######## alu_result_display ########
alu_result_display, clock distribution:
Scale: 6 px per µm.
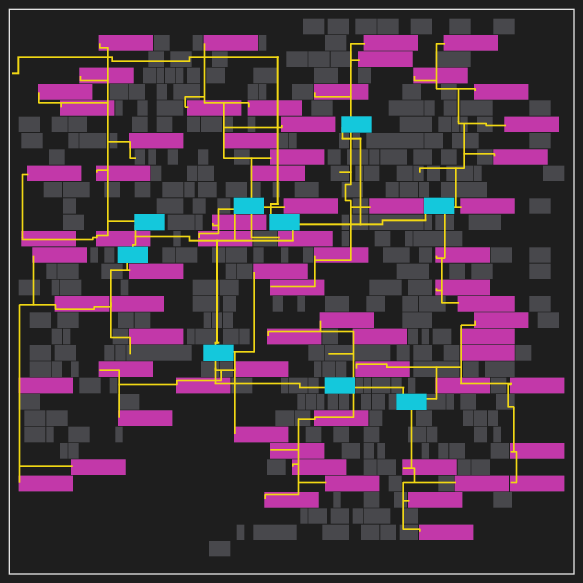

`config.mk`:
```
export PLATFORM = sky130hd
export DESIGN_NAME = alu_result_display
export DESIGN_NICKNAME = d
export VERILOG_FILES = /design/src/rtl/alu_result_display_pkg.sv /design/src/rtl/alu_result_display_seg7_decode.sv /design/src/rtl/alu_result_display.sv
export SDC_FILE = /design/constraint.sdc
export NUM_CORES = 1
export LEC_CHECK = 0
export CAP_MARGIN = 15
export CORE_UTILIZATION = 40
export CTS_BUF_LIST = sky130_fd_sc_hd__clkbuf_4 sky130_fd_sc_hd__clkbuf_8 sky130_fd_sc_hd__clkbuf_16
export CTS_CLUSTER_DIAMETER = 40
export DETAILED_ROUTE_END_ITERATION = 12
export HOLD_SLACK_MARGIN = 0.06
export PLACE_DENSITY = 0.59
export SLEW_MARGIN = 20
export SYNTH_ARGS = -nofsm -noshare
export SYNTH_HDL_FRONTEND = slang
export SYNTH_SLANG_ARGS = --single-unit
export TNS_END_PERCENT = 30
```
`constraint.sdc`:
```
create_clock -name clk -period 3.1 [get_ports clk]
set_input_delay 0.93 -clock clk [delete_from_list [all_inputs] [get_ports clk]]
set_output_delay 0.93 -clock clk [all_outputs]
set_load 0.005 [all_outputs]
```
`src/rtl/alu_result_display_pkg.sv`:
```
// Shared types and constants for the ALU result display: conversion FSM states,
// seven-segment encodings and the double-dabble iteration step.
package alu_result_display_pkg;

    typedef enum logic {
        IDLE = 1'b0,
        CONV = 1'b1
    } state_t;

    localparam int NUM_DIGITS = 3;
    localparam int CONV_ITERS = 8;
    localparam int BIN_W      = 8;
    localparam int BCD_W      = 4 * NUM_DIGITS;
    localparam int SHIFT_W    = BIN_W + BCD_W;
    localparam int ITER_W     = $clog2(CONV_ITERS);

    // Segment patterns ordered {g,f,e,d,c,b,a}, indexed by decimal digit
    localparam logic [6:0] SEG_TABLE [10] = '{
        7'b0111111,
        7'b0000110,
        7'b1011011,
        7'b1001111,
        7'b1100110,
        7'b1101101,
        7'b1111101,
        7'b0000111,
        7'b1111111,
        7'b1101111
    };

    // One double-dabble iteration over {bcd digits, binary}: correct then shift
    function automatic logic [SHIFT_W-1:0] dabble_step(input logic [SHIFT_W-1:0] sr);
        logic [SHIFT_W-1:0] adj;
        adj = sr;
        for (int d = 0; d < NUM_DIGITS; d++) begin
            if (adj[BIN_W + 4*d +: 4] >= 4'd5) begin
                adj[BIN_W + 4*d +: 4] = adj[BIN_W + 4*d +: 4] + 4'd3;
            end
        end
        return {adj[SHIFT_W-2:0], 1'b0};
    endfunction

endpackage

```
`src/rtl/alu_result_display_seg7_decode.sv`:
```
// Combinational BCD nibble to seven-segment decoder; non-decimal nibbles
// produce a dark digit.
module seg7_decode
    import alu_result_display_pkg::*;
(
    input  logic [3:0] nibble,
    output logic [6:0] seg
);

    always_comb begin
        seg = 7'b0000000;
        if (nibble <= 4'd9) begin
            seg = SEG_TABLE[nibble];
        end
    end

endmodule

```
`src/rtl/alu_result_display.sv`:
```
// Converts an 8-bit ALU result to three BCD digits with a sequential
// double-dabble engine and scans them onto a multiplexed seven-segment display.
module alu_result_display
    import alu_result_display_pkg::*;
#(
    parameter int SCAN_DIV = 50000
) (
    input  logic        clk,
    input  logic        rst,
    input  logic [7:0]  result,
    input  logic        load,
    output logic        busy,
    output logic        valid,
    output logic [11:0] bcd,
    output logic [6:0]  seg,
    output logic [2:0]  dig_sel
);

    localparam int               PRE_W     = 20;
    localparam logic [PRE_W-1:0] PRE_LAST  = PRE_W'(SCAN_DIV - 1);
    localparam logic [ITER_W-1:0] LAST_ITER = ITER_W'(CONV_ITERS - 1);
    localparam logic [1:0]       LAST_DIG  = 2'(NUM_DIGITS - 1);

    state_t               state;
    state_t               state_next;
    logic [SHIFT_W-1:0]   shreg;
    logic [SHIFT_W-1:0]   shreg_next;
    logic [ITER_W-1:0]    iter;
    logic [ITER_W-1:0]    iter_next;
    logic [BCD_W-1:0]     bcd_next;
    logic                 valid_next;

    logic [PRE_W-1:0]     pre_cnt;
    logic                 wrap;
    logic [1:0]           dig_idx;
    logic [1:0]           dig_idx_next;
    logic [2:0]           sel_next;
    logic [3:0]           nibble;
    logic                 blank;
    logic [6:0]           seg_raw;

    assign busy = (state == CONV);

    // Load is only honoured from IDLE, so strobes during a conversion are dropped
    always_comb begin
        state_next = state;
        shreg_next = shreg;
        iter_next  = iter;
        bcd_next   = bcd;
        valid_next = valid;
        case (state)
            IDLE: begin
                if (load) begin
                    shreg_next = {{BCD_W{1'b0}}, result};
                    iter_next  = '0;
                    state_next = CONV;
                end
            end
            CONV: begin
                shreg_next = dabble_step(shreg);
                iter_next  = iter + 1'b1;
                if (iter == LAST_ITER) begin
                    bcd_next   = shreg_next[SHIFT_W-1 -: BCD_W];
                    valid_next = 1'b1;
                    state_next = IDLE;
                end
            end
            default: state_next = IDLE;
        endcase
    end

    always_ff @(posedge clk or posedge rst) begin
        if (rst) begin
            state <= IDLE;
            shreg <= '0;
            iter  <= '0;
            bcd   <= '0;
            valid <= 1'b0;
        end else begin
            state <= state_next;
            shreg <= shreg_next;
            iter  <= iter_next;
            bcd   <= bcd_next;
            valid <= valid_next;
        end
    end

    assign wrap = (pre_cnt == PRE_LAST);

    always_comb begin
        dig_idx_next = dig_idx;
        if (wrap) begin
            dig_idx_next = (dig_idx == LAST_DIG) ? 2'd0 : dig_idx + 2'd1;
        end
    end

    // Decode for the digit that becomes active on this edge so seg and dig_sel move together
    always_comb begin
        nibble   = bcd[3:0];
        blank    = 1'b0;
        sel_next = 3'b001;
        case (dig_idx_next)
            2'd1: begin
                nibble   = bcd[7:4];
                blank    = (bcd[11:8] == 4'd0) && (bcd[7:4] == 4'd0);
                sel_next = 3'b010;
            end
            2'd2: begin
                nibble   = bcd[11:8];
                blank    = (bcd[11:8] == 4'd0);
                sel_next = 3'b100;
            end
            default: ;
        endcase
    end

    seg7_decode u_seg7_decode (
        .nibble (nibble),
        .seg    (seg_raw)
    );

    always_ff @(posedge clk or posedge rst) begin
        if (rst) begin
            pre_cnt <= '0;
            dig_idx <= 2'd0;
            dig_sel <= 3'b001;
            seg     <= 7'b0000000;
        end else begin
            pre_cnt <= wrap ? '0 : pre_cnt + 1'b1;
            dig_idx <= dig_idx_next;
            dig_sel <= sel_next;
            seg     <= (valid && !blank) ? seg_raw : 7'b0000000;
        end
    end

endmodule

```
######## mdu_iter ########
--- config.mk ---
export PLATFORM = sky130hd
export DESIGN_NAME = mdu_iter
export DESIGN_NICKNAME = d
export VERILOG_FILES = /design/src/rtl/mdu_pkg.sv /design/src/rtl/mdu_div_core.sv /design/src/rtl/mdu_iter.sv
export SDC_FILE = /design/constraint.sdc
export NUM_CORES = 2
export LEC_CHECK = 0
export CAP_MARGIN = 10
export CELL_PAD_IN_SITES_DETAIL_PLACEMENT = 1
export CELL_PAD_IN_SITES_GLOBAL_PLACEMENT = 1
export CORE_UTILIZATION = 35
export DETAILED_ROUTE_END_ITERATION = 6
export HOLD_SLACK_MARGIN = 0.12
export PLACE_DENSITY_LB_ADDON = 0.15
export SYNTH_ARGS = -nofsm -noshare
export SYNTH_HDL_FRONTEND = slang
export SYNTH_SLANG_ARGS = --single-unit
--- constraint.sdc ---
create_clock -name clk -period 8.05 [get_ports clk]
set_clock_uncertainty 0.15 [all_clocks]
set_input_delay 2.415 -clock clk [delete_from_list [all_inputs] [get_ports clk]]
set_output_delay 2.415 -clock clk [all_outputs]
set_load 0.02 [all_outputs]
--- src/rtl/mdu_pkg.sv ---
// Shared definitions for the multiply/divide unit: op codes, FSM states
// and op-decode helpers used by mdu_iter and mdu_div_core.
package mdu_pkg;

   localparam int unsigned OP_W = 4;

   typedef enum logic [OP_W-1:0] {
      MDU_NOP   = 4'd0,
      MDU_MULT  = 4'd1,
      MDU_MULTU = 4'd2,
      MDU_MADD  = 4'd3,
      MDU_MADDU = 4'd4,
      MDU_MSUB  = 4'd5,
      MDU_MSUBU = 4'd6,
      MDU_DIV   = 4'd7,
      MDU_DIVU  = 4'd8,
      MDU_MTHI  = 4'd9,
      MDU_MTLO  = 4'd10
   } mdu_op_e;

   typedef enum logic [1:0] {
      ST_IDLE,
      ST_MUL,
      ST_DIV,
      ST_FIX
   } mdu_state_e;

   function automatic logic op_is_valid(input logic [OP_W-1:0] op);
      return (op >= MDU_MULT) && (op <= MDU_MTLO);
   endfunction

   function automatic logic op_is_div(input logic [OP_W-1:0] op);
      return (op == MDU_DIV) || (op == MDU_DIVU);
   endfunction

   function automatic logic op_is_signed(input logic [OP_W-1:0] op);
      return (op == MDU_MULT) || (op == MDU_MADD) || (op == MDU_MSUB) || (op == MDU_DIV);
   endfunction

   function automatic logic op_is_madd(input logic [OP_W-1:0] op);
      return (op == MDU_MADD) || (op == MDU_MADDU);
   endfunction

   function automatic logic op_is_msub(input logic [OP_W-1:0] op);
      return (op == MDU_MSUB) || (op == MDU_MSUBU);
   endfunction

endpackage

--- src/rtl/mdu_div_core.sv ---
// Iterative 1-bit-per-cycle restoring divider on unsigned magnitudes.
// go loads operands; fin is high during the last iteration cycle, so
// quot/rem are valid the cycle after fin. kill aborts immediately.
// Optional: MDU_EARLY_OUT_EN skips the leading zeros of the dividend.
module mdu_div_core
   import mdu_pkg::*;
#(
   parameter int unsigned WIDTH = 32
) (
   input  logic             clk,
   input  logic             resetn,
   input  logic             kill,
   input  logic             go,
   input  logic [WIDTH-1:0] dividend,
   input  logic [WIDTH-1:0] divisor,
   output logic [WIDTH-1:0] quot,
   output logic [WIDTH-1:0] rem,
   output logic             fin
);

   localparam int unsigned CW = $clog2(WIDTH + 1);

   logic [CW-1:0]    r_cnt;
   logic [WIDTH-1:0] r_q;
   logic [WIDTH-1:0] r_r;
   logic [WIDTH-1:0] r_d;
   logic [CW-1:0]    w_iters;
   logic [WIDTH-1:0] w_dvd_init;
   logic [WIDTH:0]   w_sh;
   logic [WIDTH-1:0] w_sub;
   logic             w_ge;

`ifdef MDU_EARLY_OUT_EN
   // Number of significant bits of v (0 for v == 0).
   function automatic logic [CW-1:0] sig_bits(input logic [WIDTH-1:0] v);
      logic [CW-1:0] n;
      n = '0;
      for (int unsigned i = 0; i < WIDTH; i++)
         if (v[i]) n = CW'(i + 1);
      return n;
   endfunction

   // Iteration count and pre-aligned dividend: the dividend is shifted so its
   // top significant bit sits at the MSB; the quotient still lands in r_q.
   always_comb begin
      w_iters = sig_bits(dividend);
      if (w_iters == '0) w_iters = CW'(1);
      w_dvd_init = dividend << (WIDTH - w_iters);
   end
`else
   // Fixed full-width iteration count.
   always_comb begin
      w_iters    = CW'(WIDTH);
      w_dvd_init = dividend;
   end
`endif

   // One restoring step: shift in the next dividend bit, trial-subtract divisor.
   always_comb begin
      w_sh  = {r_r, r_q[WIDTH-1]};
      w_ge  = (w_sh >= {1'b0, r_d});
      w_sub = w_sh[WIDTH-1:0] - r_d;
   end

   // Operand load and iteration state.
   always_ff @(posedge clk or negedge resetn) begin
      if (!resetn) begin
         r_cnt <= '0;
         r_q   <= '0;
         r_r   <= '0;
         r_d   <= '0;
      end else if (kill) begin
         r_cnt <= '0;
      end else if (go) begin
         r_cnt <= w_iters;
         r_q   <= w_dvd_init;
         r_r   <= '0;
         r_d   <= divisor;
      end else if (r_cnt != '0) begin
         r_cnt <= r_cnt - CW'(1);
         r_q   <= {r_q[WIDTH-2:0], w_ge};
         r_r   <= w_ge ? w_sub : w_sh[WIDTH-1:0];
      end
   end

   // Result and last-iteration flag.
   always_comb begin
      quot = r_q;
      rem  = r_r;
      fin  = (r_cnt == CW'(1));
   end

endmodule

--- src/rtl/mdu_iter.sv ---
// Multiply/divide unit beside the EX-stage ALU. Owns HI/LO.
// Multiplies go through a MUL_LAT-cycle product pipeline; divides use
// mdu_div_core followed by a sign-fix/writeback cycle.
// Optional: MDU_EARLY_OUT_EN (passed through to mdu_div_core).
module mdu_iter
   import mdu_pkg::*;
#(
   parameter int unsigned WIDTH   = 32,
   parameter int unsigned MUL_LAT = 2
) (
   input  logic             clk,
   input  logic             resetn,
   input  logic             flush,
   input  logic             start,
   input  logic [OP_W-1:0]  op,
   input  logic [WIDTH-1:0] opr1,
   input  logic [WIDTH-1:0] opr2,
   output logic             busy,
   output logic             done,
   output logic             stallreq,
   output logic [WIDTH-1:0] hi,
   output logic [WIDTH-1:0] lo
);

   localparam int unsigned DW   = 2 * WIDTH;
   localparam int unsigned MCW  = $clog2(MUL_LAT + 1);
   localparam bit          MUL1 = (MUL_LAT == 1);

   mdu_state_e       r_state, w_state_nxt;
   logic [OP_W-1:0]  r_op;
   logic [DW-1:0]    r_prod;
   logic             r_neg;
   logic             r_rneg;
   logic             r_dz;
   logic [WIDTH-1:0] r_dvd_raw;
   logic [MCW-1:0]   r_mcnt;
   logic             r_done;
   logic [WIDTH-1:0] r_hi, r_lo;

   logic             w_accept;
   logic             w_a_neg, w_b_neg;
   logic [WIDTH-1:0] w_mag_a, w_mag_b;
   logic [DW-1:0]    w_prod_now;
   logic [OP_W-1:0]  w_wb_op;
   logic [DW-1:0]    w_wb_mag, w_prod_sgn, w_mul_res;
   logic             w_wb_neg;
   logic             w_wb_mul, w_wb_div, w_wb_mthi, w_wb_mtlo;
   logic [WIDTH-1:0] w_quot, w_rem, w_div_lo, w_div_hi;
   logic             w_fin;

   // Accept decode and operand magnitudes (shared by multiplier and divider).
   always_comb begin
      w_accept   = (r_state == ST_IDLE) && start && !flush && !r_done && op_is_valid(op);
      w_a_neg    = op_is_signed(op) && opr1[WIDTH-1];
      w_b_neg    = op_is_signed(op) && opr2[WIDTH-1];
      w_mag_a    = w_a_neg ? -opr1 : opr1;
      w_mag_b    = w_b_neg ? -opr2 : opr2;
      w_prod_now = DW'(w_mag_a) * DW'(w_mag_b);
   end

   // Multiply writeback: sign the magnitude product, then accumulate on HI/LO.
   // With MUL_LAT == 1 the writeback happens in the accept cycle itself.
   always_comb begin
      w_wb_op    = MUL1 ? op : r_op;
      w_wb_mag   = MUL1 ? w_prod_now : r_prod;
      w_wb_neg   = MUL1 ? (w_a_neg ^ w_b_neg) : r_neg;
      w_prod_sgn = w_wb_neg ? -w_wb_mag : w_wb_mag;
      if (op_is_madd(w_wb_op))      w_mul_res = {r_hi, r_lo} + w_prod_sgn;
      else if (op_is_msub(w_wb_op)) w_mul_res = {r_hi, r_lo} - w_prod_sgn;
      else                          w_mul_res = w_prod_sgn;
   end

   // Divide sign correction and divide-by-zero override.
   always_comb begin
      w_div_lo = r_neg  ? -w_quot : w_quot;
      w_div_hi = r_rneg ? -w_rem  : w_rem;
      if (r_dz) begin
         w_div_lo = '1;
         w_div_hi = r_dvd_raw;
      end
   end

   mdu_div_core #(
      .WIDTH(WIDTH)
   ) u_div (
      .clk      (clk),
      .resetn   (resetn),
      .kill     (flush),
      .go       (w_accept && op_is_div(op)),
      .dividend (w_mag_a),
      .divisor  (w_mag_b),
      .quot     (w_quot),
      .rem      (w_rem),
      .fin      (w_fin)
   );

   // FSM state register.
   always_ff @(posedge clk or negedge resetn) begin
      if (!resetn) r_state <= ST_IDLE;
      else         r_state <= w_state_nxt;
   end

   // Next state and writeback strobes; flush overrides everything.
   always_comb begin
      w_state_nxt = r_state;
      w_wb_mul    = 1'b0;
      w_wb_div    = 1'b0;
      w_wb_mthi   = 1'b0;
      w_wb_mtlo   = 1'b0;
      if (flush) begin
         w_state_nxt = ST_IDLE;
      end else begin
         case (r_state)
            ST_IDLE: begin
               if (w_accept) begin
                  if (op == MDU_MTHI)      w_wb_mthi = 1'b1;
                  else if (op == MDU_MTLO) w_wb_mtlo = 1'b1;
                  else if (op_is_div(op))  w_state_nxt = ST_DIV;
                  else if (MUL1)           w_wb_mul = 1'b1;
                  else                     w_state_nxt = ST_MUL;
               end
            end
            ST_MUL: begin
               if (r_mcnt == '0) begin
                  w_wb_mul    = 1'b1;
                  w_state_nxt = ST_IDLE;
               end
            end
            ST_DIV: begin
               if (w_fin) w_state_nxt = ST_FIX;
            end
            ST_FIX: begin
               w_wb_div    = 1'b1;
               w_state_nxt = ST_IDLE;
            end
            default: w_state_nxt = ST_IDLE;
         endcase
      end
   end

   // Operand latch, multiply stage counter, HI/LO writeback and done pulse.
   always_ff @(posedge clk or negedge resetn) begin
      if (!resetn) begin
         r_op      <= '0;
         r_prod    <= '0;
         r_neg     <= 1'b0;
         r_rneg    <= 1'b0;
         r_dz      <= 1'b0;
         r_dvd_raw <= '0;
         r_mcnt    <= '0;
         r_done    <= 1'b0;
         r_hi      <= '0;
         r_lo      <= '0;
      end else begin
         r_done <= w_wb_mul || w_wb_div || w_wb_mthi || w_wb_mtlo;
         if (w_accept) begin
            r_op      <= op;
            r_prod    <= w_prod_now;
            r_neg     <= w_a_neg ^ w_b_neg;
            r_rneg    <= w_a_neg;
            r_dz      <= (opr2 == '0);
            r_dvd_raw <= opr1;
            r_mcnt    <= MUL1 ? '0 : MCW'(MUL_LAT - 2);
         end else if ((r_state == ST_MUL) && (r_mcnt != '0)) begin
            r_mcnt <= r_mcnt - MCW'(1);
         end
         if (w_wb_mthi) r_hi <= opr1;
         if (w_wb_mtlo) r_lo <= opr1;
         if (w_wb_mul) {r_hi, r_lo} <= w_mul_res;
         if (w_wb_div) begin
            r_hi <= w_div_hi;
            r_lo <= w_div_lo;
         end
      end
   end

   // Outputs.
   always_comb begin
      busy     = (r_state != ST_IDLE);
      done     = r_done;
      stallreq = start && !r_done && !flush;
      hi       = r_hi;
      lo       = r_lo;
   end

endmodule

alu_result_display, cell area per tile:
Scale: 3 px per µm. The die is cut into 9 by 9 equal tiles; black is low, pale yellow is high, 0 to 100% covered.
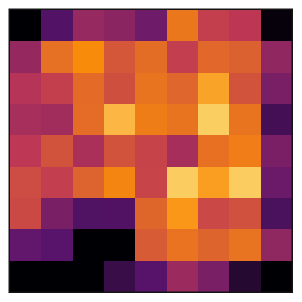
fullest tile: 89%
emptiest ninth of the die: bottom left
nearly empty tiles: 9.9%

About 'clock distribution' of alu_result_display:
[cyan] clock drivers | count: 9
[yellow] clock wires | length: 907 µm
[magenta] flip-flops | count: 69
flops lie: widely spread
routed clock nets: 10
Latency at later pin: 0.34 ns
clk_skew: 0.01047 ns

==> impl_metrics.csv, alu_result_display <==
group,metric,value,unit
run_status,outcome,"complete, no violations",
yosys,ys_types,43,
yosys,top_cells_by_count,"dfrtp_1 (68), nand2_1 (27), mux2i_1 (19), o21ai_0 (18), ha_1 (16)",
global_route,globalRouteMet3Util,4.126,%
final_layout,flop-count,69,
yosys,ff_type,"dfrtp_1",
global_route,antenna_found_initial,0,
worst_setup_path,cp_num_cells,10,
final_layout,num-clock-buffers,10,
route,drtAntennaViolNets,0,
run,drv_cap,0,
clock_network,ctsHoldBuffers,0,
timing,final-setup-viol-count,0,
alu_result_display: layout by cell type, fill, tap and decap left out, types with 7 or more instances in the layout:
| master | n |
|---|---|
| clkdlybuf4s50_1 | 34 |
| clkbuf_8 | 9 |
| dfrtp_1 | 68 |
| mux2i_1 | 17 |
| o21ai_0 | 17 |
| nor3b_1 | 8 |
| inv_1 | 9 |
| nor2_1 | 14 |
| nand2b_1 | 11 |
| xnor2_1 | 13 |
| buf_4 | 21 |
| nand2_1 | 26 |
| ha_1 | 13 |
| nand3_1 | 11 |
| a21oi_1 | 12 |
| xor2_1 | 7 |
mdu_iter, cell classes on the final placement:
Scale: 1 px per µm. Fill, decap, tap and diode cells in grey.
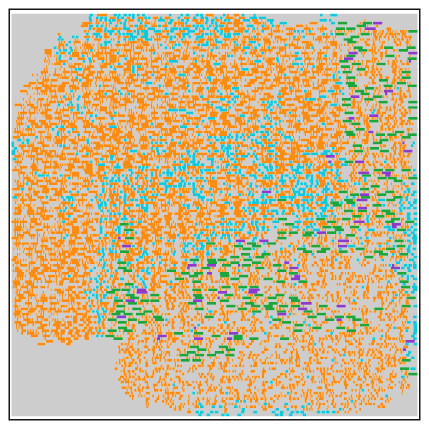
[purple] clock drivers and dummy loads | cells: 67 | share of their area: 1.9%
[green] flops | cells: 274 | share of their area: 9.5%
[orange] combinational and other logic | cells: 6462 | share of their area: 73%
[cyan] other buffers and delay cells | cells: 1194 | share of their area: 15%

mdu_iter, clock distribution:
Scale: 1.5 px per µm.
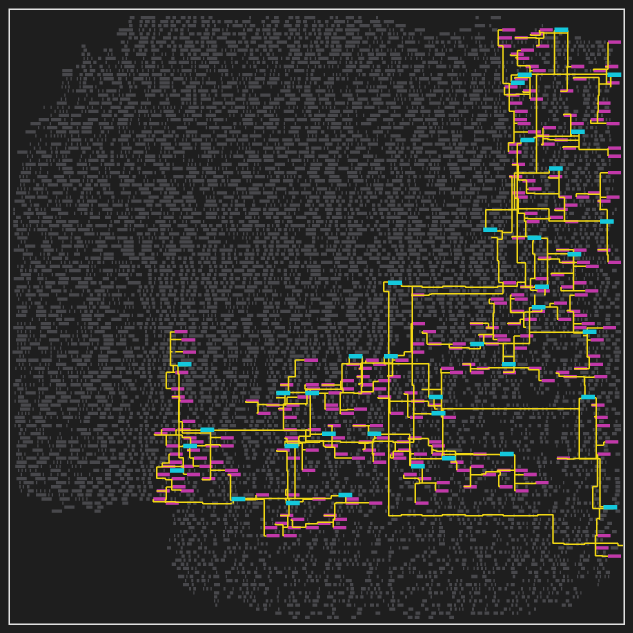
[yellow] clock wires | length: 5580 µm
[magenta] flip-flops | count: 274
[cyan] clock drivers | count: 38
flops lie: widely spread

==> impl_metrics.csv, mdu_iter <==
group,metric,value,unit
final_layout,inv_count,1069,
timing,final-setup-viol-count,55,
final_layout,num-fill-cells,19150,
clock_network,clk_path_buf_depth,3,
run_status,outcome,"finished with violations",
yosys,mappedNetlistArea,0.05796,mm²
clock_network,ctsHoldBuffers,0,
global_route,globalRouteMet3Util,3.914,%
global_route,grt_use_total,34.25,%
timing,rsz0062_at_grt,"true",
worst_setup_path,rrSetupSlack,0.35,ns
run_status,failed_checks,"DRC, setup timing",
route,drc,9,
place,dp_slack,-4.797,ns
yosys,synth_sequential_area_ratio,11.83,%
yosys,synthTopCellsByArea,"fa_1 (31%), dfrtp_1 (12%), ha_1 (9.3%)",
clock_network,numCtsBuffers,38,
worst_setup_path,path_class,"input port to flip-flop",
yosys,synthArstFlopShare,100.0,%
timing,finalWorstSetupSlack,-3.251,ns
min_path,hp-class,"flip-flop to flip-flop",
-- mdu_iter: critical path: cells and delay by family --
family	cells	cell delay [ns]
fa+ha+maj	9	4.26
compound gates	6	1.28
xor+xnor	2	0.43
simple gates	7	2.04
buf+inv	10	1.19
-- mdu_iter: sequential cells by signal (all words and copies together) (netlist names), 2 cells and up --
| register | cells |
|---|---|
| u_div.r_d | 32 |
| r_prod | 64 |
| r_op | 4 |
| r_mcnt | 2 |
| u_div.rem | 32 |
| u_div.r_cnt | 6 |
| r_state | 2 |
| r_dvd_raw | 32 |
| hi | 32 |
| lo | 32 |
| u_div.quot | 32 |

######## sonic_eth_st_timing_adapter_fifo ########
sonic_eth_st_timing_adapter_fifo, clock wiring as the flow saved it:
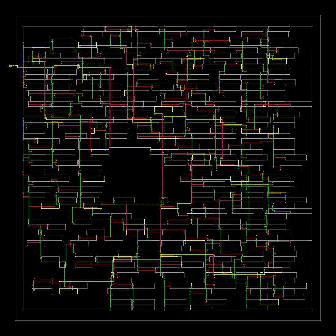

[src/rtl/sonic_eth_st_timing_adapter_fifo.sv]
// rtl/sonic_eth_st_timing_adapter_fifo.sv - ready-latency-N to ready-latency-0 Avalon-ST adapter
// Credit-based circular buffer absorbs in-flight beats; unpermitted beats are dropped and counted.
module sonic_eth_st_timing_adapter_fifo #(
   parameter int DATA_W           = 72,
   parameter int IN_READY_LATENCY = 0,
   parameter int DEPTH            = 4,
   parameter int CNT_W            = 16
) (
   input  logic                     clk,
   input  logic                     reset_n,
   output logic                     in_ready,
   input  logic                     in_valid,
   input  logic [DATA_W-1:0]        in_data,
   output logic                     out_valid,
   input  logic                     out_ready,
   output logic [DATA_W-1:0]        out_data,
   output logic [$clog2(DEPTH):0]   occupancy,
   output logic                     overflow,
   output logic [CNT_W-1:0]         drop_count,
   input  logic                     clear_stats
);
   localparam int AW  = $clog2(DEPTH);
   localparam int LAT = IN_READY_LATENCY;

   logic [DATA_W-1:0] mem [DEPTH];
   logic [AW-1:0]     wr_ptr;
   logic [AW-1:0]     rd_ptr;
   logic [AW+1:0]     pending;
   logic              permit;
   logic              wr_en;
   logic              rd_en;
   logic              drop;

   // Grants issued but whose beats have not arrived yet still reserve a slot.
   assign in_ready = reset_n &&
                     (((AW+2)'(occupancy) + pending) < (AW+2)'(DEPTH));

   generate
      if (LAT == 0) begin : g_no_hist
         assign pending = '0;
         assign permit  = in_ready;
      end else begin : g_hist
         logic [LAT-1:0] g;
         logic [LAT:0]   g_next;

         assign g_next = {g, in_ready};
         assign permit = g[LAT-1];

         always_ff @(posedge clk or negedge reset_n) begin
            if (!reset_n) begin
               g <= '0;
            end else begin
               g <= g_next[LAT-1:0];
            end
         end

         always_comb begin
            pending = '0;
            for (int i = 0; i < LAT; i++) begin
               pending = pending + (AW+2)'(g[i]);
            end
         end
      end
   endgenerate

   assign out_valid = (occupancy != '0);
   assign out_data  = mem[rd_ptr];
   assign wr_en     = in_valid && permit;
   assign drop      = in_valid && !permit;
   assign rd_en     = out_valid && out_ready;

   always_ff @(posedge clk) begin
      if (wr_en) begin
         mem[wr_ptr] <= in_data;
      end
   end

   always_ff @(posedge clk or negedge reset_n) begin
      if (!reset_n) begin
         wr_ptr    <= '0;
         rd_ptr    <= '0;
         occupancy <= '0;
      end else begin
         if (wr_en) begin
            wr_ptr <= wr_ptr + AW'(1);
         end
         if (rd_en) begin
            rd_ptr <= rd_ptr + AW'(1);
         end
         case ({wr_en, rd_en})
            2'b10:   occupancy <= occupancy + (AW+1)'(1);
            2'b01:   occupancy <= occupancy - (AW+1)'(1);
            default: occupancy <= occupancy;
         endcase
      end
   end

   // Clear takes priority over a drop landing in the same cycle.
   always_ff @(posedge clk or negedge reset_n) begin
      if (!reset_n) begin
         overflow   <= 1'b0;
         drop_count <= '0;
      end else if (clear_stats) begin
         overflow   <= 1'b0;
         drop_count <= '0;
      end else if (drop) begin
         overflow <= 1'b1;
         if (drop_count != '1) begin
            drop_count <= drop_count + CNT_W'(1);
         end
      end
   end

   a_no_write_when_full : assert property (@(posedge clk) disable iff (!reset_n)
      !(wr_en && (occupancy == (AW+1)'(DEPTH))));

endmodule
[config.mk]
export PLATFORM = sky130hd
export DESIGN_NAME = sonic_eth_st_timing_adapter_fifo
export DESIGN_NICKNAME = d
export VERILOG_FILES = /design/src/rtl/sonic_eth_st_timing_adapter_fifo.sv
export SDC_FILE = /design/constraint.sdc
export NUM_CORES = 1
export LEC_CHECK = 0
export CAP_MARGIN = 20
export CORE_MARGIN = 4
export CORE_UTILIZATION = 54
export DETAILED_ROUTE_END_ITERATION = 8
export HOLD_SLACK_MARGIN = 0.03
export PLACE_DENSITY = 0.87
export SYNTH_ARGS = -nofsm -noshare
export SYNTH_HDL_FRONTEND = slang
export SYNTH_SLANG_ARGS = --single-unit
export TNS_END_PERCENT = 10
[constraint.sdc]
create_clock -name clk -period 3.3 [get_ports clk]
set_input_delay 0.33 -clock clk [delete_from_list [all_inputs] [get_ports clk]]
set_output_delay 0.33 -clock clk [all_outputs]
set_load 0.005 [all_outputs]
######## write_post_buffer_flat ########
--- src/rtl/write_post_buffer_pkg.sv ---
// Shared types for the write post buffer.
// Op codes, read-source select and FSM states.
package write_post_buffer_pkg;

  typedef enum logic [1:0] {
    OP_RD   = 2'b00,
    OP_WR   = 2'b01,
    OP_RSV  = 2'b10,
    OP_NOOP = 2'b11
  } op_e;

  localparam logic SRC_CACHE = 1'b0;
  localparam logic SRC_DIN   = 1'b1;

  typedef enum logic [1:0] {
    IDLE,
    DRAIN,
    FLUSH,
    FLUSH_DONE
  } state_e;

  function automatic logic op_is(
    input logic       vld,
    input logic [1:0] op,
    input op_e        code
  );
    return vld && (op == code);
  endfunction

endpackage

--- src/rtl/write_post_buffer_if.sv ---
// Processor/cache bundle of the write post buffer.
// master drives ops and cache ready; slave is the buffer.
interface write_post_buffer_if #(
  parameter int ADDR_W = 8,
  parameter int DATA_W = 32,
  parameter int DEPTH  = 4
);

  logic                      op_valid;
  logic [1:0]                op;
  logic [ADDR_W-1:0]         op_addr;
  logic [DATA_W-1:0]         op_wdata;
  logic                      op_ready;
  logic                      fwd_hit;
  logic [DATA_W-1:0]         fwd_data;
  logic                      cwr_valid;
  logic [ADDR_W-1:0]         cwr_addr;
  logic [DATA_W-1:0]         cwr_data;
  logic                      cwr_ready;
  logic                      flush_req;
  logic                      flush_done;
  logic [$clog2(DEPTH):0]    count;

  modport master (
    output op_valid, op, op_addr, op_wdata,
    output cwr_ready, flush_req,
    input  op_ready, fwd_hit, fwd_data,
    input  cwr_valid, cwr_addr, cwr_data,
    input  flush_done, count
  );

  modport slave (
    input  op_valid, op, op_addr, op_wdata,
    input  cwr_ready, flush_req,
    output op_ready, fwd_hit, fwd_data,
    output cwr_valid, cwr_addr, cwr_data,
    output flush_done, count
  );

endinterface

--- src/rtl/write_post_buffer_fwd_match.sv ---
// Newest-first address match over the buffer entries.
// Age runs backwards from wr_ptr; later hits overwrite older ones.
module wpb_fwd_match #(
  parameter int ADDR_W = 8,
  parameter int DEPTH  = 4,
  localparam int PTR_W = $clog2(DEPTH)
) (
  input  logic [ADDR_W-1:0] entry_addr [DEPTH],
  input  logic [DEPTH-1:0]  entry_vld,
  input  logic [PTR_W-1:0]  wr_ptr,
  input  logic [ADDR_W-1:0] key,
  output logic              hit,
  output logic [PTR_W-1:0]  idx
);

  logic [PTR_W-1:0] pos;

  // walk oldest to newest so the newest match is the last one kept
  always_comb begin
    hit = 1'b0;
    idx = '0;
    pos = '0;
    for (int k = DEPTH; k >= 1; k--) begin
      pos = wr_ptr - PTR_W'(k);
      if (entry_vld[pos] && (entry_addr[pos] == key)) begin
        hit = 1'b1;
        idx = pos;
      end
    end
  end

endmodule

--- src/rtl/write_post_buffer.sv ---
// Posted-write FIFO in front of the cache write port.
// Reads keep priority; buffered data is forwarded to hitting reads.
module write_post_buffer
  import write_post_buffer_pkg::*;
#(
  parameter int ADDR_W = 8,
  parameter int DATA_W = 32,
  parameter int DEPTH  = 4
) (
  input logic             clk,
  input logic             rst,
  write_post_buffer_if.slave bus
);

  localparam int PTR_W = $clog2(DEPTH);
  localparam int CNT_W = PTR_W + 1;

  logic [ADDR_W-1:0] addr_q [DEPTH];
  logic [DATA_W-1:0] data_q [DEPTH];
  logic [DEPTH-1:0]  vld_q;
  logic [PTR_W-1:0]  wr_ptr;
  logic [PTR_W-1:0]  rd_ptr;
  logic [CNT_W-1:0]  cnt_q;
  logic [CNT_W-1:0]  cnt_nx;
  state_e            state;

  logic             rd_now;
  logic             wr_now;
  logic             push;
  logic             pop;
  logic             hit;
  logic [PTR_W-1:0] hit_idx;
  logic             cwr_vld;
  logic             rdy;

  assign rd_now = op_is(bus.op_valid, bus.op, OP_RD);
  assign wr_now = op_is(bus.op_valid, bus.op, OP_WR);

  assign rdy     = (cnt_q < CNT_W'(DEPTH)) && (state != FLUSH);
  assign cwr_vld = ((state == DRAIN) || (state == FLUSH))
                 && (cnt_q != '0);

  assign push = wr_now && rdy;
  assign pop  = cwr_vld && bus.cwr_ready;

  assign bus.op_ready   = rdy;
  assign bus.cwr_valid  = cwr_vld;
  assign bus.cwr_addr   = addr_q[rd_ptr];
  assign bus.cwr_data   = data_q[rd_ptr];
  assign bus.flush_done = (state == FLUSH_DONE);
  assign bus.count      = cnt_q;

  // occupancy after this edge
  always_comb begin
    cnt_nx = cnt_q;
    unique case (1'b1)
      (push && !pop): cnt_nx = cnt_q + CNT_W'(1);
      (pop && !push): cnt_nx = cnt_q - CNT_W'(1);
      default:        cnt_nx = cnt_q;
    endcase
  end

  // entry payload; validity is tracked separately so no reset needed
  always_ff @(posedge clk) begin
    if (push) begin
      addr_q[wr_ptr] <= bus.op_addr;
      data_q[wr_ptr] <= bus.op_wdata;
    end
  end

  // pointers, valid mask and count; reset discards all entries
  always_ff @(posedge clk or posedge rst) begin
    if (rst) begin
      wr_ptr <= '0;
      rd_ptr <= '0;
      cnt_q  <= '0;
      vld_q  <= '0;
    end else begin
      cnt_q <= cnt_nx;
      if (push) begin
        wr_ptr         <= wr_ptr + PTR_W'(1);
        vld_q[wr_ptr]  <= 1'b1;
      end
      if (pop) begin
        rd_ptr         <= rd_ptr + PTR_W'(1);
        vld_q[rd_ptr]  <= 1'b0;
      end
    end
  end

  // drain/flush control; a pending handshake is never dropped
  always_ff @(posedge clk or posedge rst) begin
    if (rst) begin
      state <= IDLE;
    end else begin
      unique case (state)
        IDLE: begin
          if (bus.flush_req)
            state <= FLUSH;
          else if ((cnt_nx != '0) && !rd_now)
            state <= DRAIN;
        end
        DRAIN: begin
          if (bus.flush_req)
            state <= FLUSH;
          else if (pop && ((cnt_nx == '0) || rd_now))
            state <= IDLE;
        end
        FLUSH: begin
          if (cnt_nx == '0)
            state <= FLUSH_DONE;
        end
        FLUSH_DONE: state <= IDLE;
        default:    state <= IDLE;
      endcase
    end
  end

  wpb_fwd_match #(
    .ADDR_W (ADDR_W),
    .DEPTH  (DEPTH)
  ) u_match (
    .entry_addr (addr_q),
    .entry_vld  (vld_q),
    .wr_ptr     (wr_ptr),
    .key        (bus.op_addr),
    .hit        (hit),
    .idx        (hit_idx)
  );

  // DIN read source: newest buffered data for a hitting read
  always_comb begin
    bus.fwd_hit  = rd_now && hit;
    bus.fwd_data = '0;
    if (bus.fwd_hit)
      bus.fwd_data = data_q[hit_idx];
  end

endmodule

--- src/flat_wrapper.sv ---
// flat-port wrapper written by rule: the top's interface ports become plain ports
module write_post_buffer_flat import write_post_buffer_pkg::*;
#(
  parameter int ADDR_W = 8,
  parameter int DATA_W = 32,
  parameter int DEPTH  = 4
)
  (clk, rst, bus_op_valid, bus_op, bus_op_addr, bus_op_wdata, bus_cwr_ready, bus_flush_req, bus_op_ready, bus_fwd_hit, bus_fwd_data, bus_cwr_valid, bus_cwr_addr, bus_cwr_data, bus_flush_done, bus_count);
  write_post_buffer_if #(.ADDR_W(ADDR_W), .DATA_W(DATA_W), .DEPTH(DEPTH)) bus_i ();
  input logic clk;
  input logic rst;
  input wire logic [$bits(bus_i.op_valid)-1:0] bus_op_valid;
  input wire logic [$bits(bus_i.op)-1:0] bus_op;
  input wire logic [$bits(bus_i.op_addr)-1:0] bus_op_addr;
  input wire logic [$bits(bus_i.op_wdata)-1:0] bus_op_wdata;
  input wire logic [$bits(bus_i.cwr_ready)-1:0] bus_cwr_ready;
  input wire logic [$bits(bus_i.flush_req)-1:0] bus_flush_req;
  output wire logic [$bits(bus_i.op_ready)-1:0] bus_op_ready;
  output wire logic [$bits(bus_i.fwd_hit)-1:0] bus_fwd_hit;
  output wire logic [$bits(bus_i.fwd_data)-1:0] bus_fwd_data;
  output wire logic [$bits(bus_i.cwr_valid)-1:0] bus_cwr_valid;
  output wire logic [$bits(bus_i.cwr_addr)-1:0] bus_cwr_addr;
  output wire logic [$bits(bus_i.cwr_data)-1:0] bus_cwr_data;
  output wire logic [$bits(bus_i.flush_done)-1:0] bus_flush_done;
  output wire logic [$bits(bus_i.count)-1:0] bus_count;
  assign bus_i.op_valid = bus_op_valid;
  assign bus_i.op = bus_op;
  assign bus_i.op_addr = bus_op_addr;
  assign bus_i.op_wdata = bus_op_wdata;
  assign bus_i.cwr_ready = bus_cwr_ready;
  assign bus_i.flush_req = bus_flush_req;
  assign bus_op_ready = bus_i.op_ready;
  assign bus_fwd_hit = bus_i.fwd_hit;
  assign bus_fwd_data = bus_i.fwd_data;
  assign bus_cwr_valid = bus_i.cwr_valid;
  assign bus_cwr_addr = bus_i.cwr_addr;
  assign bus_cwr_data = bus_i.cwr_data;
  assign bus_flush_done = bus_i.flush_done;
  assign bus_count = bus_i.count;
  write_post_buffer #(.ADDR_W(ADDR_W), .DATA_W(DATA_W), .DEPTH(DEPTH)) u_core (.clk(clk), .rst(rst), .bus(bus_i));
endmodule
--- config.mk ---
export PLATFORM = sky130hd
export DESIGN_NAME = write_post_buffer_flat
export DESIGN_NICKNAME = d
export VERILOG_FILES = /design/src/rtl/write_post_buffer_pkg.sv /design/src/rtl/write_post_buffer_if.sv /design/src/rtl/write_post_buffer_fwd_match.sv /design/src/rtl/write_post_buffer.sv /design/src/flat_wrapper.sv
export SDC_FILE = /design/constraint.sdc
export NUM_CORES = 1
export LEC_CHECK = 0
export CAP_MARGIN = 40
export CORE_MARGIN = 2
export CORE_UTILIZATION = 55
export CTS_CLUSTER_DIAMETER = 60
export DETAILED_ROUTE_END_ITERATION = 16
export HOLD_SLACK_MARGIN = 0.06
export PLACE_DENSITY = 0.8
export SLEW_MARGIN = 20
export SYNTH_ARGS = -nofsm -noshare
export SYNTH_HDL_FRONTEND = slang
export SYNTH_SLANG_ARGS = --single-unit
--- constraint.sdc ---
create_clock -name clk -period 6.6 [get_ports clk]
set_input_delay 0.99 -clock clk [delete_from_list [all_inputs] [get_ports clk]]
set_output_delay 0.99 -clock clk [all_outputs]
set_load 0.03 [all_outputs]
sonic_eth_st_timing_adapter_fifo, cell area per tile:
Scale: 2 px per µm. The die is cut into 16 by 16 equal tiles; black is low, pale yellow is high, 0 to 100% covered.
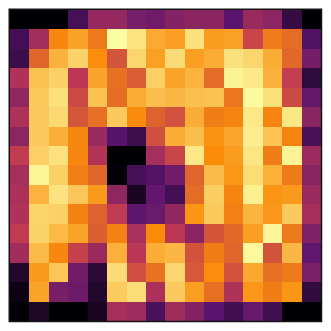
tiles over 75% full: 41%
mean over tiles: 60%
nearly empty tiles: 4.7%
FP Util: 55.41%
Core Box Area: 0.02115 mm²

## Picture notes: 'clock wiring as the flow saved it' of sonic_eth_st_timing_adapter_fifo
Seq Cell Count: 312
Latency at later pin: 0.55 ns
clk_skew: 0.01262 ns

==> impl_metrics.csv, sonic_eth_st_timing_adapter_fifo <==
group,metric,value,unit
timing,relSlewSlack,55.33,%
final_layout,nets,792,
timing,post-route-period-util,91.30,%
place,port_buffers,170,
yosys,synth_top_area_share,73.78,%
final_layout,signal_buffers,182,
clock_network,cts.clk_slew.worst_paths,0.06,ns
power,seqPwrFrac,42.6,%
yosys,simple_gate_share,2.871,%
final_layout,dominant_cells,"registers",
power,p_leak,4.890,nW
yosys,synthArstFlopShare,7.692,%
floorplanning,die_w,155.3,µm
final_layout,num-multi-input-gates,173,
route,routed_wl,24030,µm
yosys,synth_warnings,0,
place,placed_area,0.01385,mm²
power,powerSeq,4.97,mW
worst_setup_path,endpoint_kind,"output port",
worst_setup_path,reg2reg_depth,4,
run_status,outcome,"complete, no violations",
route,wl_met2,12400,µm
worst_setup_path,crit_end,"out_data[67]",
final_layout,areaGrowthSynthToFinish,27.15,%
yosys,ys_ff,312,
power,pg_clk,3.58,mW
power,clockPowerShare,30.7,%
clock_network,htree_levels,1,
final_layout,post-route-util,70.45,%
route,vias,5947,
sonic_eth_st_timing_adapter_fifo: cells by family (layout without fill, tap and decap cells):
| kind of cell | count (synthesis) | count (layout) |
|---|---|---|
| flops | 312 | 312 |
| mux | 75 | 75 |
| simple gates | 55 | 55 |
| buf+inv | 31 | 246 |
| compound gates | 30 | 30 |
| fa+ha+maj | 7 | 7 |
| xor+xnor | 6 | 6 |
sonic_eth_st_timing_adapter_fifo: flip-flops by register name, summed over array words and instances (netlist names):
signal / cells
drop_count: 16
wr_ptr: 2
mem: 288
overflow: 1
rd_ptr: 2
occupancy: 3
write_post_buffer_flat, close-up of the layout:
Window x 56 to 81, y 56 to 81 µm. Cells in grey, sequential cells in the stronger grey; small squares are vias.
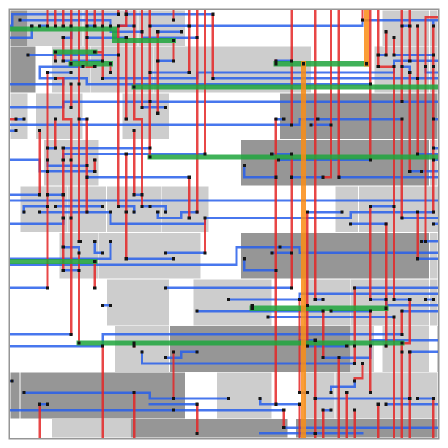
[blue] metal 1
[orange] metal 4
[red] metal 2
[green] metal 3
sequential cells in the window: 5
netlist names of flops here include: u_core.data_q (3)
cells with their middle in the window: 35
most frequent: o221ai_1 (4), a211oi_1 (4)

write_post_buffer_flat, cell area per tile:
Scale: 2 px per µm. The die is cut into 14 by 14 equal tiles; black is low, pale yellow is high, 0 to 100% covered.
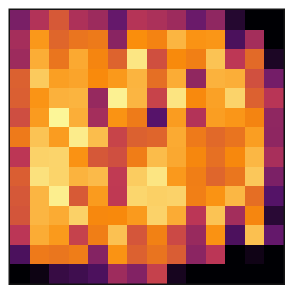
tiles over 75% full: 37%
densest ninth of the die: left middle
nearly empty tiles: 5.6%

==> impl_metrics.csv, write_post_buffer_flat <==
group,metric,value,unit
clock_network,clk_path_buf_depth,2,
final_layout,post-route-util,67.09,%
run_status,outcome,"complete, no violations",
floorplanning,dieArea,0.01871,mm²
timing,relSlewSlack,51.85,%
power,swShare,38.24,%
floorplanning,die_w,136.8,µm
floorplanning,coreArea,0.01730,mm²
min_path,hp-class,"flip-flop to flip-flop",
final_layout,signal_buffers,145,
power,clockPowerShare,20.9,%
yosys,synth-edff-count,160,
min_path,min_to,"u_core.bus.count[0]$_DFF_PP0_",
floorplanning,die.size.y,136.8,µm
route,wl_met3,1813,µm
route,top_layer,"met4",
clock_network,htree_levels,4,
global_route,use_met1,35.49,%
clock_network,cts_setup_buffers,0,
yosys,yosys_cells,647,
power,pg_clk,0.944,mW
worst_setup_path,cpMaxStageDelayCell,"clkdlybuf4s50_1",
yosys,top_cells_by_count,"edfxtp_1 (160), mux2i_1 (84), mux4_2 (54), o221ai_1 (45), xnor2_1 (35)",
global_route,grt_max_degree,52,
min_path,hold_depth,1,
global_route,grt-ovfl-total,0,
[write_post_buffer_flat: how the worst max path moves through the flow]
stage | cells after the start | endpoint | slack, ns
floorplan | 16 | bus_fwd_data[21] | 1.08
global placement | 9 | bus_fwd_data[21] | 0.49
detailed placement | 10 | bus_fwd_data[20] | 0.67
CTS | 10 | bus_fwd_data[20] | 0.60
global route | 12 | bus_fwd_data[21] | 0.52
finish | 10 | bus_fwd_data[28] | 0.77

######## nibble_rx ########
**src/rtl/nibble_rx_pkg.sv**
```systemverilog
// nibble_rx_pkg: shared definitions for the nibble_rx serial receiver.
// Holds the receiver FSM state encoding and the default frame parameters.
package nibble_rx_pkg;

    localparam int NBITS_DEF = 4;   // data bits per frame
    localparam int OVS_DEF   = 4;   // TICK periods per bit

    typedef enum logic [1:0] {
        IDLE  = 2'd0,
        START = 2'd1,
        DATA  = 2'd2,
        STOP  = 2'd3
    } state_t;

endpackage

```
**src/rtl/nibble_rx_sync.sv**
```systemverilog
// nibble_rx_sync: two-flop synchroniser for an asynchronous single-bit input.
// Both flops reset to 1, which is the idle level of a serial line.
// Ports:
//   clk - sampling clock, every rising edge (not enable-gated)
//   rst - asynchronous active-high reset
//   d   - asynchronous input
//   q   - synchronised output, d delayed by two clk edges
module nibble_rx_sync (
    input  logic clk,
    input  logic rst,
    input  logic d,
    output logic q
);

    logic meta_r;
    logic sync_r;

    // Two-stage capture of the asynchronous input
    always_ff @(posedge clk or posedge rst) begin
        if (rst) begin
            meta_r <= 1'b1;
            sync_r <= 1'b1;
        end else begin
            meta_r <= d;
            sync_r <= meta_r;
        end
    end

    assign q = sync_r;

endmodule

```
**src/rtl/nibble_rx.sv**
```systemverilog
// nibble_rx: serial-to-parallel receiver feeding a clock-enabled holding register.
// Frame on SIN: start bit (0), NBITS data bits LSB first, stop bit (1).
// All bit timing advances only on TICK-qualified CLK cycles.
// Ports:
//   CLK  - system clock
//   RST  - asynchronous active-high reset
//   SIN  - serial line, idle high, asynchronous to CLK
//   TICK - one-CLK sample enable, OVS ticks per bit
//   DOUT - last good received word, held between frames
//   LOAD - one-CLK pulse when DOUT is newly valid
//   FERR - one-CLK pulse when the stop bit was sampled low
//   BUSY - high whenever the receiver is not idle
module nibble_rx
    import nibble_rx_pkg::*;
#(
    parameter int NBITS = NBITS_DEF,
    parameter int OVS   = OVS_DEF
) (
    input  logic             CLK,
    input  logic             RST,
    input  logic             SIN,
    input  logic             TICK,
    output logic [NBITS-1:0] DOUT,
    output logic             LOAD,
    output logic             FERR,
    output logic             BUSY
);

    localparam int TW = (OVS > 1) ? $clog2(OVS) : 1;
    localparam int BW = $clog2(NBITS + 1);

    // Tick index of the mid-bit re-sample in START, and of the bit sample elsewhere
    localparam logic [TW-1:0] HALF_LAST = TW'(OVS / 2 - 1);
    localparam logic [TW-1:0] BIT_LAST  = TW'(OVS - 1);
    localparam logic [BW-1:0] DATA_LAST = BW'(NBITS - 1);

    logic             s_in;
    state_t           state_r, state_nx;
    logic [TW-1:0]    tick_cnt_r, tick_cnt_nx;
    logic [BW-1:0]    bit_cnt_r, bit_cnt_nx;
    logic [NBITS-1:0] shift_r, shift_nx;
    logic [NBITS:0]   shift_ext_s;
    logic [NBITS-1:0] dout_r, dout_nx;
    logic             load_r, load_nx;
    logic             ferr_r, ferr_nx;
    logic             busy_r, busy_nx;

    nibble_rx_sync u_sin_sync (
        .clk (CLK),
        .rst (RST),
        .d   (SIN),
        .q   (s_in)
    );

    // Next-state, counter, shift and output decode; only TICK cycles advance
    always_comb begin
        state_nx    = state_r;
        tick_cnt_nx = tick_cnt_r;
        bit_cnt_nx  = bit_cnt_r;
        shift_nx    = shift_r;
        dout_nx     = dout_r;
        load_nx     = 1'b0;
        ferr_nx     = 1'b0;
        // New sample enters at the MSB; after NBITS shifts bit 0 is the first bit
        shift_ext_s = {s_in, shift_r};
        if (TICK) begin
            case (state_r)
                IDLE: begin
                    if (!s_in) begin
                        state_nx    = START;
                        tick_cnt_nx = {TW{1'b0}};
                    end else begin
                        state_nx    = IDLE;
                    end
                end
                START: begin
                    if (tick_cnt_r == HALF_LAST) begin
                        if (s_in) begin
                            state_nx    = IDLE;   // false start
                        end else begin
                            state_nx    = DATA;
                            tick_cnt_nx = {TW{1'b0}};
                            bit_cnt_nx  = {BW{1'b0}};
                        end
                    end else begin
                        tick_cnt_nx = tick_cnt_r + TW'(1);
                    end
                end
                DATA: begin
                    if (tick_cnt_r == BIT_LAST) begin
                        shift_nx    = shift_ext_s[NBITS:1];
                        tick_cnt_nx = {TW{1'b0}};
                        if (bit_cnt_r == DATA_LAST) begin
                            state_nx   = STOP;
                            bit_cnt_nx = {BW{1'b0}};
                        end else begin
                            bit_cnt_nx = bit_cnt_r + BW'(1);
                        end
                    end else begin
                        tick_cnt_nx = tick_cnt_r + TW'(1);
                    end
                end
                STOP: begin
                    if (tick_cnt_r == BIT_LAST) begin
                        state_nx    = IDLE;
                        tick_cnt_nx = {TW{1'b0}};
                        if (s_in) begin
                            dout_nx = shift_r;
                            load_nx = 1'b1;
                        end else begin
                            ferr_nx = 1'b1;
                        end
                    end else begin
                        tick_cnt_nx = tick_cnt_r + TW'(1);
                    end
                end
                default: begin
                    state_nx    = IDLE;
                    tick_cnt_nx = {TW{1'b0}};
                    bit_cnt_nx  = {BW{1'b0}};
                end
            endcase
        end else begin
            state_nx = state_r;
        end
        busy_nx = (state_nx != IDLE);
    end

    // State, counters, shift register and registered outputs
    always_ff @(posedge CLK or posedge RST) begin
        if (RST) begin
            state_r    <= IDLE;
            tick_cnt_r <= {TW{1'b0}};
            bit_cnt_r  <= {BW{1'b0}};
            shift_r    <= {NBITS{1'b0}};
            dout_r     <= {NBITS{1'b0}};
            load_r     <= 1'b0;
            ferr_r     <= 1'b0;
            busy_r     <= 1'b0;
        end else begin
            state_r    <= state_nx;
            tick_cnt_r <= tick_cnt_nx;
            bit_cnt_r  <= bit_cnt_nx;
            shift_r    <= shift_nx;
            dout_r     <= dout_nx;
            load_r     <= load_nx;
            ferr_r     <= ferr_nx;
            busy_r     <= busy_nx;
        end
    end

    assign DOUT = dout_r;
    assign LOAD = load_r;
    assign FERR = ferr_r;
    assign BUSY = busy_r;

endmodule
```
**config.mk**
```make
export PLATFORM = sky130hd
export DESIGN_NAME = nibble_rx
export DESIGN_NICKNAME = d
export VERILOG_FILES = /design/src/rtl/nibble_rx_pkg.sv /design/src/rtl/nibble_rx_sync.sv /design/src/rtl/nibble_rx.sv
export SDC_FILE = /design/constraint.sdc
export NUM_CORES = 1
export LEC_CHECK = 0
export CORE_AREA = 2 2 49 51
export DETAILED_ROUTE_END_ITERATION = 10
export DIE_AREA = 0 0 51 53
export GPL_TIMING_DRIVEN = 0
export HOLD_SLACK_MARGIN = 0.05
export MAX_ROUTING_LAYER = met4
export PLACE_DENSITY = 0.72
export SLEW_MARGIN = 20
export SYNTH_ARGS = -nofsm -noshare
export SYNTH_HDL_FRONTEND = slang
export SYNTH_SLANG_ARGS = --single-unit
```
**constraint.sdc**
```tcl
create_clock -name CLK -period 3 [get_ports CLK]
set_clock_uncertainty 0.15 [all_clocks]
set_input_delay 0.6 -clock CLK [delete_from_list [all_inputs] [get_ports CLK]]
set_output_delay 0.6 -clock CLK [all_outputs]
set_load 0.01 [all_outputs]
```
######## vector_output_buffer_flat ########
## src/rtl/vector_output_buffer_if.sv

```systemverilog
`default_nettype none
// +----------------------------------------------------------------------------+
// | vector_output_buffer_if : drain-side valid/ready bus of the output buffer  |
// | Revision 1.0                                                               |
// +----------------------------------------------------------------------------+
interface vector_output_buffer_if #(
    parameter int DATA_WIDTH  = 16,
    parameter int VECTOR_SIZE = 6,
    parameter int LANE_W      = $clog2(VECTOR_SIZE)
);
    logic                              drainValid;
    logic                              drainReady;
    logic [DATA_WIDTH*VECTOR_SIZE-1:0] drainData;
    logic [LANE_W-1:0]                 drainLane;
    logic                              drainLast;

    modport master (
        output drainValid,
        output drainData,
        output drainLane,
        output drainLast,
        input  drainReady
    );

    modport slave (
        input  drainValid,
        input  drainData,
        input  drainLane,
        input  drainLast,
        output drainReady
    );
endinterface
`default_nettype wire

```

## src/rtl/vector_output_buffer.sv

```systemverilog
`default_nettype none
// +----------------------------------------------------------------------------+
// | vector_output_buffer : captures CPU result vectors into a FIFO and drains  |
// | them as whole-vector or lane-per-beat valid/ready transfers.               |
// | Revision 1.0                                                               |
// +----------------------------------------------------------------------------+
module vector_output_buffer #(
    parameter int DATA_WIDTH  = 16,
    parameter int VECTOR_SIZE = 6,
    parameter int DEPTH       = 8,
    parameter int LANE_W      = $clog2(VECTOR_SIZE),
    parameter int CNT_W       = $clog2(DEPTH + 1)
) (
    input  wire logic                              clock,
    input  wire logic                              reset,
    input  wire logic                              outFlag,
    input  wire logic [DATA_WIDTH*VECTOR_SIZE-1:0] out,
    input  wire logic                              serialMode,
    input  wire logic                              clear,
    vector_output_buffer_if.master                 drain,
    output logic      [CNT_W-1:0]                  count,
    output logic                                   full,
    output logic                                   empty,
    output logic                                   overflow,
    output logic      [7:0]                        dropCount
);

    localparam int                PTR_W       = $clog2(DEPTH);
    localparam int                VEC_W       = DATA_WIDTH * VECTOR_SIZE;
    localparam logic [LANE_W-1:0] C_LAST_LANE = LANE_W'(VECTOR_SIZE - 1);
    localparam logic [CNT_W-1:0]  C_DEPTH     = CNT_W'(DEPTH);

    logic [VEC_W-1:0]      mem_q [DEPTH];

    logic [PTR_W-1:0]      wr_ptr_q, wr_ptr_d;
    logic [PTR_W-1:0]      rd_ptr_q, rd_ptr_d;
    logic [CNT_W-1:0]      count_q, count_d;
    logic [LANE_W-1:0]     lane_q, lane_d;
    logic                  mode_q, mode_d;
    logic                  overflow_q, overflow_d;
    logic [7:0]            drop_q, drop_d;

    logic                  w_empty;
    logic                  w_full;
    logic                  w_last;
    logic                  w_xfer;
    logic                  w_pop;
    logic                  w_capture;
    logic                  w_drop;
    logic [VEC_W-1:0]      w_head;
    logic [DATA_WIDTH-1:0] w_lane_data;

    assign w_empty = (count_q == '0);
    assign w_full  = (count_q == C_DEPTH);
    assign w_last  = mode_q ? (lane_q == C_LAST_LANE) : 1'b1;
    assign w_xfer  = !w_empty && drain.drainReady;
    assign w_pop   = w_xfer && w_last;

    // A final-beat pop frees a slot at the same edge, so a full FIFO can still accept.
    assign w_capture = outFlag && !clear && (!w_full || w_pop);
    assign w_drop    = outFlag && !clear && w_full && !w_pop;

    assign w_head = mem_q[rd_ptr_q];

    always_comb begin
        w_lane_data = '0;
        for (int i = 0; i < VECTOR_SIZE; i++) begin
            if (lane_q == LANE_W'(i)) begin
                w_lane_data = w_head[i*DATA_WIDTH +: DATA_WIDTH];
            end
        end
    end

    always_comb begin
        wr_ptr_d   = wr_ptr_q;
        rd_ptr_d   = rd_ptr_q;
        count_d    = count_q;
        lane_d     = lane_q;
        mode_d     = mode_q;
        overflow_d = overflow_q;
        drop_d     = drop_q;

        if (w_capture) begin
            wr_ptr_d = wr_ptr_q + PTR_W'(1);
        end

        if (w_xfer) begin
            lane_d = w_last ? '0 : lane_q + LANE_W'(1);
        end

        if (w_pop) begin
            rd_ptr_d = rd_ptr_q + PTR_W'(1);
        end

        case ({w_capture, w_pop})
            2'b10:   count_d = count_q + CNT_W'(1);
            2'b01:   count_d = count_q - CNT_W'(1);
            default: count_d = count_q;
        endcase

        // Mode only changes on an entry boundary so a serial entry is never split.
        if (w_empty || w_pop) begin
            mode_d = serialMode;
        end

        if (w_drop) begin
            overflow_d = 1'b1;
            if (drop_q != 8'hFF) begin
                drop_d = drop_q + 8'd1;
            end
        end

        if (clear) begin
            wr_ptr_d   = '0;
            rd_ptr_d   = '0;
            count_d    = '0;
            lane_d     = '0;
            mode_d     = serialMode;
            overflow_d = 1'b0;
            drop_d     = '0;
        end
    end

    always_ff @(posedge clock or negedge reset) begin
        if (!reset) begin
            wr_ptr_q   <= '0;
            rd_ptr_q   <= '0;
            count_q    <= '0;
            lane_q     <= '0;
            mode_q     <= 1'b0;
            overflow_q <= 1'b0;
            drop_q     <= '0;
        end else begin
            wr_ptr_q   <= wr_ptr_d;
            rd_ptr_q   <= rd_ptr_d;
            count_q    <= count_d;
            lane_q     <= lane_d;
            mode_q     <= mode_d;
            overflow_q <= overflow_d;
            drop_q     <= drop_d;
        end
    end

    // Storage is deliberately left unreset; occupancy alone qualifies its contents.
    always_ff @(posedge clock) begin
        if (w_capture) begin
            mem_q[wr_ptr_q] <= out;
        end
    end

    always_comb begin
        drain.drainValid = !w_empty;
        drain.drainLast  = w_last;
        drain.drainLane  = mode_q ? lane_q : '0;
        if (w_empty) begin
            drain.drainData = '0;
        end else if (mode_q) begin
            drain.drainData = VEC_W'(w_lane_data);
        end else begin
            drain.drainData = w_head;
        end
    end

    assign count     = count_q;
    assign full      = w_full;
    assign empty     = w_empty;
    assign overflow  = overflow_q;
    assign dropCount = drop_q;

endmodule
`default_nettype wire
```

## src/flat_wrapper.sv

```systemverilog
// flat-port wrapper written by rule: the top's interface ports become plain ports
module vector_output_buffer_flat 
#(
    parameter int DATA_WIDTH  = 16,
    parameter int VECTOR_SIZE = 6,
    parameter int DEPTH       = 8,
    parameter int LANE_W      = $clog2(VECTOR_SIZE),
    parameter int CNT_W       = $clog2(DEPTH + 1)
)
  (clock, reset, outFlag, out, serialMode, clear, count, full, empty, overflow, dropCount, drain_drainValid, drain_drainData, drain_drainLane, drain_drainLast, drain_drainReady);
  vector_output_buffer_if #(.DATA_WIDTH(DATA_WIDTH), .VECTOR_SIZE(VECTOR_SIZE), .LANE_W(LANE_W)) drain_i ();
  input  wire logic clock;
  input  wire logic reset;
  input  wire logic outFlag;
  input  wire logic [DATA_WIDTH*VECTOR_SIZE-1:0] out;
  input  wire logic serialMode;
  input  wire logic clear;
  output logic      [CNT_W-1:0] count;
  output logic full;
  output logic empty;
  output logic overflow;
  output logic      [7:0] dropCount;
  output wire logic [$bits(drain_i.drainValid)-1:0] drain_drainValid;
  output wire logic [$bits(drain_i.drainData)-1:0] drain_drainData;
  output wire logic [$bits(drain_i.drainLane)-1:0] drain_drainLane;
  output wire logic [$bits(drain_i.drainLast)-1:0] drain_drainLast;
  input wire logic [$bits(drain_i.drainReady)-1:0] drain_drainReady;
  assign drain_drainValid = drain_i.drainValid;
  assign drain_drainData = drain_i.drainData;
  assign drain_drainLane = drain_i.drainLane;
  assign drain_drainLast = drain_i.drainLast;
  assign drain_i.drainReady = drain_drainReady;
  vector_output_buffer #(.DATA_WIDTH(DATA_WIDTH), .VECTOR_SIZE(VECTOR_SIZE), .DEPTH(DEPTH), .LANE_W(LANE_W), .CNT_W(CNT_W)) u_core (.clock(clock), .reset(reset), .outFlag(outFlag), .out(out), .serialMode(serialMode), .clear(clear), .drain(drain_i), .count(count), .full(full), .empty(empty), .overflow(overflow), .dropCount(dropCount));
endmodule
```

## config.mk

```make
export PLATFORM = sky130hd
export DESIGN_NAME = vector_output_buffer_flat
export DESIGN_NICKNAME = d
export VERILOG_FILES = /design/src/rtl/vector_output_buffer_if.sv /design/src/rtl/vector_output_buffer.sv /design/src/flat_wrapper.sv
export SDC_FILE = /design/constraint.sdc
export NUM_CORES = 1
export LEC_CHECK = 0
export CAP_MARGIN = 10
export CELL_PAD_IN_SITES_DETAIL_PLACEMENT = 0
export CELL_PAD_IN_SITES_GLOBAL_PLACEMENT = 1
export CORE_MARGIN = 2
export CORE_UTILIZATION = 50
export DETAILED_ROUTE_END_ITERATION = 8
export GPL_TIMING_DRIVEN = 0
export PLACE_DENSITY_LB_ADDON = 0.1
export SLEW_MARGIN = 15
export SYNTH_ARGS = -nofsm -noshare
export SYNTH_HDL_FRONTEND = slang
export SYNTH_SLANG_ARGS = --single-unit
```

## constraint.sdc

```tcl
create_clock -name clock -period 20.3 [get_ports clock]
set_clock_uncertainty 0.1 [all_clocks]
set_input_delay 4.06 -clock clock [delete_from_list [all_inputs] [get_ports clock]]
set_output_delay 4.06 -clock clock [all_outputs]
set_load 0.02 [all_outputs]
```

######## seq_divider_flat ########
`src/rtl/ike_pkg.sv`:
```
// Shared bike-computer constants and types used by the speed stage and the divider.
// Keeps operand/result widths in one place so both sides agree.
package ike_pkg;

    typedef enum logic [1:0] {
        IDLE = 2'd0,
        RUN  = 2'd1,
        DONE = 2'd2
    } state_t;

    localparam int DIV_W_IN  = 26;
    localparam int DIV_W_OUT = 16;

    // Fixed-point speed scale factor consumed by the speed stage.
    localparam logic [15:0] SPEED_K = 16'b1001001_10111010;

endpackage

```
`src/rtl/seq_divider_if.sv`:
```
// Request/result bundle between the speed stage (master) and the divider (slave).
// start/dividend/divisor flow in; registered quotient, remainder and status flow back.
interface seq_divider_if #(
    parameter int WIDTH_IN  = ike_pkg::DIV_W_IN,
    parameter int WIDTH_OUT = ike_pkg::DIV_W_OUT
);
    logic                 start;
    logic [WIDTH_IN-1:0]  dividend;
    logic [WIDTH_IN-1:0]  divisor;
    logic [WIDTH_OUT-1:0] quotient;
    logic [WIDTH_IN-1:0]  remainder;
    logic                 Busy;
    logic                 Ready;
    logic                 div0;
    logic                 ovf;

    modport master (
        output start, dividend, divisor,
        input  quotient, remainder, Busy, Ready, div0, ovf
    );

    modport slave (
        input  start, dividend, divisor,
        output quotient, remainder, Busy, Ready, div0, ovf
    );
endinterface

```
`src/rtl/seq_divider_div_step.sv`:
```
// One combinational restoring-division iteration: shift in a dividend bit, trial-subtract.
// The shifted value is one bit wider than the operands so the compare cannot overflow.
module div_step #(
    parameter int W = 26
) (
    input  logic [W-1:0] rem_in,
    input  logic         bit_in,
    input  logic [W-1:0] divisor,
    output logic [W-1:0] rem_out,
    output logic         q_bit
);
    logic [W:0]   shifted;
    logic [W-1:0] diff;

    assign shifted = {rem_in, bit_in};
    // When the subtraction is taken the true difference is below divisor, so W bits suffice.
    assign diff    = shifted[W-1:0] - divisor;
    assign q_bit   = (shifted >= {1'b0, divisor});
    assign rem_out = q_bit ? diff : shifted[W-1:0];
endmodule

```
`src/rtl/seq_divider.sv`:
```
// Sequential radix-2 restoring unsigned divider, fixed WIDTH_IN-cycle latency.
// start/Busy/Ready handshake; start is ignored while iterating, Ready holds until next start.
module seq_divider
    import ike_pkg::*;
#(
    parameter int WIDTH_IN  = DIV_W_IN,
    parameter int WIDTH_OUT = DIV_W_OUT
) (
    input  logic          clk,
    input  logic          rst,
    seq_divider_if.slave  bus
);
    localparam int CW = $clog2(WIDTH_IN + 1);

    state_t               state, state_nxt;
    logic [WIDTH_IN-1:0]  dvd_sr;
    logic [WIDTH_IN-1:0]  dsr;
    logic [WIDTH_IN-1:0]  rem;
    logic [WIDTH_IN-1:0]  rem_step;
    logic [WIDTH_IN-1:0]  q_full;
    logic [CW-1:0]        cnt;
    logic                 q_bit;
    logic                 q_ovf;
    logic                 accept;
    logic                 last;

    assign accept = bus.start && (state != RUN);
    assign last   = (state == RUN) && (cnt == CW'(1));

    div_step #(.W(WIDTH_IN)) u_step (
        .rem_in  (rem),
        .bit_in  (dvd_sr[WIDTH_IN-1]),
        .divisor (dsr),
        .rem_out (rem_step),
        .q_bit   (q_bit)
    );

    // dvd_sr drains dividend bits from the top while quotient bits fill from the bottom.
    assign q_full = {dvd_sr[WIDTH_IN-2:0], q_bit};
    assign q_ovf  = |q_full[WIDTH_IN-1:WIDTH_OUT];

    always_ff @(posedge clk) begin
        if (rst) state <= IDLE;
        else     state <= state_nxt;
    end

    always_comb begin
        state_nxt = state;
        case (state)
            IDLE, DONE: if (bus.start) state_nxt = RUN;
            RUN:        if (last)      state_nxt = DONE;
            default:                   state_nxt = IDLE;
        endcase
    end

    always_comb begin
        bus.Busy  = (state == RUN);
        bus.Ready = (state == DONE);
    end

    always_ff @(posedge clk) begin
        if (rst) begin
            dvd_sr        <= '0;
            dsr           <= '0;
            rem           <= '0;
            cnt           <= '0;
            bus.quotient  <= '0;
            bus.remainder <= '0;
            bus.div0      <= 1'b0;
            bus.ovf       <= 1'b0;
        end else if (accept) begin
            dvd_sr   <= bus.dividend;
            dsr      <= bus.divisor;
            rem      <= '0;
            cnt      <= CW'(WIDTH_IN);
            bus.div0 <= 1'b0;
            bus.ovf  <= 1'b0;
        end else if (state == RUN) begin
            dvd_sr <= q_full;
            rem    <= rem_step;
            cnt    <= cnt - CW'(1);
            if (last) begin
                bus.quotient  <= q_ovf ? '1 : q_full[WIDTH_OUT-1:0];
                bus.remainder <= rem_step;
                bus.div0      <= (dsr == '0);
                bus.ovf       <= q_ovf;
            end
        end
    end
endmodule

```
`src/flat_wrapper.sv`:
```
// flat-port wrapper written by rule: the top's interface ports become plain ports
module seq_divider_flat import ike_pkg::*;
#(
    parameter int WIDTH_IN  = DIV_W_IN,
    parameter int WIDTH_OUT = DIV_W_OUT
)
  (clk, rst, bus_start, bus_dividend, bus_divisor, bus_quotient, bus_remainder, bus_Busy, bus_Ready, bus_div0, bus_ovf);
  seq_divider_if #(.WIDTH_IN(WIDTH_IN), .WIDTH_OUT(WIDTH_OUT)) bus_i ();
  input  logic clk;
  input  logic rst;
  input wire logic [$bits(bus_i.start)-1:0] bus_start;
  input wire logic [$bits(bus_i.dividend)-1:0] bus_dividend;
  input wire logic [$bits(bus_i.divisor)-1:0] bus_divisor;
  output wire logic [$bits(bus_i.quotient)-1:0] bus_quotient;
  output wire logic [$bits(bus_i.remainder)-1:0] bus_remainder;
  output wire logic [$bits(bus_i.Busy)-1:0] bus_Busy;
  output wire logic [$bits(bus_i.Ready)-1:0] bus_Ready;
  output wire logic [$bits(bus_i.div0)-1:0] bus_div0;
  output wire logic [$bits(bus_i.ovf)-1:0] bus_ovf;
  assign bus_i.start = bus_start;
  assign bus_i.dividend = bus_dividend;
  assign bus_i.divisor = bus_divisor;
  assign bus_quotient = bus_i.quotient;
  assign bus_remainder = bus_i.remainder;
  assign bus_Busy = bus_i.Busy;
  assign bus_Ready = bus_i.Ready;
  assign bus_div0 = bus_i.div0;
  assign bus_ovf = bus_i.ovf;
  seq_divider #(.WIDTH_IN(WIDTH_IN), .WIDTH_OUT(WIDTH_OUT)) u_core (.clk(clk), .rst(rst), .bus(bus_i));
endmodule
```
`config.mk`:
```
export PLATFORM = sky130hd
export DESIGN_NAME = seq_divider_flat
export DESIGN_NICKNAME = d
export VERILOG_FILES = /design/src/rtl/ike_pkg.sv /design/src/rtl/seq_divider_if.sv /design/src/rtl/seq_divider_div_step.sv /design/src/rtl/seq_divider.sv /design/src/flat_wrapper.sv
export SDC_FILE = /design/constraint.sdc
export NUM_CORES = 1
export LEC_CHECK = 0
export CORE_UTILIZATION = 50
export DETAILED_ROUTE_END_ITERATION = 12
export DONT_BUFFER_PORTS = 1
export SYNTH_ARGS = -nofsm -noshare
export SYNTH_HDL_FRONTEND = slang
export SYNTH_SLANG_ARGS = --single-unit
```
`constraint.sdc`:
```
create_clock -name clk -period 3.73 [get_ports clk]
set_clock_uncertainty 0.1 [all_clocks]
set_input_delay 1.119 -clock clk [delete_from_list [all_inputs] [get_ports clk]]
set_output_delay 1.119 -clock clk [all_outputs]
set_load 0.01 [all_outputs]
```
######## length_writer ########
===== src/rtl/length_writer.sv =====
// Per-lane row-length FIFOs reassembled in row order and packed
// four lengths per word for the length memory.
module length_writer #(
    parameter int LANES  = 4,
    parameter int LEN_W  = 8,
    parameter int DEPTH  = 4,
    parameter int ADDR_W = 10
) (
    input  logic              clk,
    input  logic              rst,
    input  logic [3:0]        write,
    input  logic [31:0]       in,
    output logic [3:0]        full,
    input  logic              flush,
    output logic              mem_we,
    output logic [ADDR_W-1:0] mem_addr,
    output logic [31:0]       mem_data,
    output logic              done
);

    localparam int PW = $clog2(DEPTH);
    localparam int CW = $clog2(DEPTH + 1);

    typedef enum logic {
        RUN,
        DRAIN
    } state_t;

    state_t            state;
    logic [LEN_W-1:0]  fifo [LANES][DEPTH];
    logic [PW-1:0]     wptr [LANES];
    logic [PW-1:0]     rptr [LANES];
    logic [CW-1:0]     count [LANES];
    logic [1:0]        cur;
    logic [31:0]       pack;
    logic [ADDR_W-1:0] addr;

    logic [LANES-1:0]  push;
    logic [LANES-1:0]  nonempty;
    logic [LANES-1:0]  pop_lane;
    logic              pop;
    logic              all_empty;
    logic [LEN_W-1:0]  head;

    always_comb begin
        full     = '0;
        push     = '0;
        nonempty = '0;
        pop_lane = '0;
        for (int i = 0; i < LANES; i++) begin
            full[i]     = (count[i] == CW'(DEPTH));
            push[i]     = write[i] && !full[i];
            nonempty[i] = (count[i] != '0);
        end
        pop       = nonempty[cur];
        all_empty = ~|nonempty;
        head      = fifo[cur][rptr[cur]];
        for (int i = 0; i < LANES; i++)
            pop_lane[i] = pop && (cur == 2'(i));
    end

    always_ff @(posedge clk) begin
        if (rst) begin
            state    <= RUN;
            cur      <= '0;
            pack     <= '0;
            addr     <= '0;
            mem_we   <= 1'b0;
            mem_addr <= '0;
            mem_data <= '0;
            done     <= 1'b0;
            for (int i = 0; i < LANES; i++) begin
                wptr[i]  <= '0;
                rptr[i]  <= '0;
                count[i] <= '0;
            end
        end else begin
            mem_we <= 1'b0;
            done   <= 1'b0;
            for (int i = 0; i < LANES; i++) begin
                if (push[i]) begin
                    fifo[i][wptr[i]] <= in[i*LEN_W +: LEN_W];
                    wptr[i]          <= wptr[i] + 1'b1;
                end
                if (pop_lane[i])
                    rptr[i] <= rptr[i] + 1'b1;
                count[i] <= count[i] + CW'(push[i])
                          - CW'(pop_lane[i]);
            end
            // byte 3 completes a word; pack is cleared so flushes stay zero-padded
            if (pop) begin
                if (cur == 2'd3) begin
                    mem_we   <= 1'b1;
                    mem_addr <= addr;
                    mem_data <= {head, pack[23:0]};
                    addr     <= addr + 1'b1;
                    pack     <= '0;
                end else begin
                    pack[cur*LEN_W +: LEN_W] <= head;
                end
                cur <= cur + 1'b1;
            end
            unique case (state)
                RUN: begin
                    if (flush)
                        state <= DRAIN;
                end
                DRAIN: begin
                    if (all_empty) begin
                        if (cur != 2'd0) begin
                            mem_we   <= 1'b1;
                            mem_addr <= addr;
                            mem_data <= pack;
                            addr     <= addr + 1'b1;
                        end
                        done  <= 1'b1;
                        cur   <= '0;
                        pack  <= '0;
                        state <= RUN;
                    end
                end
                default: state <= RUN;
            endcase
        end
    end

endmodule


===== config.mk =====
export PLATFORM = sky130hd
export DESIGN_NAME = length_writer
export DESIGN_NICKNAME = d
export VERILOG_FILES = /design/src/rtl/length_writer.sv
export SDC_FILE = /design/constraint.sdc
export NUM_CORES = 1
export LEC_CHECK = 0
export ABC_AREA = 1
export CORE_MARGIN = 2
export CORE_UTILIZATION = 55
export DETAILED_ROUTE_END_ITERATION = 6
export MAX_ROUTING_LAYER = met4
export PLACE_DENSITY_LB_ADDON = 0.1
export SLEW_MARGIN = 20
export SYNTH_ARGS = -nofsm -noshare
export SYNTH_HDL_FRONTEND = slang
export SYNTH_SLANG_ARGS = --single-unit
export TNS_END_PERCENT = 10

===== constraint.sdc =====
create_clock -name clk -period 3.1 [get_ports clk]
set_clock_uncertainty 0.2 [all_clocks]
set_input_delay 0.465 -clock clk [delete_from_list [all_inputs] [get_ports clk]]
set_output_delay 0.465 -clock clk [all_outputs]
set_load 0.02 [all_outputs]

length_writer, cell classes on the final placement:
Scale: 2 px per µm. Fill, decap, tap and diode cells in grey.
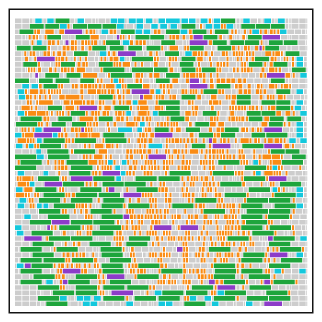
[orange] combinational and other logic | cells: 1129 | share of their area: 38%
[purple] clock drivers and dummy loads | cells: 49 | share of their area: 6.8%
[cyan] other buffers and delay cells | cells: 116 | share of their area: 8.3%
[green] flops | cells: 245 | share of their area: 47%

==> impl_metrics.csv, length_writer <==
group,metric,value,unit
final_layout,nets,1593,
yosys,ys_ff,245,
yosys,synthTopLogicFamily,"simple AND/OR/NAND/NOR gates",
worst_setup_path,crit_path_max_incr_delay,0.55,ns
timing,tns,0,ns
clock_network,cts_tree,"done",
final_layout,final-seq-area,0.006349,mm²
yosys,mux_area_share,0,%
worst_setup_path,path_class,"flip-flop to flip-flop",
worst_setup_path,cp_common_cell,"nand2_1",
route,routed_wl,29770,µm
worst_setup_path,reg2reg_depth,8,
global_route,grt_pass1_wl,46530,µm
worst_setup_path,required,3.36,ns
clock_network,cts.clk_slew.worst_paths,0.07,ns
clock_network,clkSinkCount,245,
final_layout,num-clock-buffers,33,
worst_setup_path,path_buffers,2,
power,seqPwrFrac,32.9,%
yosys,synthArstFlopShare,0,%
worst_setup_path,cpMaxStageDelayCell,"nor2_1",
place,gp_congestion,0.9200,
clock_network,clkLatencyLatePin,0.54,ns
final_layout,comb_area,0.004452,mm²
run_status,outcome,"complete, no violations",
final_layout,flop-count,245,
yosys,ff_type,"edfxtp_1",
yosys,yosysChipArea,0.01188,mm²
run,drv_cap,0,
length_writer: per-stage QoR:
stage	hold WS (ns)	setup slack (ns)	cell area [µm²]	power, mW	utilization (%)
finish	0.2654	0.3981	13880	12.31	65.80
global route	0.2825	0.2076	13880	13.08	65.80
CTS	0.2658	0.4405	13880	12.29	65.80
detailed placement	0.2567	0.4607	12960	9.021	61.45
global placement	0.2522	0.5067	12960	8.974	61.45
floorplan	0.2375	0.2630	11880	7.606	-
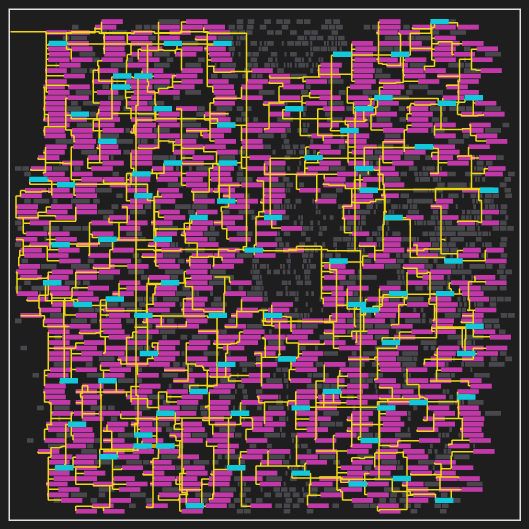
vector_output_buffer_flat: clock distribution
Scale: 2 px per µm.
[yellow] clock wires | length: 8640 µm
[cyan] clock drivers | count: 80
[magenta] flip-flops | count: 791
routed clock nets: 81
flops lie: widely spread

vector_output_buffer_flat, close-up of the layout:
Window x 115 to 140, y 115 to 140 µm. Cells in grey, sequential cells in the stronger grey; small squares are vias.
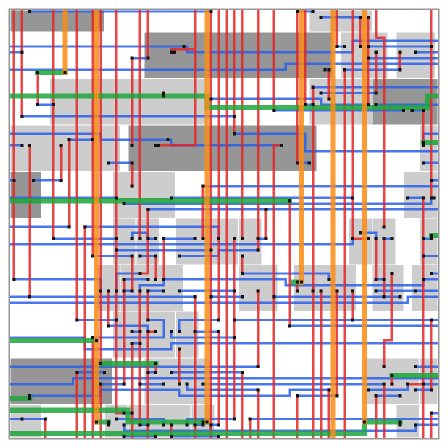
[blue] metal 1
[orange] metal 4
[red] metal 2
[green] metal 3
netlist names of flops here include: u_core.mem_q (3)
most frequent: nor2_1 (12), o311a_1 (6), edfxtp_1 (3)
cells with their middle in the window: 34
sequential cells in the window: 3

==> impl_metrics.csv, vector_output_buffer_flat <==
group,metric,value,unit
yosys,top_cells_by_count,"edfxtp_1 (768), mux4_2 (185), nor2_1 (107), mux2i_1 (83), a21oi_1 (41)",
final_layout,inv_count,10,
floorplanning,die.size.y,254.7,µm
run_status,outcome,"complete, no violations",
timing,worst_pin_slew,0.9361,ns
worst_setup_path,cp_max_fo,10,
final_layout,areaGrowthSynthToFinish,21.77,%
yosys,synth_nets,1628,
clock_network,cts_tree,"done",
clock_network,cts-root-buf,"clkbuf_16",
final_layout,layout_top_cells,"edfxtp_1 (768), clkdlybuf4s50_1 (215), mux4_2 (185), nor2_1 (101), clkbuf_16 (84)",
final_layout,post-route-util,61.78,%
global_route,grt_use_total,25.14,%
worst_setup_path,cp_common_cell,"buf_2",
worst_setup_path,crit_path_start_kind,"flip-flop",
final_layout,instances_no_fill,2773,
vector_output_buffer_flat: sequential cells by signal (all words and copies together), names as in the netlist:
| signal | count |
|---|---|
| u_core.wr_ptr_q | 3 |
| u_core.mem_q | 768 |
| u_core.rd_ptr_q | 3 |
| u_core.count | 4 |
| u_core.lane_q | 3 |
| u_core.overflow | 1 |
| u_core.dropCount | 8 |
| u_core.mode_q | 1 |
vector_output_buffer_flat: where the power goes:
part / switching, mW / internal (mW) / total [mW]
Sequential: 0.0182 / 1.84 / 1.86
Clock: 0.587 / 0.838 / 1.43
Combinational: 0.620 / 0.468 / 1.09
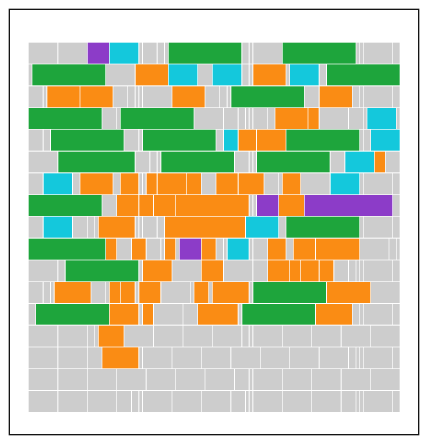
nibble_rx: cell classes on the final placement
Scale: 8 px per µm. Fill, decap, tap and diode cells in grey.
[purple] clock drivers and dummy loads | cells: 4 | share of their area: 4.6%
[cyan] other buffers and delay cells | cells: 13 | share of their area: 11%
[green] flops | cells: 20 | share of their area: 44%
[orange] combinational and other logic | cells: 52 | share of their area: 41%

nibble_rx, clock distribution:
Scale: 12 px per µm.
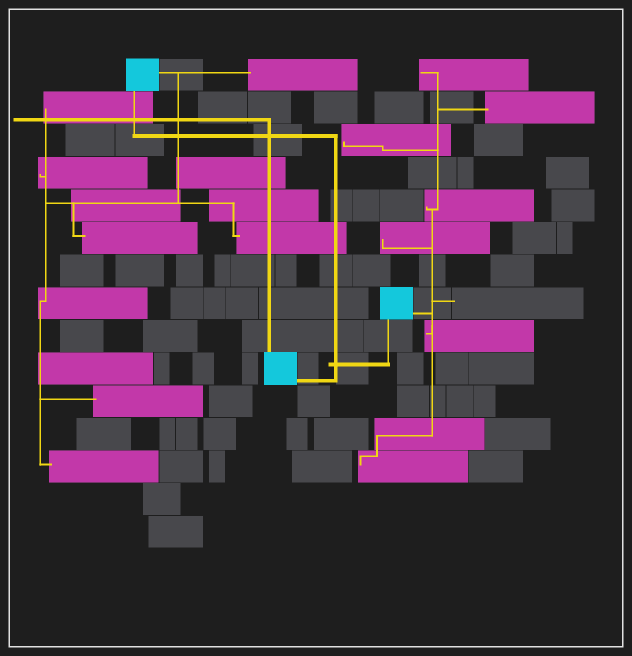
[cyan] clock drivers | count: 3
[yellow] clock wires | length: 242 µm
[magenta] flip-flops | count: 20
routed clock nets: 4

==> impl_metrics.csv, nibble_rx <==
group,metric,value,unit
run_status,outcome,"complete, no violations",
worst_setup_path,required,2.25,ns
route,routed_wl,1546,µm
floorplanning,die_w,51,µm
yosys,simple_gate_share,16.16,%
min_path,min_to,"u_sin_sync.q$_DFF_PP1_",
timing,tns,0,ns
final_layout,num-fill-cells,173,
min_path,hp-class,"flip-flop to flip-flop",
route,firstDrtPassIters,4,
place,gp_congestion,0.7618,
timing,worst_pin_slew,0.7174,ns
route,drtAntennaViolNets,0,
final_layout,num-multi-input-gates,47,
worst_setup_path,endpoint_kind,"output port",
timing,relSlewSlack,52.12,%
yosys,ys_ff,20,
floorplanning,coreArea,0.002148,mm²
yosys,synthTopCellsByArea,"dfrtp_1 (45%), mux2_2 (9.1%), dfstp_2 (5.3%)",
worst_setup_path,reg2reg_depth,4,
timing,period_needed,1.953,ns
final_layout,area_share_nonclk_buffers,10.51,%
final_layout,final-clk-cell-share,4.459,%
route,vias_per_cell,5.188,
run,drv_cap,0,
yosys,synthArstFlopShare,100.0,%
yosys,yosysChipArea,991.0,µm²
==> nibble_rx: per-layer routing <==
layer / vias up / GRT usage (%) / share of wire (%)
li1: 295 / - / -
met1: 291 / 16.70 / 47
met2: 17 / 18.40 / 45
met3: 4 / 5.085 / 5.3
met4: 0 / 8.108 / 2.5
met5: - / - / 0
==> nibble_rx: where the power goes <==
part | switching (mW) | internal [mW]
clock | 0.0823 | 0.135
combinational | 0.155 | 0.191
sequential | 0.0480 | 0.326
total | 0.285 | 0.652
seq_divider_flat, close-up of the layout:
Window x 46 to 71, y 46 to 71 µm. Cells in grey, sequential cells in the stronger grey; small squares are vias.
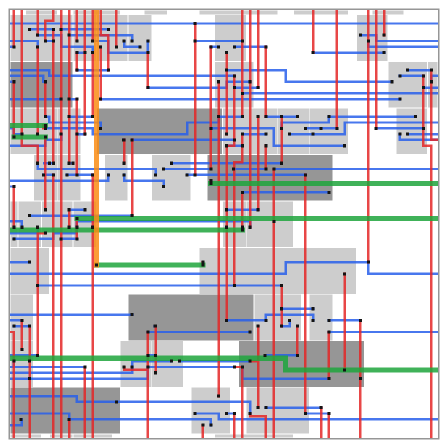
[orange] metal 4
[green] metal 3
[red] metal 2
[blue] metal 1
most frequent: dfxtp_1 (6), nor2_1 (5)
cells with their middle in the window: 39
sequential cells in the window: 6
netlist names of flops here include: u_core.rem (3), u_core.bus.remainder (2)

==> impl_metrics.csv, seq_divider_flat <==
group,metric,value,unit
run_status,outcome,"complete, no violations",
global_route,grt_pass1_wl,26920,µm
worst_setup_path,reg2reg_from,"u_core.dvd_sr[25]$_SDFFE_PP0P_",
timing,period_needed,3.309,ns
floorplanning,die_w,117.1,µm
global_route,grt_pass1_vias,5333,
final_layout,drive_gt1_share,6.150,%
route,drtAntennaViolNets,0,
power,p_comb_share,28.5,%
floorplanning,die.size.y,117.1,µm
worst_setup_path,crit_start,"u_core.dvd_sr[25]$_SDFFE_PP0P_",
clock_network,numCtsBuffers,17,
power,clockPowerShare,35.6,%
place,placed_area,0.006708,mm²
min_path,hp-class,"flip-flop to flip-flop",
timing,rsz0062_at_grt,"false",
seq_divider_flat: cell type report:
class | instances | area share, %
clock inverter | 12 | 1.172
multi-input combinational | 604 | 50.97
inverter | 40 | 2.068
timing repair buffer | 8 | 0.8273
sequential | 129 | 35.57
tap | 172 | 2.964
clock buffer | 20 | 6.429
seq_divider_flat: registers in the layout, indices dropped and copies added (netlist names):
register	count
u_core.cnt	5
u_core.dsr	26
u_core.bus.ovf	1
u_core.bus.remainder	26
u_core.state	2
u_core.bus.quotient	16
u_core.rem	26
u_core.dvd_sr	26
u_core.bus.div0	1

==> layout pictures side by side <==
Clock wiring as the flow saved it.
shot_01.png
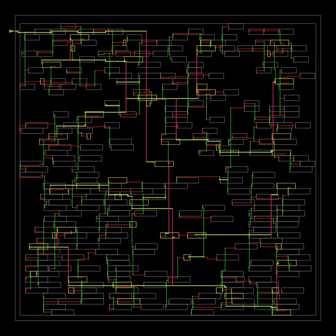
shot_02.png
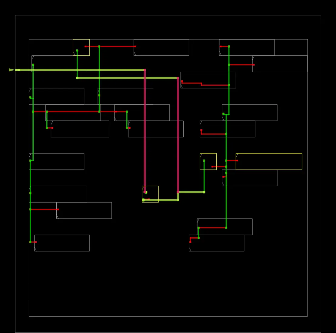
shot_03.png
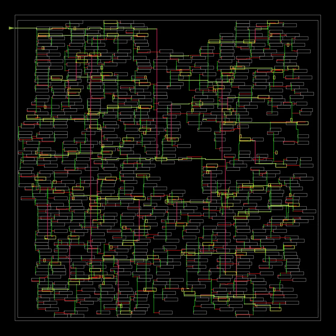
shot_04.png
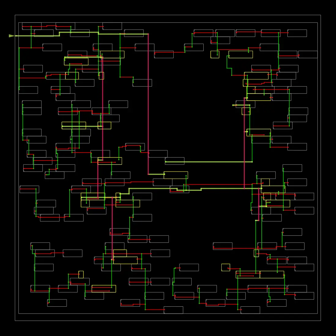
shot_02.png comes from nibble_rx.
shot_01.png comes from length_writer.
shot_03.png comes from vector_output_buffer_flat.
shot_04.png comes from seq_divider_flat.



## Gallery

Cell area per tile.
panel A
The die is cut into 20 by 20 equal tiles; black is low, pale yellow is high, 0 to 100% covered.
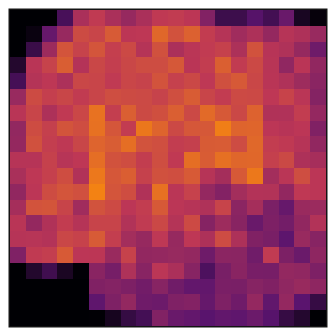
panel B
Scale: 2 px per µm. The die is cut into 12 by 12 equal tiles; black is low, pale yellow is high, 0 to 100% covered.
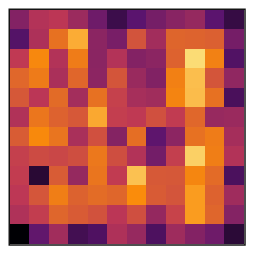
panel C
Scale: 4 px per µm. The die is cut into 10 by 11 equal tiles; black is low, pale yellow is high, 0 to 100% covered.
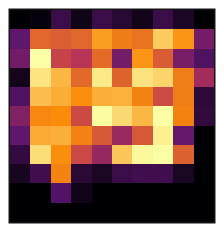
panel D
Scale: 2 px per µm. The die is cut into 15 by 15 equal tiles; black is low, pale yellow is high, 0 to 100% covered.
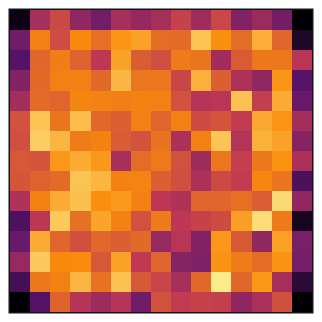
panel E
Scale: 1 px per µm. The die is cut into 25 by 25 equal tiles; black is low, pale yellow is high, 0 to 100% covered.
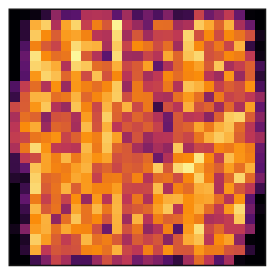
Of these, lowest utilization: panel A
seq_divider_flat is panel B.
length_writer is panel D.
mdu_iter is panel A.
vector_output_buffer_flat is panel E.
nibble_rx is panel C.

Key to panel A:
nearly empty tiles: 6.2%
mean over tiles: 43%
fullest tile: 72%


==> notes/layouts.md <==
Pictures saved along the way, in no particular order.

Cell classes on the final placement.
(a)
Scale: 3 px per µm. Fill, decap, tap and diode cells in grey.
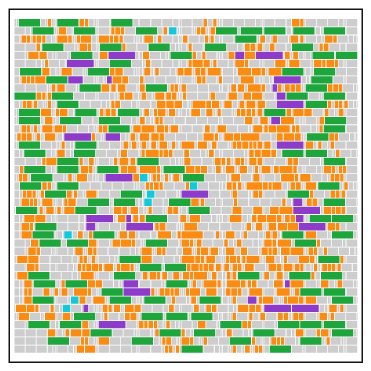
(b)
Scale: 3 px per µm. Fill, decap, tap and diode cells in grey.
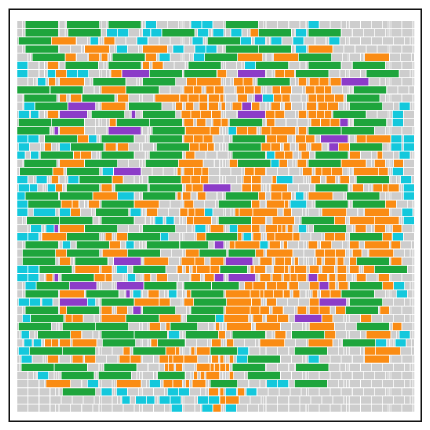
(c)
Scale: 1.5 px per µm. Fill, decap, tap and diode cells in grey.
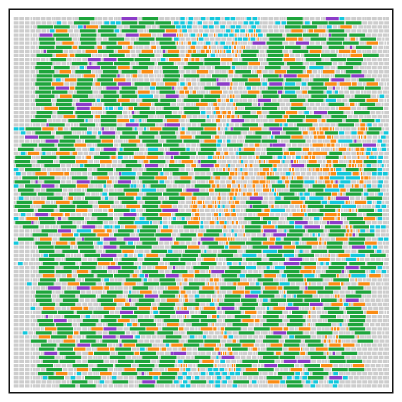
(d)
Scale: 2 px per µm. Fill, decap, tap and diode cells in grey.
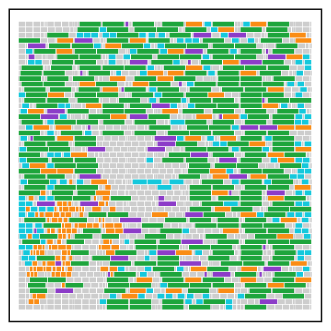
(e)
Scale: 4 px per µm. Fill, decap, tap and diode cells in grey.
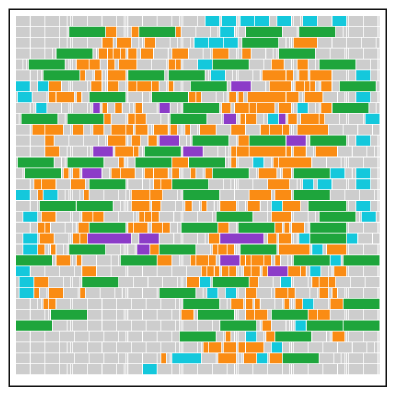
- fewest cells: (e)
- largest die: (c)
(a) comes from seq_divider_flat.
(e) comes from alu_result_display.
(c) comes from vector_output_buffer_flat.
(b) comes from write_post_buffer_flat.
(d) comes from sonic_eth_st_timing_adapter_fifo.

Key to (b):
[orange] combinational and other logic | cells: 417 | share of their area: 38%
[green] flops | cells: 173 | share of their area: 45%
[cyan] other buffers and delay cells | cells: 145 | share of their area: 12%
[purple] clock drivers and dummy loads | cells: 32 | share of their area: 4.9%

No activity file was given, so power comes from the tool's default toggle rates.
